######## design 1 ########
Figure 1. Zoomed window (design 1).
Window x 31 to 61, y 50 to 80 um. Cells in gray, sequential cells in the stronger gray; small squares are vias.
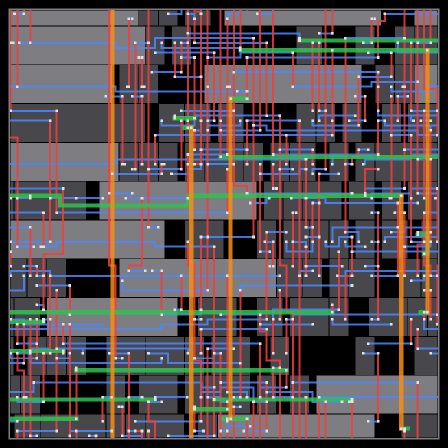
Figure 2. Routed metal, one color a layer (design 1).
Drawn at 4 px/um. Two of the layers only.
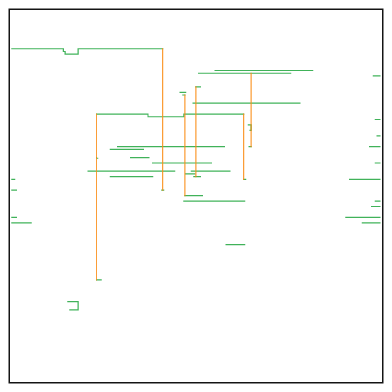
==> src/rtl/ps2_pkg.sv <==
// ps2_pkg: decoder states, PS/2 byte constants, packed key event type and byte helpers.
package ps2_pkg;
  typedef enum logic [2:0] {IDLE, GOT_E0, GOT_F0, GOT_E0F0, SKIP} dec_state_e;
  localparam logic [7:0] PS2_EXT    = 8'hE0;
  localparam logic [7:0] PS2_BRK    = 8'hF0;
  localparam logic [7:0] PS2_PAUSE  = 8'hE1;
  localparam logic [7:0] PS2_ACK    = 8'hFA;
  localparam logic [7:0] PS2_BAT    = 8'hAA;
  localparam logic [7:0] PS2_ECHO   = 8'hEE;
  localparam logic [7:0] PS2_RESEND = 8'hFE;
  localparam logic [7:0] PS2_ERR0   = 8'h00;
  localparam logic [7:0] PS2_ERR1   = 8'hFF;
  localparam logic [55:0] PS2_PAUSE_SEQ = 56'h14_77_E1_F0_14_F0_77;
  typedef struct packed {
    logic       ext;
    logic       brk;
    logic [7:0] code;
  } ps2_event_t;
  function automatic logic is_filter(input logic [7:0] b);
    return b == PS2_ACK || b == PS2_BAT || b == PS2_ECHO || b == PS2_RESEND ||
           b == PS2_ERR0 || b == PS2_ERR1;
  endfunction
  // Expected pause byte while c bytes remain (c=7 is the first byte after E1).
  function automatic logic [7:0] pause_byte(input logic [2:0] c);
    return 8'(PS2_PAUSE_SEQ >> {c - 3'd1, 3'b000});
  endfunction
endpackage

==> src/rtl/ps2_event_fifo.sv <==
// ps2_event_fifo: first-word fall-through FIFO; a pop frees room for a same-cycle push when full.
module ps2_event_fifo #(
  parameter int DEPTH = 4,
  parameter int W = 10
) (
  input  logic                     clock,
  input  logic                     reset,
  input  logic                     push,
  input  logic                     pop,
  input  logic [W-1:0]             din,
  output logic [W-1:0]             dout,
  output logic [$clog2(DEPTH):0]   count,
  output logic                     full,
  output logic                     empty
);
  localparam int AW = $clog2(DEPTH);
  localparam int CW = AW + 1;
  logic [W-1:0] mem [DEPTH];
  logic [AW-1:0] wr_ptr, rd_ptr;
  logic do_push, do_pop;
  assign empty = count == '0;
  assign full = count == CW'(DEPTH);
  assign do_pop = pop && !empty;
  assign do_push = push && (!full || do_pop);
  assign dout = empty ? '0 : mem[rd_ptr];
  always_ff @(posedge clock)
    if (do_push) mem[wr_ptr] <= din;
  always_ff @(posedge clock or negedge reset)
    if (!reset) begin
      wr_ptr <= '0;
      rd_ptr <= '0;
      count <= '0;
    end else begin
      if (do_push) wr_ptr <= wr_ptr + 1'b1;
      if (do_pop) rd_ptr <= rd_ptr + 1'b1;
      count <= count + CW'(do_push) - CW'(do_pop);
    end
endmodule

==> src/rtl/ps2_scancode_ctrl.sv <==
// ps2_scancode_ctrl: decodes E0/F0/E1 scancode sequences into queued key events.
// Define PS2_PAUSE_DECODE_EN to turn the E1 pause sequence into an E0-77 make event.
module ps2_scancode_ctrl
  import ps2_pkg::*;
#(
  parameter int FIFO_DEPTH = 4,
  parameter int TIMEOUT_CYCLES = 50000
) (
  input  logic                          clock,
  input  logic                          reset,
  input  logic [7:0]                    rx_data,
  input  logic                          rx_valid,
  output logic [7:0]                    ev_code,
  output logic                          ev_ext,
  output logic                          ev_brk,
  output logic                          ev_valid,
  input  logic                          ev_ready,
  output logic [$clog2(FIFO_DEPTH):0]   ev_count,
  output logic                          overflow,
  output logic                          seq_error,
  input  logic                          clear
);
  localparam int TW = $clog2(TIMEOUT_CYCLES) + 1;
  dec_state_e state, state_nx;
  logic [2:0] skip_cnt;
  logic [TW-1:0] tmo_cnt;
  logic filt, expire, err_nx, push, pop, full, empty;
  ps2_event_t push_ev, head_ev;
  assign filt = is_filter(rx_data);
  assign expire = state != IDLE && !rx_valid && tmo_cnt == TW'(TIMEOUT_CYCLES - 1);
  assign pop = ev_valid && ev_ready;
  assign ev_valid = !empty;
  assign {ev_ext, ev_brk, ev_code} = head_ev;
  always_comb begin
    state_nx = state;
    push = 1'b0;
    push_ev = {1'b0, 1'b0, rx_data};
    err_nx = expire;
    if (expire) state_nx = IDLE;
    else if (rx_valid) begin
      if (state != IDLE && filt) begin
        err_nx = 1'b1;
        state_nx = IDLE;
      end else begin
        case (state)
          IDLE: begin
            state_nx = rx_data == PS2_EXT ? GOT_E0 : rx_data == PS2_BRK ? GOT_F0 :
                       rx_data == PS2_PAUSE ? SKIP : IDLE;
            push = state_nx == IDLE && !filt;
          end
          GOT_E0: begin
            state_nx = rx_data == PS2_BRK ? GOT_E0F0 : rx_data == PS2_EXT ? GOT_E0 : IDLE;
            push = state_nx == IDLE;
            push_ev.ext = 1'b1;
          end
          GOT_F0, GOT_E0F0: begin
            err_nx = rx_data == PS2_EXT || rx_data == PS2_BRK;
            state_nx = rx_data == PS2_EXT ? GOT_E0 : rx_data == PS2_BRK ? state : IDLE;
            push = !err_nx;
            push_ev.ext = state == GOT_E0F0;
            push_ev.brk = 1'b1;
          end
          SKIP: begin
`ifdef PS2_PAUSE_DECODE_EN
            err_nx = rx_data != pause_byte(skip_cnt);
            state_nx = err_nx || skip_cnt == 3'd1 ? IDLE : SKIP;
            push = !err_nx && skip_cnt == 3'd1;
            push_ev = {1'b1, 1'b0, 8'h77};
`else
            state_nx = skip_cnt == 3'd1 ? IDLE : SKIP;
`endif
          end
          default: state_nx = IDLE;
        endcase
      end
    end
  end
  always_ff @(posedge clock or negedge reset)
    if (!reset) begin
      state <= IDLE;
      skip_cnt <= '0;
      tmo_cnt <= '0;
      seq_error <= 1'b0;
      overflow <= 1'b0;
    end else begin
      state <= state_nx;
      seq_error <= err_nx;
      tmo_cnt <= state == IDLE || rx_valid || expire ? '0 : tmo_cnt + 1'b1;
      if (rx_valid && state == IDLE && rx_data == PS2_PAUSE) skip_cnt <= 3'd7;
      else if (rx_valid && state == SKIP) skip_cnt <= skip_cnt - 1'b1;
      overflow <= (overflow && !clear) || (push && full && !pop);
    end
  ps2_event_fifo #(.DEPTH(FIFO_DEPTH), .W(10)) u_fifo (
    .clock(clock),
    .reset(reset),
    .push(push),
    .pop(pop),
    .din(push_ev),
    .dout(head_ev),
    .count(ev_count),
    .full(full),
    .empty(empty)
  );
endmodule

==> config.mk <==
export PLATFORM = sky130hd
export DESIGN_NAME = ps2_scancode_ctrl
export DESIGN_NICKNAME = d
export VERILOG_FILES = /design/src/rtl/ps2_pkg.sv /design/src/rtl/ps2_event_fifo.sv /design/src/rtl/ps2_scancode_ctrl.sv
export SDC_FILE = /design/constraint.sdc
export NUM_CORES = 1
export LEC_CHECK = 0
export ABC_AREA = 1
export CAP_MARGIN = 10
export CORE_UTILIZATION = 46
export CTS_CLUSTER_SIZE = 28
export DETAILED_ROUTE_END_ITERATION = 12
export PLACE_DENSITY = 0.76
export SLEW_MARGIN = 20
export SYNTH_ARGS = -nofsm -noshare
export SYNTH_HDL_FRONTEND = slang
export SYNTH_HIERARCHICAL = 1
export SYNTH_SLANG_ARGS = --single-unit
==> constraint.sdc <==
create_clock -name clock -period 2.8 [get_ports clock]
set_input_delay 0.42 -clock clock [delete_from_list [all_inputs] [get_ports clock]]
set_output_delay 0.42 -clock clock [all_outputs]
set_load 0.01 [all_outputs]
==> flow_summary.yaml <==
# flow metrics
synth:
  ys_sh_adder_pct: 3.15
  ys_cells: 450
  simple_gate_share_pct: 28.9
grt:
  grt_pass1_vias: 2994
  grt_usage_pct: 20.2
power:
  p_sw_share_pct: 35.5
  p_clk_w: 0.000803
  clkPwrFrac_pct: 22.2
  seq_power_w: 0.00148
worst_setup_path:
  crit_path_max_incr_delay_ps: 600
  cp_top_family: "buffers and inverters"
  cp_slowest_cell: "dfrtp_1"
  worstSetupStartpoint: "u_fifo/rd_ptr[1]$_DFFE_PN0N_"
final_layout:
  fin_nets: 527
  clock_area_share_pct: 4.30
  sh_seq_area_pct: 44.1
  reg.largest.list: "u_fifo/mem: 40 flops, tmo_cnt: 17 flops"
  finalNonFillerCells: 612
floorplanning:
  ios: 29
  die_w_um: 93.0
drt:
  vias: 3053
  drt-initial-drc-count: 178
cts:
  cts_buffers: 9
  cts_tree: "built"
  clk_pin_slew_worst_paths_ps: 80
  post_cts_buffers: 0
sta:
  final_max_slew_viol_count: 0
outcome:
  status: "completed"
About Figure 1:
- red: metal 2
- blue: metal 1
- green: metal 3
- orange: metal 4
- netlist names of flops here include: u_fifo/mem (9), state (1)
- most frequent: nand2_1 (25), inv_1 (20), nor2_1 (12)
- sequential cells in the window: 10
- cells with their middle in the window: 99

About Figure 2:
- green: metal 3 (wire length 329 um)
- orange: metal 4 (wire length 159 um)


######## design 2 ########
Figure 3. Routed metal, one color a layer (design 2).
Drawn at 6 px/um. Two of the layers only.
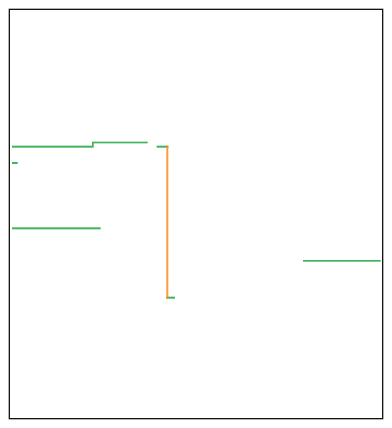
## src/rtl/tx_trn_arbiter_pkg.sv

```systemverilog
// Shared definitions for the TRN transmit arbiter: state encodings, error bit
// indices and parameter defaults.
package tx_trn_arbiter_pkg;

  typedef enum logic [2:0] {
    ST_GAP   = 3'b001,
    ST_OFFER = 3'b010,
    ST_BUSY  = 3'b100
  } arb_state_t;

  localparam int ERR_SPURIOUS = 0;
  localparam int ERR_MULTI    = 1;
  localparam int ERR_WATCHDOG = 2;

  localparam int DEF_OFFER_CYCLES = 4;
  localparam int DEF_MAX_HOLD     = 1024;
  localparam int WD_W             = 11;

endpackage

```

## src/rtl/tx_arb_watchdog.sv

```systemverilog
// Ownership watchdog: counts BUSY cycles (saturating) and flags when MAX_HOLD is reached.
// Instantiated by tx_trn_arbiter only when TX_ARB_WATCHDOG_EN is defined.
module tx_arb_watchdog
  import tx_trn_arbiter_pkg::*;
#(
  parameter int MAX_HOLD = DEF_MAX_HOLD
) (
  input  logic trn_clk,
  input  logic reset,
  input  logic start,
  input  logic busy,
  output logic hit
);

  logic [WD_W-1:0] wd_cnt;

  always_ff @(posedge trn_clk) begin
    if (reset || start) begin
      wd_cnt <= '0;
    end else if (busy && (wd_cnt != '1)) begin
      wd_cnt <= wd_cnt + 1'b1;
    end
  end

  // Fires during the MAX_HOLD-th BUSY cycle so the sticky flag shows right after it.
  assign hit = busy && (wd_cnt >= WD_W'(MAX_HOLD - 1));

endmodule

```

## src/rtl/tx_trn_arbiter.sv

```systemverilog
// Round-robin owner of the TRN TX interface using the my_turn / driving_interface handshake.
// Optional ownership watchdog compiled in with TX_ARB_WATCHDOG_EN.
//
// Handshake: my_turn[i] offers the bus to engine i; the engine takes it by raising
// driving_interface[i] (one cycle after seeing my_turn) and keeps it high for as long as
// it owns the bus. Dropping driving_interface[owner] releases the bus.
module tx_trn_arbiter
  import tx_trn_arbiter_pkg::*;
#(
  parameter int NUM_REQ      = 2,
  parameter int OFFER_CYCLES = DEF_OFFER_CYCLES,
  parameter int MAX_HOLD     = DEF_MAX_HOLD,
  localparam int IDX_W       = $clog2(NUM_REQ)
) (
  input  logic               trn_clk,
  input  logic               reset,
  input  logic [NUM_REQ-1:0] driving_interface,
  output logic [NUM_REQ-1:0] my_turn,
  output logic [IDX_W-1:0]   grant_idx,
  output logic               bus_busy,
  output logic [2:0]         arb_error,
  output arb_state_t         state_dbg
);

  if (NUM_REQ < 2 || NUM_REQ > 8 || OFFER_CYCLES < 2 || OFFER_CYCLES > 15 ||
      MAX_HOLD < 1 || MAX_HOLD > 2047) begin : g_bad_params
    $error("tx_trn_arbiter: parameter out of range");
  end

  arb_state_t         state, state_n;
  logic [IDX_W-1:0]   ptr, ptr_n;
  logic [IDX_W-1:0]   owner, owner_n;
  logic [IDX_W-1:0]   last, last_n;
  logic [IDX_W-1:0]   allowed;
  logic [3:0]         cnt, cnt_n;
  logic [NUM_REQ-1:0] my_turn_n;
  logic [IDX_W-1:0]   grant_n;
  logic               busy_n;
  logic [2:0]         err_set;
  logic               wd_hit;

  function automatic logic [IDX_W-1:0] wrap_inc(input logic [IDX_W-1:0] i);
    return (i == IDX_W'(NUM_REQ - 1)) ? '0 : i + 1'b1;
  endfunction

  function automatic logic [NUM_REQ-1:0] onehot(input logic [IDX_W-1:0] i);
    return {{(NUM_REQ-1){1'b0}}, 1'b1} << i;
  endfunction

  always_ff @(posedge trn_clk) begin
    if (reset) begin
      state     <= ST_GAP;
      ptr       <= '0;
      owner     <= '0;
      last      <= '0;
      cnt       <= '0;
      my_turn   <= '0;
      grant_idx <= '0;
      bus_busy  <= 1'b0;
      arb_error <= '0;
    end else begin
      state     <= state_n;
      ptr       <= ptr_n;
      owner     <= owner_n;
      last      <= last_n;
      cnt       <= cnt_n;
      my_turn   <= my_turn_n;
      grant_idx <= grant_n;
      bus_busy  <= busy_n;
      arb_error <= arb_error | err_set;
    end
  end

  always_comb begin
    state_n   = state;
    ptr_n     = ptr;
    owner_n   = owner;
    last_n    = last;
    cnt_n     = cnt;
    my_turn_n = my_turn;
    grant_n   = grant_idx;
    busy_n    = bus_busy;
    allowed   = last;
    case (state)
      ST_GAP: begin
        allowed = last;
        // An engine that saw its offer in the final OFFER cycle may still take here.
        if (driving_interface[last]) begin
          state_n   = ST_BUSY;
          owner_n   = last;
          grant_n   = last;
          busy_n    = 1'b1;
          my_turn_n = '0;
        end else begin
          state_n   = ST_OFFER;
          my_turn_n = onehot(ptr);
          last_n    = ptr;
          cnt_n     = '0;
        end
      end
      ST_OFFER: begin
        allowed = ptr;
        if (driving_interface[ptr]) begin
          state_n   = ST_BUSY;
          owner_n   = ptr;
          grant_n   = ptr;
          busy_n    = 1'b1;
          my_turn_n = '0;
        end else if (cnt == 4'(OFFER_CYCLES - 1)) begin
          state_n   = ST_GAP;
          my_turn_n = '0;
          ptr_n     = wrap_inc(ptr);
        end else begin
          cnt_n = cnt + 1'b1;
        end
      end
      ST_BUSY: begin
        allowed = owner;
        if (!driving_interface[owner]) begin
          state_n = ST_GAP;
          busy_n  = 1'b0;
          ptr_n   = wrap_inc(owner);
        end
      end
      default: begin
        state_n   = ST_GAP;
        my_turn_n = '0;
        busy_n    = 1'b0;
      end
    endcase
  end

  always_comb begin
    err_set               = '0;
    err_set[ERR_SPURIOUS] = |(driving_interface & ~onehot(allowed));
    err_set[ERR_MULTI]    = ($countones(driving_interface) > 1);
    err_set[ERR_WATCHDOG] = wd_hit;
  end

`ifdef TX_ARB_WATCHDOG_EN
  tx_arb_watchdog #(
    .MAX_HOLD (MAX_HOLD)
  ) u_watchdog (
    .trn_clk (trn_clk),
    .reset   (reset),
    .start   ((state_n == ST_BUSY) && (state != ST_BUSY)),
    .busy    (state == ST_BUSY),
    .hit     (wd_hit)
  );
`else
  assign wd_hit = 1'b0;
`endif

  assign state_dbg = state;

endmodule
```

## config.mk

```make
export PLATFORM = sky130hd
export DESIGN_NAME = tx_trn_arbiter
export DESIGN_NICKNAME = d
export VERILOG_FILES = /design/src/rtl/tx_trn_arbiter_pkg.sv /design/src/rtl/tx_arb_watchdog.sv /design/src/rtl/tx_trn_arbiter.sv
export SDC_FILE = /design/constraint.sdc
export NUM_CORES = 1
export LEC_CHECK = 0
export CAP_MARGIN = 15
export CORE_AREA = 10 10 52 58
export DETAILED_ROUTE_END_ITERATION = 16
export DIE_AREA = 0 0 62 68
export GPL_TIMING_DRIVEN = 0
export PLACE_DENSITY = 0.78
export RECOVER_POWER = 50
export SLEW_MARGIN = 0
export SYNTH_ARGS = -nofsm -noshare
export SYNTH_HDL_FRONTEND = slang
export SYNTH_HIERARCHICAL = 1
export SYNTH_SLANG_ARGS = --single-unit
```

## constraint.sdc

```tcl
create_clock -name trn_clk -period 1.65 [get_ports trn_clk]
set_input_delay 0.495 -clock trn_clk [delete_from_list [all_inputs] [get_ports trn_clk]]
set_output_delay 0.495 -clock trn_clk [all_outputs]
set_load 0.02 [all_outputs]
```

==> flow_summary.yaml <==
# flow metrics
outcome:
  status: "completed"
synth:
  ys_sh_mux_pct: 3.88
  ys.flops: 15
  topCellsByArea: "dfxtp_1, a21oi_1, nand2_1"
  ys_sh_adder_pct: 1.55
  async_reset_ff_share_pct: 0
  top_cell: "dfxtp_1"
worst_setup_path:
  reg2reg_to: "arb_error[0]$_SDFF_PP0_"
  critical_path_required_ps: 1150
  cp-start-kind: "flip-flop"
power:
  leakagePower_nw: 0.382
  ir_worst_vdd_v: 0.000599
  p_sw_share_pct: 33.4
drt:
  drt_wl_total_mm: 1.79
floorplanning:
  core-area_sq_um: 1940
sta:
  rsz0062_at_grt: "false"
final_layout:
  comb_share_pct: 49.9
  largest_cell_class: "combinational gates"
  largest_reg_flops: 4
grt:
  gr-usage-met2_pct: 16.3
Notes on Figure 3 above:
- orange: metal 4 (wire length 25.2 um)
- green: metal 3 (wire length 53.5 um)


######## design 3 ########
Figure 4. Zoomed window (design 3).
Window x 77 to 107, y 115 to 145 um. Cells in gray, sequential cells in the stronger gray; small squares are vias.
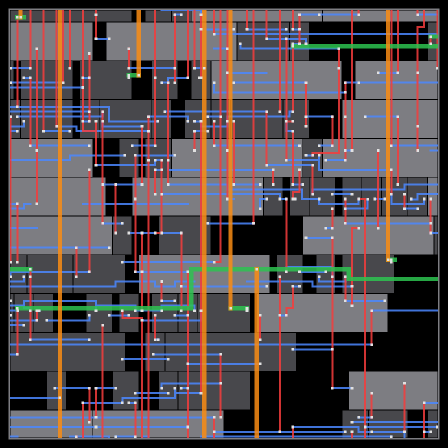
Figure 5. Signal wires on met1 (design 3).
Drawn at 2 px/um. Supply wires on this layer in gray.
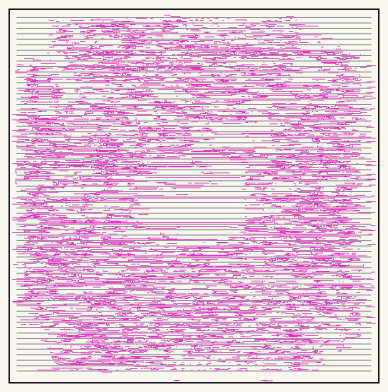
**config.mk**
```make
export PLATFORM = sky130hd
export DESIGN_NAME = dircc_avalon_st_packet_receiver
export DESIGN_NICKNAME = d
export VERILOG_FILES = /design/src/rtl/dircc_types_pkg.sv /design/src/rtl/dircc_avalon_st_packet_receiver.sv
export SDC_FILE = /design/constraint.sdc
export NUM_CORES = 1
export LEC_CHECK = 0
export ABC_AREA = 1
export CAP_MARGIN = 25
export CORE_AREA = 3 3 181 183
export DETAILED_ROUTE_END_ITERATION = 12
export DIE_AREA = 0 0 184 186
export PLACE_DENSITY = 0.84
export SKIP_LAST_GASP = 1
export SLEW_MARGIN = 25
export SYNTH_ARGS = -nofsm -noshare
export SYNTH_HDL_FRONTEND = slang
export SYNTH_SLANG_ARGS = --single-unit
```
**constraint.sdc**
```tcl
create_clock -name clk -period 4.2 [get_ports clk]
set_input_delay 0.63 -clock clk [delete_from_list [all_inputs] [get_ports clk]]
set_output_delay 0.63 -clock clk [all_outputs]
set_load 0.05 [all_outputs]
```
**src/rtl/dircc_types_pkg.sv**
```systemverilog
// Shared packet and address types for the dircc Avalon-ST packet path.
// One packet travels as PACKET_BEATS 32-bit beats.
package dircc_types_pkg;

  localparam int PACKET_BEATS = 8;

  // The upper 24 bits of an address beat carry {sw_addr, port, flag}
  typedef struct packed {
    logic [31:0] hw_addr;
    logic [15:0] sw_addr;
    logic [6:0]  port;
    logic        flag;
  } address_t;

  typedef struct packed {
    address_t    dest_addr;
    address_t    src_addr;
    logic [31:0] lamport;
    logic [95:0] data;
  } packet_t;

  function automatic address_t with_upper(input address_t addr, input logic [23:0] upper);
    address_t result;
    result = addr;
    {result.sw_addr, result.port, result.flag} = upper;
    return result;
  endfunction

endpackage

```
**src/rtl/dircc_avalon_st_packet_receiver.sv**
```systemverilog
// Reassembles 8-beat Avalon-ST frames into a packet_t; packet_valid rises 1 cycle after the eop beat.
// ready drops while an unread packet is held, so the sink stalls until read_packet.
module dircc_avalon_st_packet_receiver
  import dircc_types_pkg::*;
#(
  parameter int  BITS_PER_SYMBOL  = 8,
  parameter int  SYMBOLS_PER_BEAT = 4,
  localparam int DATA_WIDTH       = BITS_PER_SYMBOL * SYMBOLS_PER_BEAT,
  localparam int EMPTY_WIDTH      = (SYMBOLS_PER_BEAT > 1) ? $clog2(SYMBOLS_PER_BEAT) : 1
) (
  input  logic                   clk,
  input  logic                   reset_n,
  input  logic [DATA_WIDTH-1:0]  data,
  input  logic [EMPTY_WIDTH-1:0] empty,
  input  logic                   startofpacket,
  input  logic                   endofpacket,
  input  logic                   valid,
  output logic                   ready,
  output packet_t                packet_data,
  output logic                   packet_valid,
  input  logic                   read_packet,
  output logic                   receiving,
  output logic                   error,
  output logic [7:0]             error_count
);

  // Declaration order follows beat order so a capture state advances by +1
  typedef enum logic [3:0] {
    IDLE,
    DEST_ADDR1,
    SRC_ADDR0,
    SRC_ADDR1,
    LAMPORT,
    DATA0,
    DATA1,
    DATA2,
    DISCARD
  } state_t;

  state_t      state;
  state_t      state_next;
  packet_t     shadow;
  packet_t     commit_pkt;
  logic [31:0] beat;
  logic        accept;
  logic        load_beat0;
  logic        store;
  logic        commit;
  logic        frame_err;
  logic        unused_empty;

  assign unused_empty = ^empty;
  assign beat         = data[31:0];
  assign ready        = reset_n && !packet_valid;
  assign accept       = valid && ready;
  assign receiving    = (state != IDLE);

  always_ff @(posedge clk or negedge reset_n) begin
    if (!reset_n) begin
      state <= IDLE;
    end else begin
      state <= state_next;
    end
  end

  always_comb begin
    state_next = state;
    load_beat0 = 1'b0;
    store      = 1'b0;
    commit     = 1'b0;
    frame_err  = 1'b0;
    if (accept) begin
      if (startofpacket) begin
        // A fresh sop always wins; one-beat frames and mid-frame restarts are errors
        frame_err = ((state != IDLE) && (state != DISCARD)) || endofpacket;
        if (endofpacket) begin
          state_next = IDLE;
        end else begin
          load_beat0 = 1'b1;
          state_next = DEST_ADDR1;
        end
      end else begin
        unique case (state)
          IDLE: begin
            frame_err = 1'b1;
          end
          DATA2: begin
            if (endofpacket) begin
              commit     = 1'b1;
              state_next = IDLE;
            end else begin
              frame_err  = 1'b1;
              state_next = DISCARD;
            end
          end
          DISCARD: begin
            if (endofpacket) begin
              state_next = IDLE;
            end
          end
          default: begin
            if (endofpacket) begin
              frame_err  = 1'b1;
              state_next = IDLE;
            end else begin
              store      = 1'b1;
              state_next = state_t'(state + 4'd1);
            end
          end
        endcase
      end
    end
  end

  always_comb begin
    commit_pkt              = shadow;
    commit_pkt.data[95:64]  = beat;
  end

  always_ff @(posedge clk or negedge reset_n) begin
    if (!reset_n) begin
      shadow       <= '0;
      packet_data  <= '0;
      packet_valid <= 1'b0;
      error        <= 1'b0;
      error_count  <= 8'd0;
    end else begin
      error <= frame_err;
      if (frame_err && (error_count != 8'hff)) begin
        error_count <= error_count + 8'd1;
      end

      if (commit) begin
        packet_data  <= commit_pkt;
        packet_valid <= 1'b1;
      end else if (read_packet) begin
        packet_valid <= 1'b0;
      end

      if (load_beat0) begin
        shadow.dest_addr.hw_addr <= beat;
      end else if (store) begin
        unique case (state)
          DEST_ADDR1: shadow.dest_addr         <= with_upper(shadow.dest_addr, beat[31:8]);
          SRC_ADDR0:  shadow.src_addr.hw_addr  <= beat;
          SRC_ADDR1:  shadow.src_addr          <= with_upper(shadow.src_addr, beat[31:8]);
          LAMPORT:    shadow.lamport           <= beat;
          DATA0:      shadow.data[31:0]        <= beat;
          DATA1:      shadow.data[63:32]       <= beat;
          default: ;
        endcase
      end
    end
  end

endmodule

```
==> flow_summary.yaml <==
# flow metrics
grt:
  grt_max_degree: 201
  grt_use_met3_pct: 5.39
  grt_antenna_before_repair: 1
synth:
  ys.flops: 462
  synthCells: 1894
  postSynthSeqShare_pct: 65.4
  synth_area_sq_um: 17700
  common_cells: "nand2_1, dfrtp_1, o21ai_0"
final_layout:
  sh_seq_area_pct: 51.6
  final_cell_area_sq_um: 22400
  clock_area_share_pct: 6.69
  most-common-layout-cells: "nand2_1, dfrtp_1, o21ai_0, clkdlybuf4s50_1, inv_1"
  finalNonFillerCells: 2587
  largest_cell_class: "registers"
power:
  p_seq_share_pct: 49.9
  power_w: 0.0101
drt:
  drc: 0
  wl_met3_mm: 3.19
  vias: 13749
place:
  pre_cts_slack_ps: 1120
  place_congestion: 0.872
cts:
  cts_htree_levels: 2
worst_setup_path:
  cp_top_family: "buffers and inverters"
outcome:
  status: "completed"
sta:
  worst_pin_slew_ps: 910
  finalHoldViolCount: 0
floorplanning:
  ios: 292
About Figure 4:
- green: metal 3
- orange: metal 4
- blue: metal 1
- red: metal 2
- netlist names of flops here include: packet_data (10), commit_pkt (7)
- most frequent: dfrtp_1 (17), nand2_1 (15), clkdlybuf4s50_1 (10)
- cells with their middle in the window: 66
- sequential cells in the window: 17

About Figure 5:
- share of all routed wire: 43%
- main direction: horizontal


######## design 4 ########
Figure 6. Routing congestion (design 4).
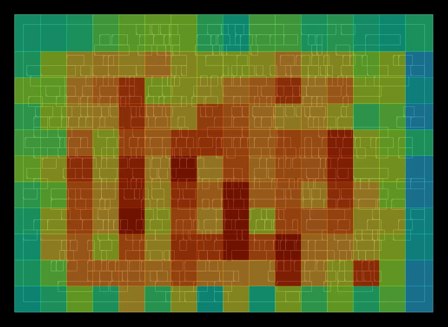
### config.mk
export PLATFORM = sky130hd
export DESIGN_NAME = ac_unit
export DESIGN_NICKNAME = d
export VERILOG_FILES = /design/src/rtl/ac_unit_pkg.sv /design/src/rtl/ac_rot_step.sv /design/src/rtl/ac_unit.sv
export SDC_FILE = /design/constraint.sdc
export NUM_CORES = 1
export LEC_CHECK = 0
export CAP_MARGIN = 15
export CORE_ASPECT_RATIO = 0.7
export CORE_MARGIN = 2
export CORE_UTILIZATION = 45
export DETAILED_ROUTE_END_ITERATION = 6
export GPL_ROUTABILITY_DRIVEN = 0
export GPL_TIMING_DRIVEN = 0
export HOLD_SLACK_MARGIN = 0.02
export PLACE_DENSITY = 0.65
export SYNTH_ARGS = -nofsm -noshare
export SYNTH_HDL_FRONTEND = slang
export SYNTH_HIERARCHICAL = 1
export SYNTH_SLANG_ARGS = --single-unit
### constraint.sdc
create_clock -name clk -period 4.2 [get_ports clk]
set_input_delay 0.84 -clock clk [delete_from_list [all_inputs] [get_ports clk]]
set_output_delay 0.84 -clock clk [all_outputs]
set_load 0.01 [all_outputs]
### src/rtl/ac_unit_pkg.sv
// ac_unit_pkg: shared opcode encodings and state type for the accumulator unit.
// Opcodes are 4 bits wide. Any value not listed here is an undefined opcode:
// it changes no state but still produces a done pulse.
package ac_unit_pkg;

    localparam logic [3:0] OP_AND = 4'd0;
    localparam logic [3:0] OP_ADD = 4'd1;
    localparam logic [3:0] OP_LDA = 4'd2;
    localparam logic [3:0] OP_CMA = 4'd3;
    localparam logic [3:0] OP_CIR = 4'd4;
    localparam logic [3:0] OP_CIL = 4'd5;
    localparam logic [3:0] OP_CLA = 4'd6;
    localparam logic [3:0] OP_CLE = 4'd7;
    localparam logic [3:0] OP_CME = 4'd8;
    localparam logic [3:0] OP_INC = 4'd9;

    typedef enum logic [0:0] {
        ST_IDLE = 1'b0,
        ST_ROT  = 1'b1
    } state_t;

endpackage

### src/rtl/ac_rot_step.sv
// ac_rot_step: combinational one-position circulate of the WIDTH+1-bit ring {E,AC}.
// Ports:
//   ac, e           current AC and E
//   left            1 = circulate left (CIL), 0 = circulate right (CIR)
//   ac_next, e_next ring contents after one step
module ac_rot_step #(
    parameter int WIDTH = 16
) (
    input  logic [WIDTH-1:0] ac,
    input  logic             e,
    input  logic             left,
    output logic [WIDTH-1:0] ac_next,
    output logic             e_next
);

    // Single-bit rotate of {E,AC} in the selected direction
    always_comb begin
        ac_next = ac;
        e_next  = e;
        if (left) begin
            ac_next = {ac[WIDTH-2:0], e};
            e_next  = ac[WIDTH-1];
        end else begin
            ac_next = {e, ac[WIDTH-1:1]};
            e_next  = ac[0];
        end
    end

endmodule

### src/rtl/ac_unit.sv
// ac_unit: registered accumulator datapath (AC, E) for the basic computer.
// Executes one operation per op_valid/op_ready handshake. Multi-position
// circulates run one bit per cycle in the ROT state.
// Ports:
//   clk, rst          clock, asynchronous active-high reset
//   op_valid/op_ready operation handshake (accept when both high at a rising edge)
//   op, shamt, dr_in  opcode, rotate count, DR operand (sampled at accept)
//   ac_out, e_out     AC and E registers
//   zero, neg         AC status flags (combinational from AC)
//   done              one-cycle pulse after an accepted operation completes
module ac_unit
    import ac_unit_pkg::*;
#(
    parameter  int WIDTH = 16,
    localparam int SHW   = $clog2(WIDTH + 2)
) (
    input  logic             clk,
    input  logic             rst,
    input  logic             op_valid,
    output logic             op_ready,
    input  logic [3:0]       op,
    input  logic [SHW-1:0]   shamt,
    input  logic [WIDTH-1:0] dr_in,
    output logic [WIDTH-1:0] ac_out,
    output logic             e_out,
    output logic             zero,
    output logic             neg,
    output logic             done
);

    localparam logic [SHW-1:0] CNT_ONE = SHW'(1);
    localparam logic [SHW-1:0] MAX_N   = SHW'(WIDTH + 1);

    state_t           state_r;
    state_t           next_state_s;
    logic [WIDTH-1:0] ac_r;
    logic [WIDTH-1:0] ac_nxt_s;
    logic             e_r;
    logic             e_nxt_s;
    logic [SHW-1:0]   cnt_r;
    logic [SHW-1:0]   cnt_nxt_s;
    logic             dir_r;
    logic             dir_nxt_s;
    logic             done_r;
    logic             done_nxt_s;
    logic [SHW-1:0]   n_s;
    logic             rot_left_s;
    logic [WIDTH-1:0] rot_ac_s;
    logic             rot_e_s;
    logic [WIDTH:0]   sum_s;

    // In ROT the direction latched at accept is used; in IDLE it comes from the opcode
    always_comb begin
        if (state_r == ST_ROT) begin
            rot_left_s = dir_r;
        end else begin
            rot_left_s = (op == OP_CIL);
        end
    end

    ac_rot_step #(.WIDTH(WIDTH)) u_rot_step (
        .ac      (ac_r),
        .e       (e_r),
        .left    (rot_left_s),
        .ac_next (rot_ac_s),
        .e_next  (rot_e_s)
    );

    // Effective rotate count: 0 means 1, anything past the ring length saturates
    always_comb begin
        if (shamt == {SHW{1'b0}}) begin
            n_s = CNT_ONE;
        end else if (shamt > MAX_N) begin
            n_s = MAX_N;
        end else begin
            n_s = shamt;
        end
    end

    assign sum_s = {1'b0, ac_r} + {1'b0, dr_in};

    // State register
    always_ff @(posedge clk or posedge rst) begin
        if (rst) begin
            state_r <= ST_IDLE;
        end else begin
            state_r <= next_state_s;
        end
    end

    // Next-state and datapath next values
    always_comb begin
        next_state_s = state_r;
        ac_nxt_s     = ac_r;
        e_nxt_s      = e_r;
        cnt_nxt_s    = cnt_r;
        dir_nxt_s    = dir_r;
        done_nxt_s   = 1'b0;
        case (state_r)
            ST_IDLE: begin
                if (op_valid) begin
                    done_nxt_s = 1'b1;
                    case (op)
                        OP_AND: ac_nxt_s = ac_r & dr_in;
                        OP_ADD: {e_nxt_s, ac_nxt_s} = sum_s;
                        OP_LDA: ac_nxt_s = dr_in;
                        OP_CMA: ac_nxt_s = ~ac_r;
                        OP_CLA: ac_nxt_s = {WIDTH{1'b0}};
                        OP_CLE: e_nxt_s  = 1'b0;
                        OP_CME: e_nxt_s  = ~e_r;
                        OP_INC: ac_nxt_s = ac_r + {{(WIDTH-1){1'b0}}, 1'b1};
                        OP_CIR, OP_CIL: begin
                            // First step happens at the accept edge
                            ac_nxt_s  = rot_ac_s;
                            e_nxt_s   = rot_e_s;
                            dir_nxt_s = (op == OP_CIL);
                            if (n_s != CNT_ONE) begin
                                next_state_s = ST_ROT;
                                cnt_nxt_s    = n_s - CNT_ONE;
                                done_nxt_s   = 1'b0;
                            end else begin
                                cnt_nxt_s = {SHW{1'b0}};
                            end
                        end
                        default: begin
                            // Undefined opcode: no state change, done still pulses
                            ac_nxt_s = ac_r;
                        end
                    endcase
                end else begin
                    done_nxt_s = 1'b0;
                end
            end
            ST_ROT: begin
                ac_nxt_s  = rot_ac_s;
                e_nxt_s   = rot_e_s;
                cnt_nxt_s = cnt_r - CNT_ONE;
                if (cnt_r == CNT_ONE) begin
                    next_state_s = ST_IDLE;
                    done_nxt_s   = 1'b1;
                end else begin
                    next_state_s = ST_ROT;
                end
            end
            default: begin
                next_state_s = ST_IDLE;
            end
        endcase
    end

    // Datapath and done registers
    always_ff @(posedge clk or posedge rst) begin
        if (rst) begin
            ac_r   <= {WIDTH{1'b0}};
            e_r    <= 1'b0;
            cnt_r  <= {SHW{1'b0}};
            dir_r  <= 1'b0;
            done_r <= 1'b0;
        end else begin
            ac_r   <= ac_nxt_s;
            e_r    <= e_nxt_s;
            cnt_r  <= cnt_nxt_s;
            dir_r  <= dir_nxt_s;
            done_r <= done_nxt_s;
        end
    end

    // Output decode from registers
    always_comb begin
        if (state_r == ST_IDLE) begin
            op_ready = 1'b1;
        end else begin
            op_ready = 1'b0;
        end
        ac_out = ac_r;
        e_out  = e_r;
        done   = done_r;
        zero   = (ac_r == {WIDTH{1'b0}});
        neg    = ac_r[WIDTH-1];
    end

endmodule
==> flow_summary.yaml <==
# flow metrics
worst_hold_path:
  hold_start: "dir_r$_DFFE_PP0P_"
  hold_path_depth: 2
power:
  p_sw_share_pct: 50.7
  power_density_nw_per_um2: 665
final_layout:
  sh_seq_area_pct: 14.5
  drive_gt1_share_pct: 9.58
  diodes: 0
synth:
  ff_type: "dfrtp_1"
  async_reset_ff_share_pct: 100
drt:
  vias: 4164
  drtAntennaViolNets: 0
worst_setup_path:
  crit_type: "input pin to flip-flop"
  crit_path_max_incr_delay_ps: 520
sta:
  whs_ps: 494
  final_max_slew_viol_count: 0
outcome:
  status: "completed"
floorplanning:
  dieArea_sq_um: 8730
grt:
  grt_max_degree: 26
About Figure 6:
global-route track usage on met3: 6.03%
met1 usage: 47.1%


######## design 5 ########
Figure 7. Routing congestion (design 5).
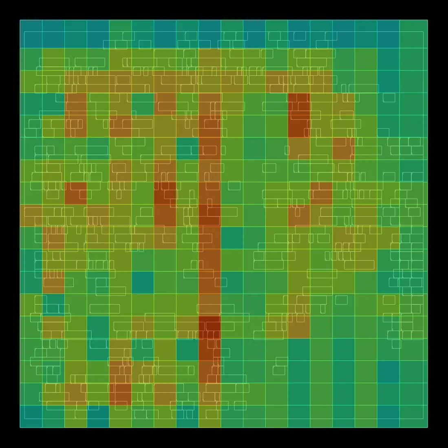
Figure 8. Gate-type map (design 5).
Drawn at 4 px/um.
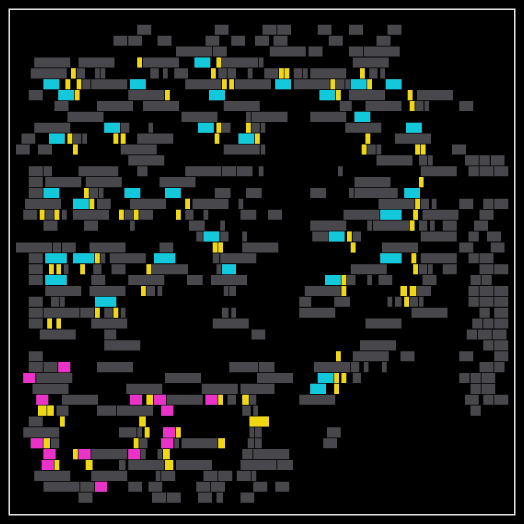
`src/rtl/instr_decode_stage_if.sv`:
```
`default_nettype none
// ----------------------------------------------------------------------------
// instr_decode_stage_if : fetch-side and decode-side handshake bundle
// Rev 1.0
// ----------------------------------------------------------------------------
interface instr_decode_stage_if #(
  parameter int OPC_W = 5,
  parameter int REG_W = 5,
  parameter int IMM_W = 16,
  parameter int XLEN  = 32,
  parameter int CNT_W = 16
);
  localparam int INSTR_W = OPC_W + 2*REG_W + 1 + IMM_W;

  logic               flush;
  logic               sext_en;
  logic               in_valid;
  logic               in_ready;
  logic [INSTR_W-1:0] in_instr;
  logic               out_valid;
  logic               out_ready;
  logic [OPC_W-1:0]   out_opcode;
  logic [REG_W-1:0]   out_dest;
  logic [REG_W-1:0]   out_src1;
  logic [REG_W-1:0]   out_src2;
  logic               out_imm_flag;
  logic [XLEN-1:0]    out_imm;
  logic               out_illegal;
  logic [CNT_W-1:0]   dec_count;

  modport master (
    output flush, sext_en, in_valid, in_instr, out_ready,
    input  in_ready, out_valid, out_opcode, out_dest, out_src1, out_src2,
           out_imm_flag, out_imm, out_illegal, dec_count
  );

  modport slave (
    input  flush, sext_en, in_valid, in_instr, out_ready,
    output in_ready, out_valid, out_opcode, out_dest, out_src1, out_src2,
           out_imm_flag, out_imm, out_illegal, dec_count
  );
endinterface
`default_nettype wire

```
`src/rtl/instr_decode_stage.sv`:
```
`default_nettype none
// ----------------------------------------------------------------------------
// instr_decode_stage : registered decode stage with a 2-entry skid buffer
// Rev 1.0
// ----------------------------------------------------------------------------
module instr_decode_stage #(
  parameter int OPC_W   = 5,
  parameter int REG_W   = 5,
  parameter int IMM_W   = 16,
  parameter int XLEN    = 32,
  parameter int NUM_OPS = 20,
  parameter int CNT_W   = 16
) (
  input  wire                  clk,
  input  wire                  rst,
  instr_decode_stage_if.slave  bus
);
  localparam int INSTR_W = OPC_W + 2*REG_W + 1 + IMM_W;
  localparam logic [OPC_W:0] c_num_ops = (OPC_W+1)'(NUM_OPS);

  typedef struct packed {
    logic [OPC_W-1:0] opcode;
    logic [REG_W-1:0] dest;
    logic [REG_W-1:0] src1;
    logic [REG_W-1:0] src2;
    logic             imm_flag;
    logic [XLEN-1:0]  imm;
    logic             illegal;
  } entry_t;

  logic       main_valid_q, main_valid_d;
  logic       skid_valid_q, skid_valid_d;
  entry_t     main_q, main_d;
  entry_t     skid_q, skid_d;
  logic [CNT_W-1:0] cnt_q, cnt_d;

  logic       w_accept;
  logic       w_handoff;
  entry_t     w_dec;
  logic [IMM_W-1:0] w_imm;

  // Decode happens on the incoming word so only finished entries are stored.
  always_comb begin
    w_imm          = bus.in_instr[IMM_W-1:0];
    w_dec.opcode   = bus.in_instr[INSTR_W-1 -: OPC_W];
    w_dec.dest     = bus.in_instr[INSTR_W-OPC_W-1 -: REG_W];
    w_dec.src1     = bus.in_instr[INSTR_W-OPC_W-REG_W-1 -: REG_W];
    w_dec.imm_flag = bus.in_instr[IMM_W];
    w_dec.src2     = w_imm[IMM_W-1 -: REG_W];
    w_dec.imm      = bus.sext_en ? XLEN'($signed(w_imm)) : XLEN'(w_imm);
    w_dec.illegal  = ({1'b0, w_dec.opcode} >= c_num_ops);
  end

  assign w_accept  = bus.in_valid & ~skid_valid_q & ~bus.flush;
  assign w_handoff = main_valid_q & bus.out_ready;

  always_comb begin
    main_valid_d = main_valid_q;
    skid_valid_d = skid_valid_q;
    main_d       = main_q;
    skid_d       = skid_q;
    cnt_d        = cnt_q + CNT_W'(w_handoff);
    if (bus.flush) begin
      main_valid_d = 1'b0;
      skid_valid_d = 1'b0;
    end else if (w_handoff) begin
      if (skid_valid_q) begin
        main_d       = skid_q;
        skid_valid_d = 1'b0;
      end else if (w_accept) begin
        main_d = w_dec;
      end else begin
        main_valid_d = 1'b0;
      end
    end else if (w_accept) begin
      if (main_valid_q) begin
        skid_d       = w_dec;
        skid_valid_d = 1'b1;
      end else begin
        main_d       = w_dec;
        main_valid_d = 1'b1;
      end
    end
  end

  always_ff @(posedge clk or posedge rst) begin
    if (rst) begin
      main_valid_q <= 1'b0;
      skid_valid_q <= 1'b0;
      main_q       <= '0;
      skid_q       <= '0;
      cnt_q        <= '0;
    end else begin
      main_valid_q <= main_valid_d;
      skid_valid_q <= skid_valid_d;
      main_q       <= main_d;
      skid_q       <= skid_d;
      cnt_q        <= cnt_d;
    end
  end

  assign bus.in_ready     = ~skid_valid_q;
  assign bus.out_valid    = main_valid_q;
  assign bus.out_opcode   = main_q.opcode;
  assign bus.out_dest     = main_q.dest;
  assign bus.out_src1     = main_q.src1;
  assign bus.out_src2     = main_q.src2;
  assign bus.out_imm_flag = main_q.imm_flag;
  assign bus.out_imm      = main_q.imm;
  assign bus.out_illegal  = main_q.illegal;
  assign bus.dec_count    = cnt_q;
endmodule
`default_nettype wire

```
`src/flat_wrapper.sv`:
```
// flat-port wrapper written by rule: the top's interface ports become plain ports
module instr_decode_stage_flat 
#(
  parameter int OPC_W   = 5,
  parameter int REG_W   = 5,
  parameter int IMM_W   = 16,
  parameter int XLEN    = 32,
  parameter int NUM_OPS = 20,
  parameter int CNT_W   = 16
)
  (clk, rst, bus_flush, bus_sext_en, bus_in_valid, bus_in_instr, bus_out_ready, bus_in_ready, bus_out_valid, bus_out_opcode, bus_out_dest, bus_out_src1, bus_out_src2, bus_out_imm_flag, bus_out_imm, bus_out_illegal, bus_dec_count);
  instr_decode_stage_if #(.OPC_W(OPC_W), .REG_W(REG_W), .IMM_W(IMM_W), .XLEN(XLEN), .CNT_W(CNT_W)) bus_i ();
  input  wire clk;
  input  wire rst;
  input wire logic [$bits(bus_i.flush)-1:0] bus_flush;
  input wire logic [$bits(bus_i.sext_en)-1:0] bus_sext_en;
  input wire logic [$bits(bus_i.in_valid)-1:0] bus_in_valid;
  input wire logic [$bits(bus_i.in_instr)-1:0] bus_in_instr;
  input wire logic [$bits(bus_i.out_ready)-1:0] bus_out_ready;
  output wire logic [$bits(bus_i.in_ready)-1:0] bus_in_ready;
  output wire logic [$bits(bus_i.out_valid)-1:0] bus_out_valid;
  output wire logic [$bits(bus_i.out_opcode)-1:0] bus_out_opcode;
  output wire logic [$bits(bus_i.out_dest)-1:0] bus_out_dest;
  output wire logic [$bits(bus_i.out_src1)-1:0] bus_out_src1;
  output wire logic [$bits(bus_i.out_src2)-1:0] bus_out_src2;
  output wire logic [$bits(bus_i.out_imm_flag)-1:0] bus_out_imm_flag;
  output wire logic [$bits(bus_i.out_imm)-1:0] bus_out_imm;
  output wire logic [$bits(bus_i.out_illegal)-1:0] bus_out_illegal;
  output wire logic [$bits(bus_i.dec_count)-1:0] bus_dec_count;
  assign bus_i.flush = bus_flush;
  assign bus_i.sext_en = bus_sext_en;
  assign bus_i.in_valid = bus_in_valid;
  assign bus_i.in_instr = bus_in_instr;
  assign bus_i.out_ready = bus_out_ready;
  assign bus_in_ready = bus_i.in_ready;
  assign bus_out_valid = bus_i.out_valid;
  assign bus_out_opcode = bus_i.out_opcode;
  assign bus_out_dest = bus_i.out_dest;
  assign bus_out_src1 = bus_i.out_src1;
  assign bus_out_src2 = bus_i.out_src2;
  assign bus_out_imm_flag = bus_i.out_imm_flag;
  assign bus_out_imm = bus_i.out_imm;
  assign bus_out_illegal = bus_i.out_illegal;
  assign bus_dec_count = bus_i.dec_count;
  instr_decode_stage #(.OPC_W(OPC_W), .REG_W(REG_W), .IMM_W(IMM_W), .XLEN(XLEN), .NUM_OPS(NUM_OPS), .CNT_W(CNT_W)) u_core (.clk(clk), .rst(rst), .bus(bus_i));
endmodule
```
`config.mk`:
```
export PLATFORM = sky130hd
export DESIGN_NAME = instr_decode_stage_flat
export DESIGN_NICKNAME = d
export VERILOG_FILES = /design/src/rtl/instr_decode_stage_if.sv /design/src/rtl/instr_decode_stage.sv /design/src/flat_wrapper.sv
export SDC_FILE = /design/constraint.sdc
export NUM_CORES = 1
export LEC_CHECK = 0
export CAP_MARGIN = 20
export CORE_UTILIZATION = 25
export DETAILED_ROUTE_END_ITERATION = 10
export GPL_TIMING_DRIVEN = 0
export PLACE_DENSITY = 0.52
export SETUP_SLACK_MARGIN = 0.1
export SKIP_LAST_GASP = 1
export SLEW_MARGIN = 20
export SYNTH_ARGS = -nofsm -noshare
export SYNTH_HDL_FRONTEND = slang
export SYNTH_SLANG_ARGS = --single-unit
```
`constraint.sdc`:
```
create_clock -name clk -period 6.3 [get_ports clk]
set_input_delay 1.89 -clock clk [delete_from_list [all_inputs] [get_ports clk]]
set_output_delay 1.89 -clock clk [all_outputs]
set_load 0.02 [all_outputs]
```
==> flow_summary.yaml <==
# flow metrics
grt:
  grt_overflow: 0
final_layout:
  seq_area_sq_um: 2150
  n_all_buffers: 148
  nMultiInputCombCells: 222
worst_setup_path:
  critical_path_arrival_ps: 1740
place:
  dpl.hpwl_mm: 6.58
drt:
  wl_met1_mm: 4.56
  met2_length_mm: 4.27
synth:
  ys_cells: 354
  edf_count: 0
  topCellsByArea: "dfrtp_1, mux2_2, nand2_1"
power:
  clkPwrFrac_pct: 29.7
  seq_power_w: 0.000765
floorplanning:
  fp.dieH_um: 126
outcome:
  status: "completed"
## Picture notes: Figure 7
Overall Global Routing Usage: 12.5%
met1 usage: 17.1%
GR peak layer: met2
Post-Route Utilization: 37.3%

## Picture notes: Figure 8
- magenta: XOR/XNOR gates (cells 15; where bottom left)
- yellow: NAND gates (cells 85; where all over the die)
- cyan: multiplexers (cells 33)


######## design 6 ########
Figure 9. Routed metal, one color a layer (design 6).
Drawn at 4 px/um. Two of the layers only.
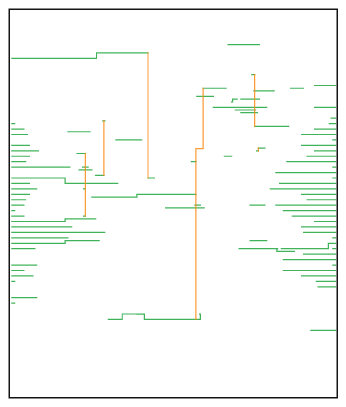
`config.mk`:
```
export PLATFORM = sky130hd
export DESIGN_NAME = rom_share_arbiter_flat
export DESIGN_NICKNAME = d
export VERILOG_FILES = /design/src/rtl/rom_share_arbiter_if.sv /design/src/rtl/rom_share_arbiter.sv /design/src/flat_wrapper.sv
export SDC_FILE = /design/constraint.sdc
export NUM_CORES = 1
export LEC_CHECK = 0
export ABC_AREA = 1
export CAP_MARGIN = 20
export CORE_ASPECT_RATIO = 1.2
export CORE_MARGIN = 3
export CORE_UTILIZATION = 50
export DETAILED_ROUTE_END_ITERATION = 10
export PLACE_DENSITY = 0.9
export SYNTH_ARGS = -nofsm -noshare
export SYNTH_HDL_FRONTEND = slang
export SYNTH_SLANG_ARGS = --single-unit
```
`constraint.sdc`:
```
create_clock -name clk_25 -period 2.35 [get_ports clk_25]
set_input_delay 0.3525 -clock clk_25 [delete_from_list [all_inputs] [get_ports clk_25]]
set_output_delay 0.3525 -clock clk_25 [all_outputs]
set_load 0.05 [all_outputs]
```
`src/rtl/rom_share_arbiter_if.sv`:
```
// Bundle of the ROM download, CPU/VG read and ROM RAM signals around rom_share_arbiter.
// Latency: none, this is wiring only.
// Backpressure: the read ports use a req/ack handshake; the download port has none and flags dropped bytes.
//
// Port summary (slave = arbiter side):
//   dn_active/dn_wr/dn_addr/dn_data   HPS ioctl download stream
//   cpu_req/cpu_addr/cpu_ack/cpu_data CPU read port
//   vg_req/vg_addr/vg_ack/vg_data     vector generator read port
//   mem_addr/mem_we/mem_wdata/mem_rdata  single-port ROM RAM, 1-cycle read latency
//   core_reset_l                      active-low reset to the game core
//   dn_overrun                        sticky dropped-byte flag
interface rom_share_arbiter_if #(
  parameter int ADDR_W = 14
);
  logic              dn_active;
  logic              dn_wr;
  logic [15:0]       dn_addr;
  logic [7:0]        dn_data;
  logic              cpu_req;
  logic [ADDR_W-1:0] cpu_addr;
  logic              cpu_ack;
  logic [7:0]        cpu_data;
  logic              vg_req;
  logic [ADDR_W-1:0] vg_addr;
  logic              vg_ack;
  logic [7:0]        vg_data;
  logic [ADDR_W-1:0] mem_addr;
  logic              mem_we;
  logic [7:0]        mem_wdata;
  logic [7:0]        mem_rdata;
  logic              core_reset_l;
  logic              dn_overrun;

  modport slave (
    input  dn_active, dn_wr, dn_addr, dn_data,
    input  cpu_req, cpu_addr, vg_req, vg_addr, mem_rdata,
    output cpu_ack, cpu_data, vg_ack, vg_data,
    output mem_addr, mem_we, mem_wdata, core_reset_l, dn_overrun
  );

  modport master (
    output dn_active, dn_wr, dn_addr, dn_data,
    output cpu_req, cpu_addr, vg_req, vg_addr, mem_rdata,
    input  cpu_ack, cpu_data, vg_ack, vg_data,
    input  mem_addr, mem_we, mem_wdata, core_reset_l, dn_overrun
  );
endinterface

```
`src/rtl/rom_share_arbiter.sv`:
```
// Shares one single-port synchronous ROM RAM between the ioctl download writer and the CPU / VG read ports.
// Latency: read req sampled at edge k -> ack after edge k+2, next grant at k+4; a buffered write takes 2 cycles.
// Backpressure: readers wait for ack (round-robin on contention, no reads during download); download bytes
//   arriving while the 1-entry write buffer is full and not draining are dropped and flagged in dn_overrun.
//
// Ports: clk_25 (single clock), RESET_L (async active-low), bus (rom_share_arbiter_if.slave, see interface).
module rom_share_arbiter #(
  parameter int ADDR_W    = 14,
  parameter int ROM_BYTES = 16384,
  parameter int RST_HOLD  = 16
) (
  input logic                clk_25,
  input logic                RESET_L,
  rom_share_arbiter_if.slave bus
);

  localparam int CNT_W = $clog2(RST_HOLD + 1);

  typedef enum logic [2:0] {IDLE, WR, RD1, RD2, GAP} state_t;

  state_t            state;
  logic              buf_full;
  logic [ADDR_W-1:0] buf_addr;
  logic [7:0]        buf_data;
  logic              rd_vg;    // read in flight belongs to the VG port
  logic              last_vg;  // round-robin pointer: last read grant went to VG
  logic [CNT_W-1:0]  hold_cnt;

  logic in_range;
  logic drain;
  logic grant_rd;
  logic pick_vg;

  always_comb begin
    in_range = 32'(bus.dn_addr) < ROM_BYTES;
    drain    = (state == IDLE) && buf_full;
    grant_rd = (state == IDLE) && !buf_full && !bus.dn_active && (bus.cpu_req || bus.vg_req);
    // VG wins when it is alone, or when both ask and the CPU was served last.
    pick_vg  = bus.vg_req && (!bus.cpu_req || !last_vg);
  end

  // One-entry download write buffer. A drain and a fill on the same edge keep the new byte.
  always_ff @(posedge clk_25 or negedge RESET_L) begin
    if (!RESET_L) begin
      buf_full       <= 1'b0;
      buf_addr       <= '0;
      buf_data       <= '0;
      bus.dn_overrun <= 1'b0;
    end else begin
      if (bus.dn_wr && in_range) begin
        if (!buf_full || drain) begin
          buf_full <= 1'b1;
          buf_addr <= bus.dn_addr[ADDR_W-1:0];
          buf_data <= bus.dn_data;
        end else begin
          bus.dn_overrun <= 1'b1;
        end
      end else if (drain) begin
        buf_full <= 1'b0;
      end
    end
  end

  // RAM access sequencer; all RAM-side and ack outputs are registered here.
  always_ff @(posedge clk_25 or negedge RESET_L) begin
    if (!RESET_L) begin
      state         <= IDLE;
      rd_vg         <= 1'b0;
      last_vg       <= 1'b1;
      bus.mem_addr  <= '0;
      bus.mem_we    <= 1'b0;
      bus.mem_wdata <= '0;
      bus.cpu_ack   <= 1'b0;
      bus.cpu_data  <= '0;
      bus.vg_ack    <= 1'b0;
      bus.vg_data   <= '0;
    end else begin
      bus.cpu_ack <= 1'b0;
      bus.vg_ack  <= 1'b0;
      bus.mem_we  <= 1'b0;
      case (state)
        IDLE: begin
          if (buf_full) begin
            state         <= WR;
            bus.mem_addr  <= buf_addr;
            bus.mem_wdata <= buf_data;
            bus.mem_we    <= 1'b1;
          end else if (grant_rd) begin
            state        <= RD1;
            rd_vg        <= pick_vg;
            last_vg      <= pick_vg;
            bus.mem_addr <= pick_vg ? bus.vg_addr : bus.cpu_addr;
          end
        end
        WR:  state <= IDLE;
        RD1: state <= RD2;   // RAM registers the read on this edge
        RD2: begin
          state <= GAP;
          if (rd_vg) begin
            bus.vg_data <= bus.mem_rdata;
            bus.vg_ack  <= 1'b1;
          end else begin
            bus.cpu_data <= bus.mem_rdata;
            bus.cpu_ack  <= 1'b1;
          end
        end
        GAP:     state <= IDLE;   // gives the acked requester a cycle to drop req
        default: state <= IDLE;
      endcase
    end
  end

  // Core reset: low during download, then RST_HOLD cycles more and until the last write has retired.
  // Once released it stays high until the next download, so normal reads cannot pull it low.
  always_ff @(posedge clk_25 or negedge RESET_L) begin
    if (!RESET_L) begin
      hold_cnt         <= CNT_W'(RST_HOLD);
      bus.core_reset_l <= 1'b0;
    end else if (bus.dn_active) begin
      hold_cnt         <= CNT_W'(RST_HOLD);
      bus.core_reset_l <= 1'b0;
    end else begin
      if (hold_cnt != '0) begin
        hold_cnt <= hold_cnt - CNT_W'(1);
      end
      bus.core_reset_l <= bus.core_reset_l ||
                          ((hold_cnt <= CNT_W'(1)) && (state == IDLE) && !buf_full);
    end
  end

endmodule

```
`src/flat_wrapper.sv`:
```
// flat-port wrapper written by rule: the top's interface ports become plain ports
module rom_share_arbiter_flat 
#(
  parameter int ADDR_W    = 14,
  parameter int ROM_BYTES = 16384,
  parameter int RST_HOLD  = 16
)
  (clk_25, RESET_L, bus_dn_active, bus_dn_wr, bus_dn_addr, bus_dn_data, bus_cpu_req, bus_cpu_addr, bus_vg_req, bus_vg_addr, bus_mem_rdata, bus_cpu_ack, bus_cpu_data, bus_vg_ack, bus_vg_data, bus_mem_addr, bus_mem_we, bus_mem_wdata, bus_core_reset_l, bus_dn_overrun);
  rom_share_arbiter_if #(.ADDR_W(ADDR_W)) bus_i ();
  input logic clk_25;
  input logic RESET_L;
  input wire logic [$bits(bus_i.dn_active)-1:0] bus_dn_active;
  input wire logic [$bits(bus_i.dn_wr)-1:0] bus_dn_wr;
  input wire logic [$bits(bus_i.dn_addr)-1:0] bus_dn_addr;
  input wire logic [$bits(bus_i.dn_data)-1:0] bus_dn_data;
  input wire logic [$bits(bus_i.cpu_req)-1:0] bus_cpu_req;
  input wire logic [$bits(bus_i.cpu_addr)-1:0] bus_cpu_addr;
  input wire logic [$bits(bus_i.vg_req)-1:0] bus_vg_req;
  input wire logic [$bits(bus_i.vg_addr)-1:0] bus_vg_addr;
  input wire logic [$bits(bus_i.mem_rdata)-1:0] bus_mem_rdata;
  output wire logic [$bits(bus_i.cpu_ack)-1:0] bus_cpu_ack;
  output wire logic [$bits(bus_i.cpu_data)-1:0] bus_cpu_data;
  output wire logic [$bits(bus_i.vg_ack)-1:0] bus_vg_ack;
  output wire logic [$bits(bus_i.vg_data)-1:0] bus_vg_data;
  output wire logic [$bits(bus_i.mem_addr)-1:0] bus_mem_addr;
  output wire logic [$bits(bus_i.mem_we)-1:0] bus_mem_we;
  output wire logic [$bits(bus_i.mem_wdata)-1:0] bus_mem_wdata;
  output wire logic [$bits(bus_i.core_reset_l)-1:0] bus_core_reset_l;
  output wire logic [$bits(bus_i.dn_overrun)-1:0] bus_dn_overrun;
  assign bus_i.dn_active = bus_dn_active;
  assign bus_i.dn_wr = bus_dn_wr;
  assign bus_i.dn_addr = bus_dn_addr;
  assign bus_i.dn_data = bus_dn_data;
  assign bus_i.cpu_req = bus_cpu_req;
  assign bus_i.cpu_addr = bus_cpu_addr;
  assign bus_i.vg_req = bus_vg_req;
  assign bus_i.vg_addr = bus_vg_addr;
  assign bus_i.mem_rdata = bus_mem_rdata;
  assign bus_cpu_ack = bus_i.cpu_ack;
  assign bus_cpu_data = bus_i.cpu_data;
  assign bus_vg_ack = bus_i.vg_ack;
  assign bus_vg_data = bus_i.vg_data;
  assign bus_mem_addr = bus_i.mem_addr;
  assign bus_mem_we = bus_i.mem_we;
  assign bus_mem_wdata = bus_i.mem_wdata;
  assign bus_core_reset_l = bus_i.core_reset_l;
  assign bus_dn_overrun = bus_i.dn_overrun;
  rom_share_arbiter #(.ADDR_W(ADDR_W), .ROM_BYTES(ROM_BYTES), .RST_HOLD(RST_HOLD)) u_core (.clk_25(clk_25), .RESET_L(RESET_L), .bus(bus_i));
endmodule
```
==> flow_summary.yaml <==
# flow metrics
synth:
  fp_nets: 474
  synth-area-yosys_sq_um: 3430
  synth_area_sq_um: 3430
  ys_sh_aoi_pct: 6.13
  ys_cells: 406
  ys_sh_mux_pct: 0
  edf_count: 0
power:
  p_seq_share_pct: 35.3
  comb_power_w: 0.00317
  power_w: 0.00625
drt:
  vias: 3180
worst_setup_path:
  crit_path_max_incr_delay_ps: 830
  crit_end: "bus_mem_wdata[6]"
final_layout:
  comb_share_pct: 27.7
  finalNonFillerCells: 602
  seq_area_sq_um: 1900
floorplanning:
  dieArea_sq_um: 7900
cts:
  cts_htree_levels: 3
  cts_hold_buf: 1
  cts_tree: "built"
outcome:
  status: "completed"
job:
  cap_viol_max_count: 0
  warning_count: 27
sta:
  setup_viol: 0
  rsz0062_at_grt: "false"
  max_freq_mhz: 528
place:
  io_buffers: 108
About Figure 9:
- orange: metal 4 (wire length 134 um)
- green: metal 3 (wire length 693 um)


######## design 7 ########
$ cat config.mk
export PLATFORM = sky130hd
export DESIGN_NAME = tune_sequencer
export DESIGN_NICKNAME = d
export VERILOG_FILES = /design/src/rtl/tune_seq_pkg.sv /design/src/rtl/tune_rom.sv /design/src/rtl/tune_sequencer.sv
export SDC_FILE = /design/constraint.sdc
export NUM_CORES = 1
export LEC_CHECK = 0
export CAP_MARGIN = 20
export CORE_ASPECT_RATIO = 1.4
export CORE_MARGIN = 2
export CORE_UTILIZATION = 50
export CTS_BUF_LIST = sky130_fd_sc_hd__clkbuf_8
export DETAILED_ROUTE_END_ITERATION = 10
export GPL_ROUTABILITY_DRIVEN = 0
export PLACE_DENSITY = 0.72
export SLEW_MARGIN = 20
export SYNTH_ARGS = -nofsm -noshare
export SYNTH_HDL_FRONTEND = slang
export SYNTH_SLANG_ARGS = --single-unit
$ cat constraint.sdc
create_clock -name clk -period 5.95 [get_ports clk]
set_input_delay 1.19 -clock clk [delete_from_list [all_inputs] [get_ports clk]]
set_output_delay 1.19 -clock clk [all_outputs]
set_load 0.01 [all_outputs]
$ cat src/rtl/tune_seq_pkg.sv
// Shared definitions for the tune sequencer: FSM state encoding, special pitch
// codes, ROM word field positions and the pitch-to-period table.
package tune_seq_pkg;

   typedef enum logic [2:0] {
      StIdle,
      StFetch,
      StPlay,
      StGap,
      StEnd
   } state_e;

   localparam logic [3:0] PITCH_REST = 4'd0;
   localparam logic [3:0] PITCH_END  = 4'd15;

   // ROM word layout: {pitch[3:0], dur[3:0]}
   localparam int unsigned PITCH_MSB = 7;
   localparam int unsigned PITCH_LSB = 4;
   localparam int unsigned DUR_MSB   = 3;
   localparam int unsigned DUR_LSB   = 0;

   localparam int unsigned PERIOD_W = 12;

   // Half-period counts for pitches 1..14; rest and end marker map to 0.
   function automatic logic [PERIOD_W-1:0] period_of(input logic [3:0] pitch);
      logic [PERIOD_W-1:0] p;
      case (pitch)
         4'd1:    p = 12'd1911;
         4'd2:    p = 12'd1804;
         4'd3:    p = 12'd1703;
         4'd4:    p = 12'd1607;
         4'd5:    p = 12'd1517;
         4'd6:    p = 12'd1432;
         4'd7:    p = 12'd1351;
         4'd8:    p = 12'd1276;
         4'd9:    p = 12'd1204;
         4'd10:   p = 12'd1136;
         4'd11:   p = 12'd1073;
         4'd12:   p = 12'd1012;
         4'd13:   p = 12'd956;
         4'd14:   p = 12'd902;
         default: p = '0;
      endcase
      return p;
   endfunction

endpackage

$ cat src/rtl/tune_rom.sv
// Synchronous 64x8 melody ROM, one-cycle read latency.
// Ports:
//   clk   in  clock
//   rst   in  asynchronous active-high reset (clears the output register)
//   addr  in  {song[1:0], note_idx[3:0]}
//   data  out registered ROM word {pitch, dur}
// Unlisted locations hold the end marker.
module tune_rom (
   input  logic       clk,
   input  logic       rst,
   input  logic [5:0] addr,
   output logic [7:0] data
);

   logic [7:0] word;

   always_comb begin
      word = 8'hF0;
      case (addr)
         // song 0
         6'd0:    word = 8'h13;
         // song 1
         6'd16:   word = 8'h00;
         6'd17:   word = 8'h21;
         // song 2: 16 one-beat notes, no end marker
         6'd32:   word = 8'h10;
         6'd33:   word = 8'h20;
         6'd34:   word = 8'h30;
         6'd35:   word = 8'h40;
         6'd36:   word = 8'h50;
         6'd37:   word = 8'h60;
         6'd38:   word = 8'h70;
         6'd39:   word = 8'h80;
         6'd40:   word = 8'h90;
         6'd41:   word = 8'hA0;
         6'd42:   word = 8'hB0;
         6'd43:   word = 8'hC0;
         6'd44:   word = 8'hD0;
         6'd45:   word = 8'hE0;
         6'd46:   word = 8'h10;
         6'd47:   word = 8'h20;
         // song 3
         6'd48:   word = 8'h35;
         6'd49:   word = 8'h47;
         default: word = 8'hF0;
      endcase
   end

   always_ff @(posedge clk or posedge rst) begin
      if (rst) begin
         data <= '0;
      end else begin
         data <= word;
      end
   end

endmodule

$ cat src/rtl/tune_sequencer.sv
// Melody sequencer: steps through the note ROM and drives a tone generator.
// Ports:
//   clk          in   clock
//   rst          in   asynchronous active-high reset
//   song_sel     in   song number, sampled when start is accepted
//   start        in   level, accepted in idle only
//   stop         in   level, aborts playback (highest priority)
//   tone_period  out  half-period count for the tone generator, 0 when silent
//   tone_en      out  tone generator gate
//   busy         out  high whenever not idle
//   note_idx     out  index of the current note
//   done         out  one-cycle pulse when a song ends naturally
// Build option: define TUNE_SEQ_LOOP_EN to repeat the song forever (no done).
module tune_sequencer
   import tune_seq_pkg::*;
#(
   parameter int unsigned MAX_COUNT = 100,
   parameter int unsigned PW        = 12
) (
   input  logic          clk,
   input  logic          rst,
   input  logic [1:0]    song_sel,
   input  logic          start,
   input  logic          stop,
   output logic [PW-1:0] tone_period,
   output logic          tone_en,
   output logic          busy,
   output logic [3:0]    note_idx,
   output logic          done
);

   localparam int unsigned CW = $clog2(MAX_COUNT);

   state_e        state_q, state_d;
   logic [1:0]    song_q, song_d;
   logic [3:0]    idx_q, idx_d;
   logic [3:0]    beats_q, beats_d;
   logic [3:0]    pitch_q, pitch_d;
   logic [CW-1:0] cnt_q, cnt_d;
   logic          cnt_clr;
   logic          tick;
   logic [7:0]    rom_data;
   logic [3:0]    rom_pitch;
   logic [3:0]    rom_dur;
   logic          play;
   logic          tone_en_d;
   logic [PW-1:0] tone_period_d;

   // Addressed from next-state values so the word is ready during the FETCH cycle.
   tune_rom u_rom (
      .clk  (clk),
      .rst  (rst),
      .addr ({song_d, idx_d}),
      .data (rom_data)
   );

   assign rom_pitch = rom_data[PITCH_MSB:PITCH_LSB];
   assign rom_dur   = rom_data[DUR_MSB:DUR_LSB];
   assign tick      = (cnt_q == CW'(MAX_COUNT - 1));

   always_comb begin
      state_d = state_q;
      song_d  = song_q;
      idx_d   = idx_q;
      beats_d = beats_q;
      pitch_d = pitch_q;
      cnt_clr = 1'b0;
      unique case (state_q)
         StIdle: begin
            if (start) begin
               state_d = StFetch;
               song_d  = song_sel;
               idx_d   = 4'd0;
            end
         end
         StFetch: begin
            if (rom_pitch == PITCH_END) begin
               state_d = StEnd;
            end else begin
               state_d = StPlay;
               pitch_d = rom_pitch;
               beats_d = rom_dur;
               cnt_clr = 1'b1;
            end
         end
         StPlay: begin
            if (tick) begin
               if (beats_q == 4'd0) begin
                  state_d = StGap;
                  cnt_clr = 1'b1;
               end else begin
                  beats_d = beats_q - 4'd1;
               end
            end
         end
         StGap: begin
            if (tick) begin
               if (idx_q == 4'd15) begin
                  state_d = StEnd;
               end else begin
                  idx_d   = idx_q + 4'd1;
                  state_d = StFetch;
               end
            end
         end
         StEnd: begin
            idx_d = 4'd0;
`ifdef TUNE_SEQ_LOOP_EN
            state_d = StFetch;
`else
            state_d = StIdle;
`endif
         end
         default: state_d = StIdle;
      endcase
      if (stop) begin
         state_d = StIdle;
         idx_d   = 4'd0;
      end
   end

   assign cnt_d = (cnt_clr || tick) ? '0 : cnt_q + CW'(1);

   // Tone outputs are registered; stop silences them on the very next edge.
   assign play          = (state_q == StPlay) && !stop;
   assign tone_en_d     = play && (pitch_q != PITCH_REST);
   assign tone_period_d = play ? PW'(period_of(pitch_q)) : '0;

   always_ff @(posedge clk or posedge rst) begin
      if (rst) begin
         state_q     <= StIdle;
         song_q      <= '0;
         idx_q       <= '0;
         beats_q     <= '0;
         pitch_q     <= '0;
         cnt_q       <= '0;
         tone_en     <= 1'b0;
         tone_period <= '0;
      end else begin
         state_q     <= state_d;
         song_q      <= song_d;
         idx_q       <= idx_d;
         beats_q     <= beats_d;
         pitch_q     <= pitch_d;
         cnt_q       <= cnt_d;
         tone_en     <= tone_en_d;
         tone_period <= tone_period_d;
      end
   end

   assign busy     = (state_q != StIdle);
   assign note_idx = idx_q;
`ifdef TUNE_SEQ_LOOP_EN
   assign done = 1'b0;
`else
   assign done = (state_q == StEnd);
`endif

endmodule
Figure 10. Routing congestion (design 7).
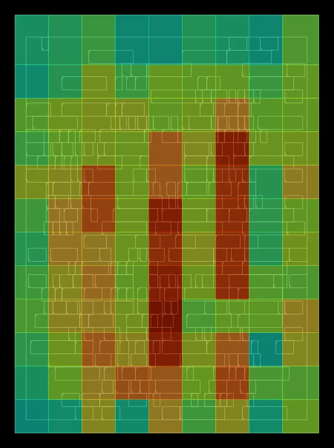
global-route track usage on met3: 4.07%
met1 usage: 23.1%
Wirelength per Cell: 14.5 um
Overall Global Routing Usage: 20.2%

Figure 11. Zoomed window (design 7).
Window x 16 to 46, y 45 to 75 um. Cells in gray, sequential cells in the stronger gray; small squares are vias.
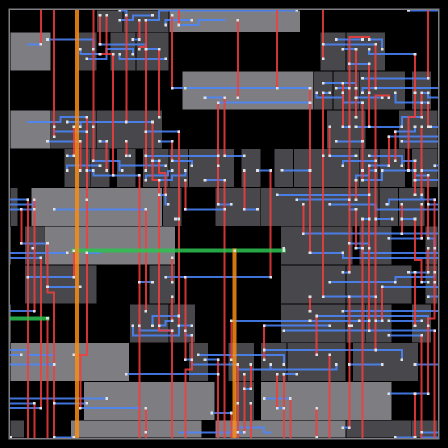
- green: metal 3
- orange: metal 4
- blue: metal 1
- red: metal 2
- most frequent: nand2_1 (7), o21ai_0 (7), dfrtp_1 (7)
- cells with their middle in the window: 59
- sequential cells in the window: 7
- netlist names of flops here include: beats_q (3), u_rom.data (3)

==> flow_summary.yaml <==
# flow metrics
place:
  dpl.hpwl_mm: 3.54
worst_setup_path:
  reg2reg_depth: 9
  reg2reg_slack_ps: 3120
  cp-end-kind: "flip-flop"
  worstSetupStartpoint: "stop"
  crit_end: "u_rom.data[7]$_DFF_PP0_"
final_layout:
  drive_gt1_share_pct: 7.27
  n_all_inverters: 15
  buf_share_pct: 8.63
  most-common-layout-cells: "dfrtp_1, nor2_1, clkdlybuf4s50_1, nand2_1, o21ai_0"
  finalNonFillerCells: 337
  clkbuf_count: 5
  fin_nets: 291
  nMultiInputCombCells: 185
sta:
  fin_worst_skew_ps: 6.15
  final.setup.tns_ps: 0
  worst_pin_slew_ps: 718
power:
  p_int_w: 0.000624
  comb_power_w: 0.000396
drt:
  drtAntennaViolNets: 0
cts:
  cts_buffers: 5
  cts_resized: 0
floorplanning:
  fp.dieH_um: 86.1
  ios: 25
job:
  cap_viol_max_count: 0
outcome:
  status: "completed"

######## design 8 ########
**src/rtl/flag_branch_unit.sv**
```systemverilog
// Flag register and branch resolver fed by the saturating ALU.
// Conditions see same-cycle forwarded flags on a per-flag basis.
module flag_branch_unit #(
  parameter int ADDR_W = 16,
  parameter int OFF_W  = 9
) (
  input  logic              clk,
  input  logic              rst,
  input  logic              stall,
  input  logic              flush,
  input  logic              alu_valid,
  input  logic [3:0]        alu_op,
  input  logic              alu_zero,
  input  logic              alu_ovfl,
  input  logic              alu_sign,
  input  logic              br_valid,
  input  logic [2:0]        br_cond,
  input  logic [ADDR_W-1:0] br_pc,
  input  logic [OFF_W-1:0]  br_offset,
  output logic              flag_z,
  output logic              flag_v,
  output logic              flag_n,
  output logic              br_resolved,
  output logic              br_taken,
  output logic [ADDR_W-1:0] br_target
);

  typedef enum logic [2:0] {
    CC_NEQ  = 3'b000,
    CC_EQ   = 3'b001,
    CC_GT   = 3'b010,
    CC_LT   = 3'b011,
    CC_GTE  = 3'b100,
    CC_LTE  = 3'b101,
    CC_OVFL = 3'b110,
    CC_AL   = 3'b111
  } cond_e;

  logic              z_q, v_q, n_q;
  logic              res_q, tak_q;
  logic [ADDR_W-1:0] tgt_q;

  logic              wr_all, wr_z;
  logic              eff_z, eff_v, eff_n;
  logic              cond_ok;
  logic [ADDR_W-1:0] off_sx;
  logic [ADDR_W-1:0] tgt_d;

  always_comb begin
    wr_all = 1'b0;
    wr_z   = 1'b0;
    if (alu_valid) begin
      unique case (alu_op)
        4'b0000, 4'b0001: begin
          wr_all = 1'b1;
          wr_z   = 1'b1;
        end
        4'b0010, 4'b0100,
        4'b0101, 4'b0110: wr_z = 1'b1;
        default: ;
      endcase
    end
  end

  assign eff_z = wr_z   ? alu_zero : z_q;
  assign eff_v = wr_all ? alu_ovfl : v_q;
  assign eff_n = wr_all ? alu_sign : n_q;

  always_comb begin
    cond_ok = 1'b0;
    unique case (cond_e'(br_cond))
      CC_NEQ:  cond_ok = ~eff_z;
      CC_EQ:   cond_ok = eff_z;
      CC_GT:   cond_ok = ~eff_z & ~eff_n;
      CC_LT:   cond_ok = eff_n;
      CC_GTE:  cond_ok = eff_z | ~eff_n;
      CC_LTE:  cond_ok = eff_z | eff_n;
      CC_OVFL: cond_ok = eff_v;
      CC_AL:   cond_ok = 1'b1;
    endcase
  end

  // Word offset: sign-extend, scale to bytes, carry out is dropped.
  assign off_sx = {{(ADDR_W-OFF_W){br_offset[OFF_W-1]}}, br_offset};
  assign tgt_d  = br_pc + ADDR_W'(2) + (off_sx << 1);

  always_ff @(posedge clk) begin
    if (rst) begin
      z_q   <= 1'b0;
      v_q   <= 1'b0;
      n_q   <= 1'b0;
      res_q <= 1'b0;
      tak_q <= 1'b0;
      tgt_q <= '0;
    end else if (flush) begin
      res_q <= 1'b0;
    end else if (!stall) begin
      z_q   <= eff_z;
      v_q   <= eff_v;
      n_q   <= eff_n;
      res_q <= br_valid;
      if (br_valid) begin
        tak_q <= cond_ok;
        tgt_q <= tgt_d;
      end
    end
  end

  assign flag_z      = z_q;
  assign flag_v      = v_q;
  assign flag_n      = n_q;
  assign br_resolved = res_q;
  assign br_taken    = tak_q;
  assign br_target   = tgt_q;

endmodule

```
**config.mk**
```make
export PLATFORM = sky130hd
export DESIGN_NAME = flag_branch_unit
export DESIGN_NICKNAME = d
export VERILOG_FILES = /design/src/rtl/flag_branch_unit.sv
export SDC_FILE = /design/constraint.sdc
export NUM_CORES = 1
export LEC_CHECK = 0
export ABC_AREA = 0
export CELL_PAD_IN_SITES_DETAIL_PLACEMENT = 0
export CELL_PAD_IN_SITES_GLOBAL_PLACEMENT = 1
export CORE_MARGIN = 2
export CORE_UTILIZATION = 25
export DETAILED_ROUTE_END_ITERATION = 6
export PLACE_DENSITY = 0.75
export REMOVE_ABC_BUFFERS = 1
export SYNTH_ARGS = -nofsm -noshare
export SYNTH_HDL_FRONTEND = slang
export SYNTH_SLANG_ARGS = --single-unit
```
**constraint.sdc**
```tcl
create_clock -name clk -period 7.78 [get_ports clk]
set_input_delay 2.334 -clock clk [delete_from_list [all_inputs] [get_ports clk]]
set_output_delay 2.334 -clock clk [all_outputs]
set_load 0.01 [all_outputs]
```
Figure 12. Routing congestion (design 8).
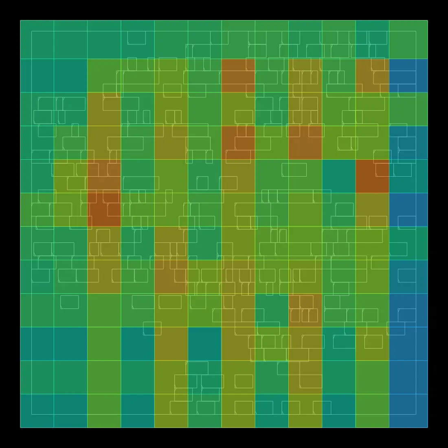
met1 usage: 13.7%
Wirelength per Cell: 11.7 um
global-route track usage on met3: 2.77%
Post-Route Utilization: 37.4%
GR peak layer: met2

==> flow_summary.yaml <==
# flow metrics
worst_setup_path:
  reg2reg_slack_ps: 6330
  crit_path_max_incr_delay_ps: 420
  cp-end-kind: "flip-flop"
  crit_fanout: 3
  cp-start-kind: "input pin"
  cp_slowest_cell: "fa_1"
power:
  comb_power_w: 0.000126
  p_int_w: 0.000218
synth:
  ys_top_logic_family: "adder cells"
  ys_sh_aoi_pct: 22.2
  async_reset_ff_share_pct: 0
  ys_sh_adder_pct: 22.5
  top_area_share_pct: 26.4
final_layout:
  clkbuf_count: 4
  n_all_buffers: 61
  buf_share_pct: 26.2
outcome:
  status: "completed"
cts:
  cts_resized: 0
  clk_pin_slew_worst_paths_ps: 70
place:
  io_buffers: 61
floorplanning:
  rows: 29
sta:
  max_freq_mhz: 211
Figure 13. Signal wires on met1 (design 8).
Drawn at 4 px/um. Supply wires on this layer in gray.
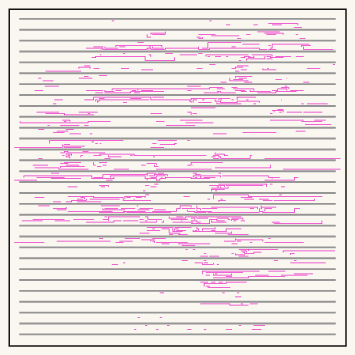
- wire length on this layer: 1810 um
- share of all routed wire: 49%


######## design 9 ########
**src/rtl/rv32i_sequencer_pkg.sv**
```systemverilog
// Shared state encodings, trap causes and RV32I major opcodes for the sequencer.
// Pure declarations; no logic.
package rv32i_sequencer_pkg;

  typedef enum logic [2:0] {
    ST_IDLE      = 3'd0,
    ST_FETCH     = 3'd1,
    ST_DECODE    = 3'd2,
    ST_EXECUTE   = 3'd3,
    ST_MEM       = 3'd4,
    ST_WRITEBACK = 3'd5,
    ST_TRAP      = 3'd6
  } state_t;

  localparam logic [1:0] CAUSE_ILLEGAL = 2'd0;
  localparam logic [1:0] CAUSE_BUS     = 2'd1;
  localparam logic [1:0] CAUSE_ECALL   = 2'd2;

  localparam logic [6:0] OPCODE_LUI    = 7'b0110111;
  localparam logic [6:0] OPCODE_AUIPC  = 7'b0010111;
  localparam logic [6:0] OPCODE_JAL    = 7'b1101111;
  localparam logic [6:0] OPCODE_JALR   = 7'b1100111;
  localparam logic [6:0] OPCODE_BRANCH = 7'b1100011;
  localparam logic [6:0] OPCODE_LOAD   = 7'b0000011;
  localparam logic [6:0] OPCODE_STORE  = 7'b0100011;
  localparam logic [6:0] OPCODE_OP_IMM = 7'b0010011;
  localparam logic [6:0] OPCODE_OP     = 7'b0110011;
  localparam logic [6:0] OPCODE_FENCE  = 7'b0001111;
  localparam logic [6:0] OPCODE_SYSTEM = 7'b1110011;

  // SYSTEM is deliberately absent: it traps as an environment call instead.
  function automatic logic is_legal(input logic [6:0] op);
    case (op)
      OPCODE_LUI, OPCODE_AUIPC, OPCODE_JAL, OPCODE_JALR, OPCODE_BRANCH,
      OPCODE_LOAD, OPCODE_STORE, OPCODE_OP_IMM, OPCODE_OP, OPCODE_FENCE:
        is_legal = 1'b1;
      default:
        is_legal = 1'b0;
    endcase
  endfunction

endpackage

```
**src/rtl/rv32i_sequencer_wait_timer.sv**
```systemverilog
// Ack wait counter: cleared outside the wait states, counts unacknowledged cycles,
// saturates at TIMEOUT and flags expired combinationally from the count.
module rv32i_sequencer_wait_timer #(
  parameter int TIMEOUT = 255
) (
  input  logic clk,
  input  logic reset,
  input  logic clear,
  input  logic enable,
  output logic expired
);

  localparam int W = $clog2(TIMEOUT + 1);
  localparam logic [W-1:0] LIMIT = W'(TIMEOUT);

  logic [W-1:0] count;

  always_ff @(posedge clk) begin
    if (reset || clear) begin
      count <= '0;
    end else if (enable && !expired) begin
      count <= count + W'(1);
    end
  end

  assign expired = (count == LIMIT);

endmodule

```
**src/rtl/rv32i_sequencer.sv**
```systemverilog
// Multi-cycle fetch/decode/execute/mem/writeback sequencer with req/ack memory ports,
// halt at instruction boundaries, bus-timeout/illegal/ecall traps and an instret counter.
module rv32i_sequencer
  import rv32i_sequencer_pkg::*;
#(
  parameter int TIMEOUT   = 255,
  parameter int CNT_WIDTH = 32
) (
  input  logic                 clk,
  input  logic                 reset,
  input  logic                 halt,
  input  logic [6:0]           opcode,
  input  logic                 mem_read,
  input  logic                 mem_write,
  input  logic                 reg_write,
  output logic                 inst_req,
  input  logic                 inst_ack,
  output logic                 ir_load,
  output logic                 data_req,
  input  logic                 data_ack,
  output logic                 pc_update,
  output logic                 rd_we,
  output logic [2:0]           state,
  output logic                 halted,
  output logic                 trap,
  output logic [1:0]           trap_cause,
  output logic [CNT_WIDTH-1:0] instret
);

  state_t     state_q, state_d;
  logic [1:0] cause_q, cause_d;
  logic       wait_clear, wait_enable, wait_expired;

  always_ff @(posedge clk) begin
    if (reset) begin
      state_q <= ST_IDLE;
      cause_q <= CAUSE_ILLEGAL;
      instret <= '0;
    end else begin
      state_q <= state_d;
      cause_q <= cause_d;
      if (state_q == ST_WRITEBACK) begin
        instret <= instret + CNT_WIDTH'(1);
      end
    end
  end

  // An ack on the expiry cycle takes priority over the bus trap.
  always_comb begin
    state_d   = state_q;
    cause_d   = cause_q;
    inst_req  = 1'b0;
    ir_load   = 1'b0;
    data_req  = 1'b0;
    pc_update = 1'b0;
    rd_we     = 1'b0;
    case (state_q)
      ST_IDLE: begin
        if (!halt) state_d = ST_FETCH;
      end
      ST_FETCH: begin
        inst_req = !reset;
        ir_load  = !reset && inst_ack;
        if (inst_ack) begin
          state_d = ST_DECODE;
        end else if (wait_expired) begin
          state_d = ST_TRAP;
          cause_d = CAUSE_BUS;
        end
      end
      ST_DECODE: begin
        if (opcode == OPCODE_SYSTEM) begin
          state_d = ST_TRAP;
          cause_d = CAUSE_ECALL;
        end else if (is_legal(opcode)) begin
          state_d = ST_EXECUTE;
        end else begin
          state_d = ST_TRAP;
          cause_d = CAUSE_ILLEGAL;
        end
      end
      ST_EXECUTE: begin
        state_d = (mem_read || mem_write) ? ST_MEM : ST_WRITEBACK;
      end
      ST_MEM: begin
        data_req = !reset;
        if (data_ack) begin
          state_d = ST_WRITEBACK;
        end else if (wait_expired) begin
          state_d = ST_TRAP;
          cause_d = CAUSE_BUS;
        end
      end
      ST_WRITEBACK: begin
        pc_update = !reset;
        rd_we     = !reset && reg_write;
        state_d   = halt ? ST_IDLE : ST_FETCH;
      end
      ST_TRAP: begin
        state_d = ST_TRAP;
      end
      default: begin
        state_d = ST_IDLE;
      end
    endcase
  end

  // Counter idles at zero outside FETCH/MEM, so every entry starts a fresh wait.
  assign wait_clear  = (state_q != ST_FETCH) && (state_q != ST_MEM);
  assign wait_enable = ((state_q == ST_FETCH) && !inst_ack) ||
                       ((state_q == ST_MEM) && !data_ack);

  rv32i_sequencer_wait_timer #(
    .TIMEOUT(TIMEOUT)
  ) u_wait_timer (
    .clk    (clk),
    .reset  (reset),
    .clear  (wait_clear),
    .enable (wait_enable),
    .expired(wait_expired)
  );

  assign state      = state_q;
  assign halted     = (state_q == ST_IDLE);
  assign trap       = (state_q == ST_TRAP);
  assign trap_cause = cause_q;

endmodule

```
**config.mk**
```make
export PLATFORM = sky130hd
export DESIGN_NAME = rv32i_sequencer
export DESIGN_NICKNAME = d
export VERILOG_FILES = /design/src/rtl/rv32i_sequencer_pkg.sv /design/src/rtl/rv32i_sequencer_wait_timer.sv /design/src/rtl/rv32i_sequencer.sv
export SDC_FILE = /design/constraint.sdc
export NUM_CORES = 1
export LEC_CHECK = 0
export ABC_AREA = 0
export CAP_MARGIN = 20
export CORE_MARGIN = 5
export CORE_UTILIZATION = 42
export DETAILED_ROUTE_END_ITERATION = 7
export PLACE_DENSITY_LB_ADDON = 0.1
export SLEW_MARGIN = 20
export SYNTH_ARGS = -nofsm -noshare
export SYNTH_HDL_FRONTEND = slang
export SYNTH_SLANG_ARGS = --single-unit
```
**constraint.sdc**
```tcl
create_clock -name clk -period 1.75 [get_ports clk]
set_input_delay 0.175 -clock clk [delete_from_list [all_inputs] [get_ports clk]]
set_output_delay 0.175 -clock clk [all_outputs]
set_load 0.005 [all_outputs]
```
Figure 14. Routed metal, one color a layer (design 9).
Drawn at 4 px/um. Two of the layers only.
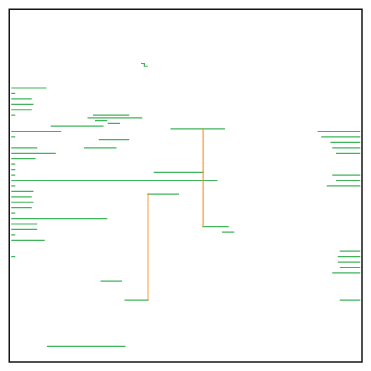
- orange: metal 4 (wire length 51.0 um)
- green: metal 3 (wire length 403 um)

==> flow_summary.yaml <==
# flow metrics
outcome:
  status: "complete, but fails checks"
  violations: "negative setup slack"
drt:
  wl_met1_mm: 3.39
  drt_wl_total_mm: 7.42
  wire_per_inst_um: 14.8
power:
  power_leader: "sequential cells"
sta:
  finalHoldViolCount: 0
  whs_ps: 243
  fin_worst_skew_ps: 10.8
  setup_slack_ps: -55.0
  setup_viol: 4
  max_freq_mhz: 554
  final_max_slew_viol_count: 0
grt:
  grt_usage_pct: 19.4
synth:
  ys_cells: 309
  postSynthSeqShare_pct: 35.4
  ys_sh_mux_pct: 5.65
  common_cells: "dfxtp_1, nor2_1, nand2_1"
  syn_area_per_cell_sq_um: 8.24
final_layout:
  final_cell_area_sq_um: 4060
  comb_share_pct: 43.2
worst_setup_path:
  r2r_start: "instret[10]$_SDFFE_PP0N_"
cts:
  clk_latency_ps: 300
  cts_tree: "built"
  cts_hold_buf: 0
worst_hold_path:
  hp-class: "input pin to flip-flop"
  min_to: "instret[1]$_SDFFE_PP0N_"
job:
  warning_count: 29

######## design 10 ########
Figure 15. Routed metal, one color a layer (design 10).
Drawn at 3 px/um. Two of the layers only.
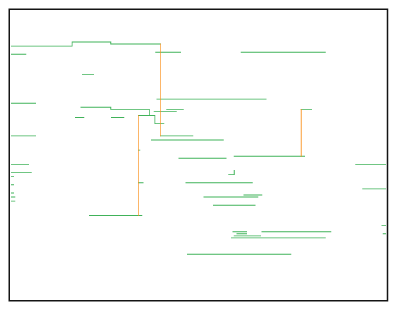
Figure 16. Zoomed window (design 10).
Window x 48 to 78, y 53 to 83 um. Cells in gray, sequential cells in the stronger gray; small squares are vias.
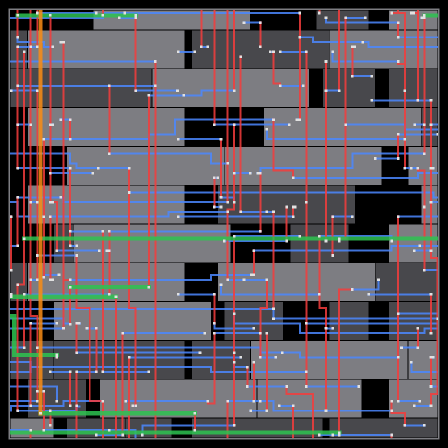
Figure 17. Gate-type map (design 10).
Drawn at 4 px/um.
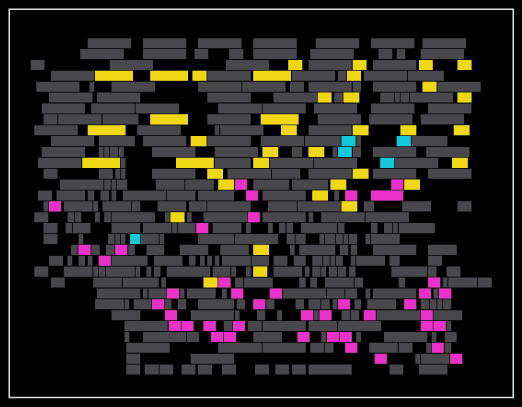
## config.mk

```make
export PLATFORM = sky130hd
export DESIGN_NAME = didactic_uart_tx
export DESIGN_NICKNAME = d
export VERILOG_FILES = /design/src/rtl/uart_pkg.sv /design/src/rtl/uart_tx_fifo.sv /design/src/rtl/didactic_uart_tx.sv
export SDC_FILE = /design/constraint.sdc
export NUM_CORES = 1
export LEC_CHECK = 0
export CAP_MARGIN = 15
export CORE_ASPECT_RATIO = 0.75
export CORE_MARGIN = 5
export CORE_UTILIZATION = 52
export CTS_CLUSTER_SIZE = 40
export DETAILED_ROUTE_END_ITERATION = 10
export GPL_TIMING_DRIVEN = 1
export PLACE_DENSITY = 0.7
export REMOVE_ABC_BUFFERS = 1
export SETUP_SLACK_MARGIN = 0.15
export SYNTH_ARGS = -nofsm -noshare
export SYNTH_HDL_FRONTEND = slang
export SYNTH_SLANG_ARGS = --single-unit
```

## constraint.sdc

```tcl
create_clock -name clk -period 5.2 [get_ports clk]
set_input_delay 0.78 -clock clk [delete_from_list [all_inputs] [get_ports clk]]
set_output_delay 0.78 -clock clk [all_outputs]
set_load 0.05 [all_outputs]
```

## src/rtl/uart_pkg.sv

```systemverilog
// Shared definitions for the Didactic UART: frame constants, the transmitter
// state encoding and the parity helper.
package uart_pkg;

  localparam int   UART_DATA_BITS  = 8;
  localparam logic UART_IDLE_LEVEL = 1'b1;

  typedef enum logic [2:0] {
    ST_IDLE,
    ST_START,
    ST_DATA,
    ST_PARITY,
    ST_STOP
  } uart_tx_state_t;

  // Even parity is the XOR of the data bits; odd parity is its complement.
  function automatic logic uart_parity(input logic [UART_DATA_BITS-1:0] data,
                                       input logic                      odd);
    return (^data) ^ odd;
  endfunction

endpackage

```

## src/rtl/uart_tx_fifo.sv

```systemverilog
// Synchronous byte FIFO with push/pop, full/empty flags and an explicit
// occupancy counter so full and empty never alias.
module uart_tx_fifo #(
  parameter int FIFO_DEPTH = 8,
  parameter int DATA_W     = 8
) (
  input  logic                         clk,
  input  logic                         reset,
  input  logic                         push_i,
  input  logic [DATA_W-1:0]            push_data_i,
  input  logic                         pop_i,
  output logic [DATA_W-1:0]            pop_data_o,
  output logic                         full_o,
  output logic                         empty_o,
  output logic [$clog2(FIFO_DEPTH):0]  level_o
);

  localparam int AW = $clog2(FIFO_DEPTH);
  localparam int LW = AW + 1;

  logic [DATA_W-1:0] mem_q [FIFO_DEPTH];
  logic [AW-1:0]     wr_ptr_q, wr_ptr_d;
  logic [AW-1:0]     rd_ptr_q, rd_ptr_d;
  logic [LW-1:0]     level_q, level_d;
  logic              push_ok, pop_ok;

  // Writes while full and reads while empty are silently dropped.
  assign full_o     = (level_q == LW'(FIFO_DEPTH));
  assign empty_o    = (level_q == '0);
  assign push_ok    = push_i && !full_o;
  assign pop_ok     = pop_i && !empty_o;
  assign pop_data_o = mem_q[rd_ptr_q];
  assign level_o    = level_q;

  // Pointer and occupancy update; a simultaneous push and pop leaves the level unchanged.
  always_comb begin
    wr_ptr_d = wr_ptr_q;
    rd_ptr_d = rd_ptr_q;
    level_d  = level_q;
    if (push_ok) wr_ptr_d = wr_ptr_q + AW'(1);
    if (pop_ok)  rd_ptr_d = rd_ptr_q + AW'(1);
    case ({push_ok, pop_ok})
      2'b10:   level_d = level_q + LW'(1);
      2'b01:   level_d = level_q - LW'(1);
      default: level_d = level_q;
    endcase
  end

  // Control registers: pointers and occupancy, cleared by reset.
  always_ff @(posedge clk) begin
    if (reset) begin
      wr_ptr_q <= '0;
      rd_ptr_q <= '0;
      level_q  <= '0;
    end else begin
      wr_ptr_q <= wr_ptr_d;
      rd_ptr_q <= rd_ptr_d;
      level_q  <= level_d;
    end
  end

  // Storage array: written on an accepted push, contents are not reset.
  always_ff @(posedge clk) begin
    if (push_ok) mem_q[wr_ptr_q] <= push_data_i;
  end

endmodule

```

## src/rtl/didactic_uart_tx.sv

```systemverilog
// Buffered UART transmitter: byte FIFO in front of a start/data/parity/stop
// serialiser with a per-frame latched baud divisor.
module didactic_uart_tx
  import uart_pkg::*;
#(
  parameter int FIFO_DEPTH = 8,
  parameter int PARITY_EN  = 0,
  parameter int PARITY_ODD = 0,
  parameter int STOP_BITS  = 1,
  parameter int DIV_WIDTH  = 16
) (
  input  logic                         clk,
  input  logic                         reset,
  input  logic [DIV_WIDTH-1:0]         baud_div_i,
  input  logic [7:0]                   tx_data_i,
  input  logic                         tx_valid_i,
  output logic                         tx_ready_o,
  output logic                         uart_tx_o,
  output logic                         busy_o,
  output logic [$clog2(FIFO_DEPTH):0]  fifo_level_o
);

  localparam logic [2:0] LAST_DATA = 3'(UART_DATA_BITS - 1);
  localparam logic [2:0] LAST_STOP = 3'(STOP_BITS - 1);
  localparam logic       PAR_ODD   = (PARITY_ODD != 0);

  uart_tx_state_t              state_q, state_d;
  logic [DIV_WIDTH-1:0]        baud_cnt_q, div_q;
  logic [2:0]                  bit_cnt_q;
  logic [UART_DATA_BITS-1:0]   shift_q;
  logic                        parity_q;
  logic                        line_q, line_d;
  logic                        bit_end, last_stop, load;
  logic                        fifo_full, fifo_empty;
  logic [UART_DATA_BITS-1:0]   fifo_head;

  uart_tx_fifo #(
    .FIFO_DEPTH (FIFO_DEPTH),
    .DATA_W     (UART_DATA_BITS)
  ) u_fifo (
    .clk         (clk),
    .reset       (reset),
    .push_i      (tx_valid_i),
    .push_data_i (tx_data_i),
    .pop_i       (load),
    .pop_data_o  (fifo_head),
    .full_o      (fifo_full),
    .empty_o     (fifo_empty),
    .level_o     (fifo_level_o)
  );

  assign bit_end    = (baud_cnt_q == div_q);
  assign last_stop  = (state_q == ST_STOP) && bit_end && (bit_cnt_q == LAST_STOP);
  assign tx_ready_o = !fifo_full;
  assign uart_tx_o  = line_q;
  assign busy_o     = (state_q != ST_IDLE) || (fifo_level_o != '0);

  // State register plus the registered serial line; reset forces the line idle.
  always_ff @(posedge clk) begin
    if (reset) begin
      state_q <= ST_IDLE;
      line_q  <= UART_IDLE_LEVEL;
    end else begin
      state_q <= state_d;
      line_q  <= line_d;
    end
  end

  // Next-state logic; the last stop bit chains straight into the next start bit.
  always_comb begin
    state_d = state_q;
    case (state_q)
      ST_IDLE:   if (!fifo_empty) state_d = ST_START;
      ST_START:  if (bit_end) state_d = ST_DATA;
      ST_DATA:   if (bit_end && bit_cnt_q == LAST_DATA)
                   state_d = (PARITY_EN != 0) ? ST_PARITY : ST_STOP;
      ST_PARITY: if (bit_end) state_d = ST_STOP;
      ST_STOP:   if (last_stop) state_d = fifo_empty ? ST_IDLE : ST_START;
      default:   state_d = ST_IDLE;
    endcase
  end

  // Output logic: FIFO pop strobe and the line level for the current state.
  always_comb begin
    load   = !fifo_empty && ((state_q == ST_IDLE) || last_stop);
    line_d = UART_IDLE_LEVEL;
    case (state_q)
      ST_IDLE:   line_d = UART_IDLE_LEVEL;
      ST_START:  line_d = 1'b0;
      ST_DATA:   line_d = shift_q[0];
      ST_PARITY: line_d = parity_q;
      ST_STOP:   line_d = 1'b1;
      default:   line_d = UART_IDLE_LEVEL;
    endcase
  end

  // Bit timer and bit counter; the bit counter restarts on every state change.
  always_ff @(posedge clk) begin
    if (reset) begin
      baud_cnt_q <= '0;
      bit_cnt_q  <= '0;
    end else begin
      if (state_q == ST_IDLE || bit_end) baud_cnt_q <= '0;
      else                               baud_cnt_q <= baud_cnt_q + DIV_WIDTH'(1);
      if (state_d != state_q)                 bit_cnt_q <= '0;
      else if (bit_end && state_q != ST_IDLE) bit_cnt_q <= bit_cnt_q + 3'd1;
    end
  end

  // Frame datapath: byte, divisor and parity captured at pop, then shifted LSB-first.
  always_ff @(posedge clk) begin
    if (load) begin
      shift_q  <= fifo_head;
      div_q    <= baud_div_i;
      parity_q <= uart_parity(fifo_head, PAR_ODD);
    end else if (state_q == ST_DATA && bit_end) begin
      shift_q  <= shift_q >> 1;
    end
  end

endmodule

```

==> flow_summary.yaml <==
# flow metrics
outcome:
  status: "completed"
drt:
  drtAntennaViolNets: 0
  wire_per_inst_um: 17.5
  wl_met1_mm: 4.80
  drt-initial-drc-count: 202
final_layout:
  seq_cells: 125
  fin_util_pct: 64.9
  mostFrequentLayoutCell: "edfxtp_1"
  top_register: "u_fifo.mem_q"
  drive_gt1_share_pct: 12.6
  sh_seq_area_pct: 53.7
floorplanning:
  core-area_sq_um: 9740
synth:
  synthCells: 365
  async_reset_ff_share_pct: 0
  edf_count: 89
worst_setup_path:
  reg2reg_depth: 12
  path_buffers: 1
  cp_slowest_cell: "dfxtp_1"
  critical_path_required_ps: 5520
grt:
  grt_usage_pct: 16.2
sta:
  finalHoldViolCount: 0
power:
  clkPwrFrac_pct: 37.1
  p_clk_w: 0.00130
job:
  cap_viol_max_count: 0
cts:
  clk_latency_ps: 400
worst_hold_path:
  hold_path_depth: 2
About Figure 15:
- orange: metal 4 (wire length 79.6 um)
- green: metal 3 (wire length 507 um)

About Figure 16:
- blue: metal 1
- green: metal 3
- orange: metal 4
- red: metal 2
- cells with their middle in the window: 33
- sequential cells in the window: 16
- most frequent: edfxtp_1 (15), mux2_2 (6), clkbuf_16 (3)
- netlist names of flops here include: u_fifo.mem_q (14), shift_q (1)

About Figure 17:
- magenta: XOR/XNOR gates (cells 42)
- cyan: AND-OR and OR-AND gates (cells 5)
- yellow: multiplexers (cells 38)


######## design 11 ########
Figure 18. Routing congestion (design 11).
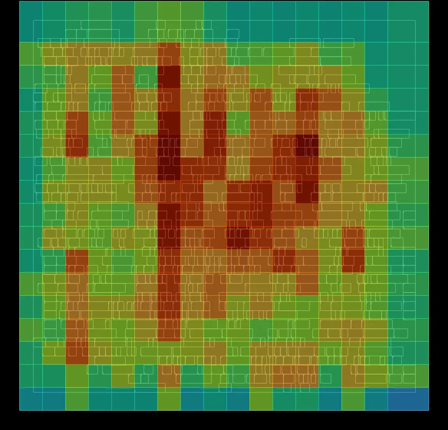
==> src/rtl/fp16_pkg.sv <==
// Shared IEEE-754 binary16 field widths and special encodings used by the
// fixed<->fp16 converters of the accelerator write-back path.
package fp16_pkg;

  localparam int FP16_EXP_W = 5;
  localparam int FP16_MAN_W = 10;
  localparam int FP16_BIAS  = 15;

  localparam logic [15:0] FP16_POS_INF = 16'h7C00;
  localparam logic [15:0] FP16_NEG_INF = 16'hFC00;
  localparam logic [15:0] FP16_ZERO    = 16'h0000;

endpackage

==> src/rtl/lzc.sv <==
// Combinational leading-zero counter with an all-zero flag.
// count is only meaningful when zero is low.
module lzc #(
  parameter int WIDTH = 32,
  parameter int CW    = $clog2(WIDTH)
) (
  input  logic [WIDTH-1:0] data,
  output logic [CW-1:0]    count,
  output logic             zero
);

  // Scan upward so the highest set bit is the last one to write count.
  always_comb begin
    count = '0;
    zero  = 1'b1;
    for (int i = 0; i < WIDTH; i++) begin
      if (data[i]) begin
        count = CW'(WIDTH - 1 - i);
        zero  = 1'b0;
      end
    end
  end

endmodule

==> src/rtl/fixed_to_fp16_pipe.sv <==
// Three-stage valid/ready converter from signed fixed point to fp16 with
// round-to-nearest-even, flush-to-zero below the normal range and saturation.
module fixed_to_fp16_pipe
  import fp16_pkg::*;
#(
  parameter int IN_WIDTH  = 32,
  parameter int FRAC_BITS = 16
) (
  input  logic                clk,
  input  logic                rst_n,
  input  logic                in_valid,
  output logic                in_ready,
  input  logic [IN_WIDTH-1:0] in_data,
  output logic                out_valid,
  input  logic                out_ready,
  output logic [15:0]         out_data
);

  localparam int PW      = $clog2(IN_WIDTH);
  localparam int FW      = IN_WIDTH - 1;
  localparam int MAN_LSB = FW - FP16_MAN_W;
  localparam int EXP_MAX = (1 << FP16_EXP_W) - 1;

  logic                s1_valid;
  logic                s1_sign;
  logic [IN_WIDTH-1:0] s1_mag;

  logic                s2_valid;
  logic                s2_sign;
  logic                s2_zero;
  logic [PW-1:0]       s2_p;
  logic [FW-1:0]       s2_frac;

  logic                s1_load;
  logic                s2_load;
  logic                s3_load;

  logic [PW-1:0]       lz;
  logic                all_zero;

  logic [FP16_MAN_W-1:0] man;
  logic                  guard;
  logic                  sticky;
  logic                  round_up;
  logic [FP16_MAN_W:0]   man_sum;
  int                    exp_pre;
  int                    exp_post;
  logic [15:0]           result;

  assign s3_load  = !out_valid || out_ready;
  assign s2_load  = !s2_valid || s3_load;
  assign s1_load  = !s1_valid || s2_load;
  assign in_ready = s1_load;

  // Negating the most-negative input wraps back to 2^(IN_WIDTH-1), which is
  // the correct unsigned magnitude.
  always_ff @(posedge clk or negedge rst_n) begin
    if (!rst_n) begin
      s1_valid <= 1'b0;
      s1_sign  <= 1'b0;
      s1_mag   <= '0;
    end else if (s1_load) begin
      s1_valid <= in_valid;
      s1_sign  <= in_data[IN_WIDTH-1];
      s1_mag   <= in_data[IN_WIDTH-1] ? -in_data : in_data;
    end
  end

  lzc #(.WIDTH(IN_WIDTH), .CW(PW)) u_lzc (
    .data  (s1_mag),
    .count (lz),
    .zero  (all_zero)
  );

  // The leading one is implicit after normalisation, so only the bits below it are kept.
  always_ff @(posedge clk or negedge rst_n) begin
    if (!rst_n) begin
      s2_valid <= 1'b0;
      s2_sign  <= 1'b0;
      s2_zero  <= 1'b1;
      s2_p     <= '0;
      s2_frac  <= '0;
    end else if (s2_load) begin
      s2_valid <= s1_valid;
      s2_sign  <= s1_sign;
      s2_zero  <= all_zero;
      s2_p     <= PW'(IN_WIDTH - 1) - lz;
      s2_frac  <= FW'(s1_mag << lz);
    end
  end

  always_comb begin
    man      = s2_frac[FW-1 -: FP16_MAN_W];
    guard    = s2_frac[MAN_LSB-1];
    sticky   = |s2_frac[MAN_LSB-2:0];
    round_up = guard && (sticky || man[0]);
    man_sum  = {1'b0, man} + {{FP16_MAN_W{1'b0}}, round_up};
    exp_pre  = int'(s2_p) - FRAC_BITS + FP16_BIAS;
    exp_post = exp_pre + int'(man_sum[FP16_MAN_W]);
    result   = FP16_ZERO;
    // Flushing uses the pre-rounding exponent, so no subnormal ever rounds up into range.
    if (s2_zero) begin
      result = FP16_ZERO;
    end else if (exp_pre <= 0) begin
      result = {s2_sign, {(FP16_EXP_W + FP16_MAN_W){1'b0}}};
    end else if (exp_post >= EXP_MAX) begin
      result = s2_sign ? FP16_NEG_INF : FP16_POS_INF;
    end else begin
      result = {s2_sign, exp_post[FP16_EXP_W-1:0], man_sum[FP16_MAN_W-1:0]};
    end
  end

  always_ff @(posedge clk or negedge rst_n) begin
    if (!rst_n) begin
      out_valid <= 1'b0;
      out_data  <= FP16_ZERO;
    end else if (s3_load) begin
      out_valid <= s2_valid;
      out_data  <= result;
    end
  end

endmodule

==> config.mk <==
export PLATFORM = sky130hd
export DESIGN_NAME = fixed_to_fp16_pipe
export DESIGN_NICKNAME = d
export VERILOG_FILES = /design/src/rtl/fp16_pkg.sv /design/src/rtl/lzc.sv /design/src/rtl/fixed_to_fp16_pipe.sv
export SDC_FILE = /design/constraint.sdc
export NUM_CORES = 1
export LEC_CHECK = 0
export CAP_MARGIN = 5
export CORE_MARGIN = 4
export CORE_UTILIZATION = 52
export DETAILED_ROUTE_END_ITERATION = 16
export HOLD_SLACK_MARGIN = 0.08
export PLACE_DENSITY = 0.72
export SETUP_SLACK_MARGIN = 0.4
export SLEW_MARGIN = 30
export SYNTH_ARGS = -nofsm -noshare
export SYNTH_HDL_FRONTEND = slang
export SYNTH_SLANG_ARGS = --single-unit
==> constraint.sdc <==
create_clock -name clk -period 6.32 [get_ports clk]
set_clock_uncertainty 0.2 [all_clocks]
set_input_delay 0.948 -clock clk [delete_from_list [all_inputs] [get_ports clk]]
set_output_delay 0.948 -clock clk [all_outputs]
set_load 0.02 [all_outputs]
==> flow_summary.yaml <==
# flow metrics
outcome:
  status: "completed"
sta:
  setup_viol: 0
  worst_pin_slew_ps: 818
power:
  p_comb_share_pct: 41.9
  comb_power_w: 0.00103
  p_int_w: 0.00146
  leakagePower_nw: 3.02
grt:
  grt_first_pass_wirelength_mm: 31.0
floorplanning:
  rows: 41
  ios: 54
  dieArea_sq_um: 15100
worst_setup_path:
  path_buffers: 1
synth:
  syn_area_per_cell_sq_um: 8.09
  edf_count: 0
final_layout:
  drive_gt1_share_pct: 6.96
  area_growth_pct: 12.0
  largest_reg_flops: 32
  final_cell_area_sq_um: 7660
drt:
  drt-initial-drc-count: 862
  wl_met3_mm: 1.22
About Figure 18:
Overall Global Routing Usage: 25.7%
global-route track usage on met3: 3.73%
Wirelength per Cell: 18.2 um
GR peak layer: met2
met1 usage: 34.9%


######## design 12 ########
==> config.mk <==
export PLATFORM = sky130hd
export DESIGN_NAME = cache_fill_ctrl
export DESIGN_NICKNAME = d
export VERILOG_FILES = /design/src/rtl/cache_fill_ctrl.sv
export SDC_FILE = /design/constraint.sdc
export NUM_CORES = 1
export LEC_CHECK = 0
export ABC_CLOCK_PERIOD_IN_PS = 1400
export CAP_MARGIN = 20
export CORE_ASPECT_RATIO = 0.5
export CORE_MARGIN = 10
export CORE_UTILIZATION = 40
export DETAILED_ROUTE_END_ITERATION = 16
export GPL_TIMING_DRIVEN = 0
export MAX_ROUTING_LAYER = met4
export PLACE_DENSITY = 0.78
export SYNTH_ARGS = -nofsm -noshare
export SYNTH_HDL_FRONTEND = slang
export SYNTH_SLANG_ARGS = --single-unit
==> constraint.sdc <==
create_clock -name clk -period 1.4 [get_ports clk]
set_input_delay 0.28 -clock clk [delete_from_list [all_inputs] [get_ports clk]]
set_output_delay 0.28 -clock clk [all_outputs]
set_load 0.1 [all_outputs]
==> src/rtl/cache_fill_ctrl.sv <==
// cache_fill_ctrl: refills one cache block from pipelined main memory.
// When a miss is accepted, the block base address is latched and WORDS
// back-to-back word reads are issued. Every returned word is steered into the
// data set with a one-hot word enable. The tag is written together with the
// last word, and at that point the pipeline stall is released.
module cache_fill_ctrl #(
    parameter int ADDR_W   = 16,
    parameter int WORDS    = 8,
    parameter int OFFSET_W = 4
) (
    input  logic              clk,
    input  logic              rst,
    input  logic              miss_detected,
    input  logic [ADDR_W-1:0] miss_address,
    input  logic              memory_data_valid,
    output logic              fsm_busy,
    output logic [ADDR_W-1:0] memory_address,
    output logic              mem_read_en,
    output logic              write_data_array,
    output logic [WORDS-1:0]  word_enable,
    output logic              write_tag_array,
    output logic              fill_done
);

    // The word index occupies the offset field above the byte-select bit.
    localparam int IDX_W = OFFSET_W - 1;
    // Counters need one extra bit so they can hold WORDS itself.
    localparam int CNT_W = IDX_W + 1;
    localparam int TAG_W = ADDR_W - OFFSET_W;

    localparam logic [CNT_W-1:0] WORDS_C = CNT_W'(WORDS);
    localparam logic [CNT_W-1:0] LAST_C  = CNT_W'(WORDS - 1);
    localparam logic [IDX_W-1:0] LAST_IX = IDX_W'(WORDS - 1);

    typedef enum logic {S_IDLE, S_FILL} state_t;

    state_t             r_state;
    state_t             w_state_nxt;
    logic [CNT_W-1:0]   r_issue_cnt;
    logic [CNT_W-1:0]   r_recv_cnt;
    logic [TAG_W-1:0]   r_base_hi;

    logic               w_accept;
    logic               w_issue;
    logic               w_recv;
    logic               w_last;
    logic [IDX_W-1:0]   w_issue_idx;
    logic               w_unused_ok;

    // The offset bits of the miss address do not matter because the whole block is refilled.
    assign w_unused_ok = &{1'b0, miss_address[OFFSET_W-1:0]};

    assign w_accept = (r_state == S_IDLE) && miss_detected;
    assign w_issue  = (r_state == S_FILL) && (r_issue_cnt < WORDS_C);
    assign w_recv   = (r_state == S_FILL) && memory_data_valid && (r_recv_cnt < WORDS_C);
    assign w_last   = w_recv && (r_recv_cnt == LAST_C);

    // Once issuing has finished, the address stays parked on the last word of the block.
    assign w_issue_idx = (r_issue_cnt < WORDS_C) ? r_issue_cnt[IDX_W-1:0] : LAST_IX;

    // State, counter and base-address registers with synchronous reset.
    always_ff @(posedge clk) begin
        if (rst) begin
            r_state     <= S_IDLE;
            r_issue_cnt <= '0;
            r_recv_cnt  <= '0;
            r_base_hi   <= '0;
        end else begin
            r_state <= w_state_nxt;
            if (w_accept) begin
                r_base_hi   <= miss_address[ADDR_W-1:OFFSET_W];
                r_issue_cnt <= '0;
                r_recv_cnt  <= '0;
            end else begin
                if (w_issue) begin
                    r_issue_cnt <= r_issue_cnt + 1'b1;
                end
                if (w_recv) begin
                    r_recv_cnt <= r_recv_cnt + 1'b1;
                end
            end
        end
    end

    // Next-state logic: accept a miss while idle, and return to idle on the final word.
    always_comb begin
        w_state_nxt = r_state;
        case (r_state)
            S_IDLE:  if (miss_detected) w_state_nxt = S_FILL;
            S_FILL:  if (w_last)        w_state_nxt = S_IDLE;
            default: w_state_nxt = S_IDLE;
        endcase
    end

    // Output decode: requests, data-array steering and completion strobes.
    always_comb begin
        fsm_busy         = 1'b0;
        mem_read_en      = 1'b0;
        memory_address   = '0;
        write_data_array = 1'b0;
        word_enable      = '0;
        write_tag_array  = 1'b0;
        fill_done        = 1'b0;
        if (r_state == S_FILL) begin
            fsm_busy       = 1'b1;
            mem_read_en    = w_issue;
            memory_address = {r_base_hi, w_issue_idx, 1'b0};
            if (w_recv) begin
                write_data_array = 1'b1;
                word_enable      = WORDS'(1) << r_recv_cnt[IDX_W-1:0];
            end
            write_tag_array = w_last;
            fill_done       = w_last;
        end
    end

endmodule

Figure 19. Gate-type map (design 12).
Drawn at 6 px/um.
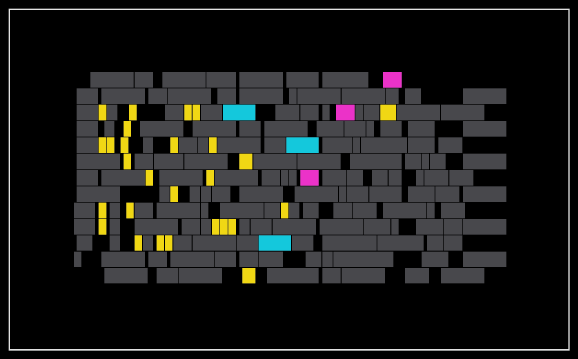
- cyan: AND-OR and OR-AND gates (cells 3)
- yellow: NAND gates (cells 27)
- magenta: XOR/XNOR gates (cells 3)

==> flow_summary.yaml <==
# flow metrics
outcome:
  status: "complete, but fails checks"
  violations: "negative setup slack"
worst_setup_path:
  crit_path_max_incr_delay_ps: 330
  path_buffers: 3
  reg2reg_slack_ps: 120
  crit_type: "flip-flop to output port"
sta:
  rsz0062_at_grt: "true"
  fin_worst_skew_ps: 1.57
  setup_slack_ps: -306
  setup_viol: 22
final_layout:
  seq_area_sq_um: 432
  fin_nets: 211
  most-common-layout-cells: "buf_12, nand2_1, dfxtp_1, and2_4, clkdlybuf4s50_1"
  mostFrequentLayoutCell: "buf_12"
cts:
  cts_resized: 257
synth:
  edf_count: 0
  ys_sh_aoi_pct: 10.3
  synth-xor-area-share_pct: 2.46
floorplanning:
  taps: 37
  core-area_sq_um: 2570
power:
  p_sw_share_pct: 32.3
worst_hold_path:
  hp-class: "flip-flop to flip-flop"
grt:
  grt_first_pass_wirelength_mm: 5.09
drt:
  viasPerCell: 4.71
Figure 20. Zoomed window (design 12).
Window x 32 to 62, y 25 to 55 um. Cells in gray, sequential cells in the stronger gray; small squares are vias.
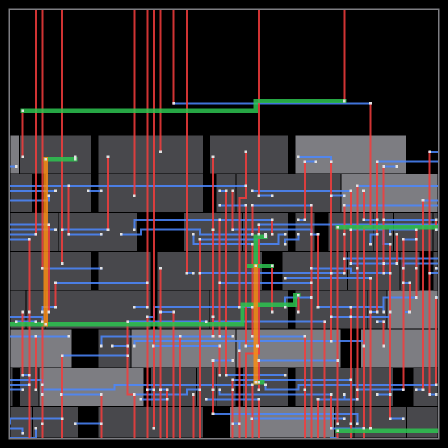
- orange: metal 4
- green: metal 3
- blue: metal 1
- red: metal 2
- sequential cells in the window: 8
- netlist names of flops here include: r_issue_cnt (4), r_base_hi (2), r_recv_cnt (2)
- cells with their middle in the window: 50
- most frequent: nor2_1 (8), buf_12 (7), dfxtp_1 (6)


######## design 13 ########
File: config.mk
export PLATFORM = sky130hd
export DESIGN_NAME = count_capture_fifo
export DESIGN_NICKNAME = d
export VERILOG_FILES = /design/src/rtl/count_capture_fifo.sv
export SDC_FILE = /design/constraint.sdc
export NUM_CORES = 1
export LEC_CHECK = 0
export CORE_MARGIN = 4
export CORE_UTILIZATION = 50
export CTS_CLUSTER_DIAMETER = 150
export DETAILED_ROUTE_END_ITERATION = 16
export PLACE_DENSITY_LB_ADDON = 0.12
export SETUP_SLACK_MARGIN = 0.4
export SYNTH_ARGS = -nofsm -noshare
export SYNTH_HDL_FRONTEND = slang
export SYNTH_SLANG_ARGS = --single-unit
File: constraint.sdc
create_clock -name clock -period 2.55 [get_ports clock]
set_input_delay 0.3825 -clock clock [delete_from_list [all_inputs] [get_ports clock]]
set_output_delay 0.3825 -clock clock [all_outputs]
set_load 0.01 [all_outputs]
File: src/rtl/count_capture_fifo.sv
// count_capture_fifo
// Captures the 6-bit count bus from the BinaryCounter stage whenever the
// result strobe is high. Each sample is tagged with a wrap flag, which is set
// when the count went backwards since the previous cycle. Tagged records are
// buffered in a first-word-fall-through FIFO and offered on a valid/ready
// output. Captures refused because the FIFO is full are counted in a
// saturating drop counter and raise a sticky overflow flag.
module count_capture_fifo #(
    parameter int DEPTH  = 8,
    parameter int DROP_W = 8
) (
    input  logic                     clock,
    input  logic                     reset,
    input  logic [5:0]               count_in,
    input  logic                     result_in,
    input  logic                     out_ready,
    output logic                     out_valid,
    output logic [6:0]               out_data,
    output logic [$clog2(DEPTH):0]   level,
    output logic                     full,
    output logic                     empty,
    output logic [DROP_W-1:0]        drop_count,
    output logic                     overflow
);

    localparam int AW = $clog2(DEPTH);
    localparam int LW = AW + 1;

    // Storage and bookkeeping state
    logic [6:0]        r_mem [DEPTH];
    logic [AW-1:0]     r_wr_ptr;
    logic [AW-1:0]     r_rd_ptr;
    logic [LW-1:0]     r_level;
    logic              r_full;
    logic              r_empty;
    logic [6:0]        r_out_data;
    logic [DROP_W-1:0] r_drop_count;
    logic              r_overflow;
    logic [5:0]        r_prev_count;

    // Combinational decisions for the current cycle
    logic              w_wrap;
    logic [6:0]        w_din;
    logic              w_pop;
    logic              w_push;
    logic              w_drop;
    logic [AW-1:0]     w_rd_next;
    logic [LW-1:0]     w_level_next;
    logic [6:0]        w_head_next;

    // Decide push/pop/drop and work out what the head will be after this edge.
    // A full FIFO still accepts a push when a pop frees a slot in the same cycle.
    always_comb begin
        w_wrap    = (count_in < r_prev_count);
        w_din     = {w_wrap, count_in};
        w_pop     = !r_empty && out_ready;
        w_push    = result_in && (!r_full || w_pop);
        w_drop    = result_in && r_full && !w_pop;
        w_rd_next = w_pop ? (r_rd_ptr + AW'(1)) : r_rd_ptr;

        w_level_next = r_level;
        if (w_push && !w_pop) begin
            w_level_next = r_level + LW'(1);
        end else if (!w_push && w_pop) begin
            w_level_next = r_level - LW'(1);
        end

        // The record being written this cycle becomes the head when it lands
        // exactly at the next read pointer (FIFO empty after this edge's pop).
        if (w_push && (r_wr_ptr == w_rd_next)) begin
            w_head_next = w_din;
        end else begin
            w_head_next = r_mem[w_rd_next];
        end
    end

    // Record storage; left unreset so it can map onto plain RAM
    always_ff @(posedge clock) begin
        if (!reset && w_push) begin
            r_mem[r_wr_ptr] <= w_din;
        end
    end

    // Pointers, occupancy, flags, registered head record and drop accounting
    always_ff @(posedge clock) begin
        if (reset) begin
            r_wr_ptr     <= '0;
            r_rd_ptr     <= '0;
            r_level      <= '0;
            r_full       <= 1'b0;
            r_empty      <= 1'b1;
            r_out_data   <= '0;
            r_drop_count <= '0;
            r_overflow   <= 1'b0;
            r_prev_count <= '0;
        end else begin
            r_prev_count <= count_in;
            if (w_push) begin
                r_wr_ptr <= r_wr_ptr + AW'(1);
            end
            r_rd_ptr <= w_rd_next;
            r_level  <= w_level_next;
            r_full   <= (w_level_next == LW'(DEPTH));
            r_empty  <= (w_level_next == '0);
            // Head is held when the FIFO drains so the last record stays visible
            if (w_level_next != '0) begin
                r_out_data <= w_head_next;
            end
            if (w_drop) begin
                r_overflow <= 1'b1;
                if (r_drop_count != {DROP_W{1'b1}}) begin
                    r_drop_count <= r_drop_count + DROP_W'(1);
                end
            end
        end
    end

    assign out_valid  = !r_empty;
    assign out_data   = r_out_data;
    assign level      = r_level;
    assign full       = r_full;
    assign empty      = r_empty;
    assign drop_count = r_drop_count;
    assign overflow   = r_overflow;

endmodule

==> flow_summary.yaml <==
# flow metrics
floorplanning:
  dieArea_sq_um: 9710
  rows: 32
cts:
  cts_hold_buf: 0
synth:
  top_area_cell: "edfxtp_1"
  yosysWarnings: 0
  ys_sh_mux_pct: 10.6
  synthCells: 318
worst_setup_path:
  cp_cell_sequence: "or3b_4 > nor4_4 > o21ai_2 > a2111oi_4 > buf_4 > buf_6 > nand3b_1 > o41ai_2"
  reg2reg_slack_ps: 370
power:
  p_comb_share_pct: 37.4
  comb_power_w: 0.00155
final_layout:
  area_growth_pct: 27.4
  drive_gt1_share_pct: 25.4
worst_hold_path:
  hold_path_depth: 2
grt:
  busiest_layer: "met2"
outcome:
  status: "completed"
Figure 21. Zoomed window (design 13).
Window x 34 to 64, y 54 to 84 um. Cells in gray, sequential cells in the stronger gray; small squares are vias.
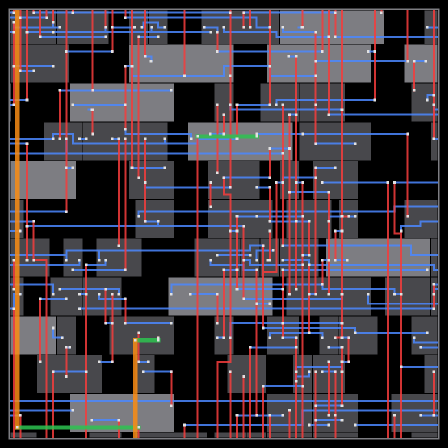
- red: metal 2
- blue: metal 1
- green: metal 3
- orange: metal 4
- cells with their middle in the window: 55
- sequential cells in the window: 9
- netlist names of flops here include: out_data (3), r_wr_ptr (3)
- most frequent: nor2_1 (9), dfxtp_1 (9)



==> layout pictures side by side <==
Zoomed window.
(a)
Window x 27 to 57, y 44 to 74 um. Cells in gray, sequential cells in the stronger gray; small squares are vias.
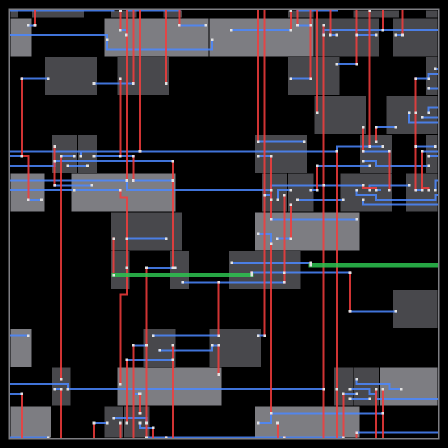
(b)
Window x 29 to 59, y 46 to 76 um. Cells in gray, sequential cells in the stronger gray; small squares are vias.
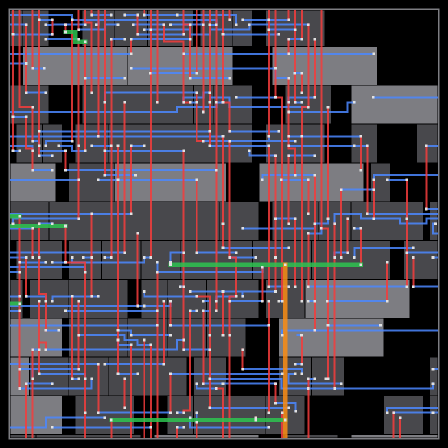
(c)
Window x 48 to 78, y 73 to 103 um. Cells in gray, sequential cells in the stronger gray; small squares are vias.
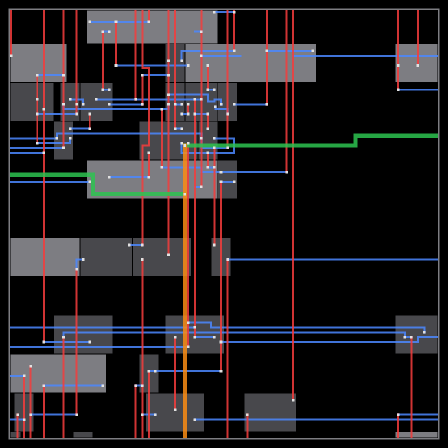
(d)
Window x 26 to 56, y 53 to 83 um. Cells in gray, sequential cells in the stronger gray; small squares are vias.
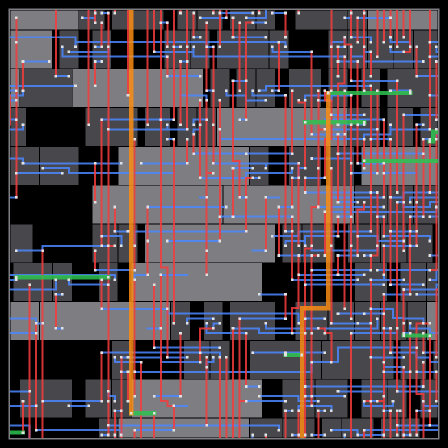
(e)
Window x 40 to 70, y 40 to 70 um. Cells in gray, sequential cells in the stronger gray; small squares are vias.
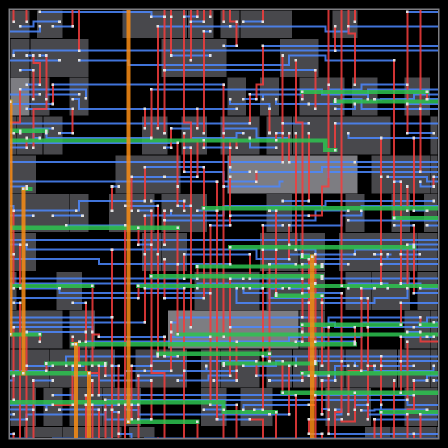
(f)
Window x 46 to 76, y 71 to 101 um. Cells in gray, sequential cells in the stronger gray; small squares are vias.
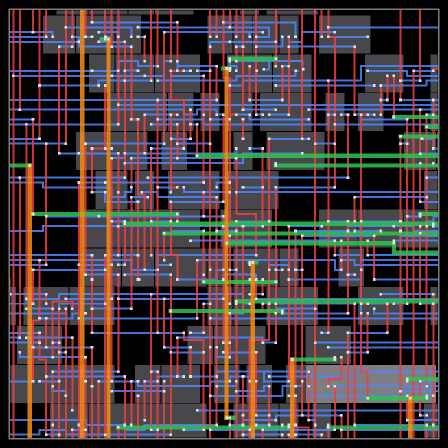
| picture | from |
|---|---|
| (b) | design 9 |
| (f) | design 11 |
| (a) | design 8 |
| (e) | design 4 |
| (c) | design 5 |
| (d) | design 6 |


==> layout pictures side by side <==
Routed metal, one color a layer.
panel A
Drawn at 3 px/um. Two of the layers only.
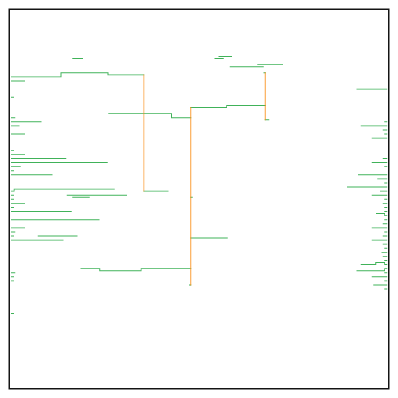
panel B
Drawn at 6 px/um. Two of the layers only.
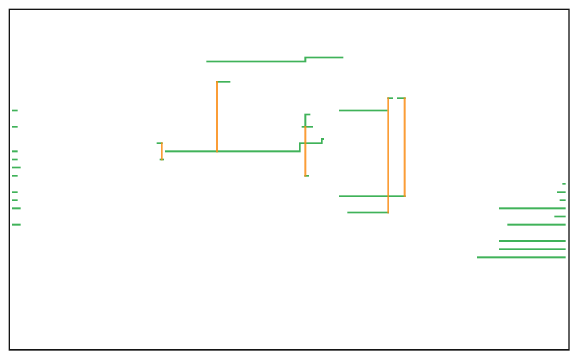
panel C
Drawn at 3 px/um. Two of the layers only.
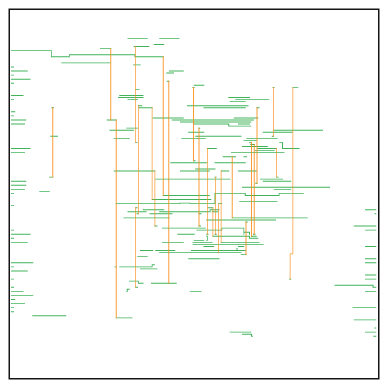
panel D
Drawn at 4 px/um. Two of the layers only.
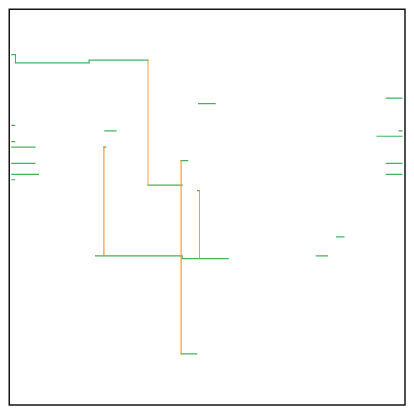
panel E
Drawn at 4 px/um. Two of the layers only.
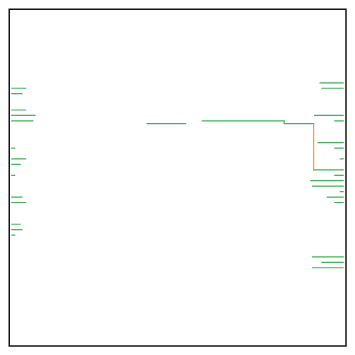
panel F
Drawn at 4 px/um. Two of the layers only.
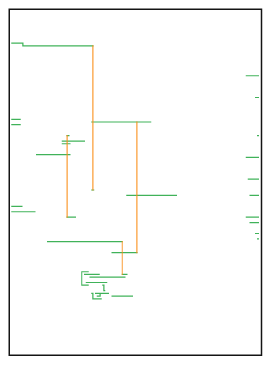
| picture | from |
|---|---|
| panel A | design 5 |
| panel F | design 7 |
| panel C | design 11 |
| panel D | design 13 |
| panel B | design 12 |
| panel E | design 8 |

No activity file was given, so power comes from the tool's default toggle rates.
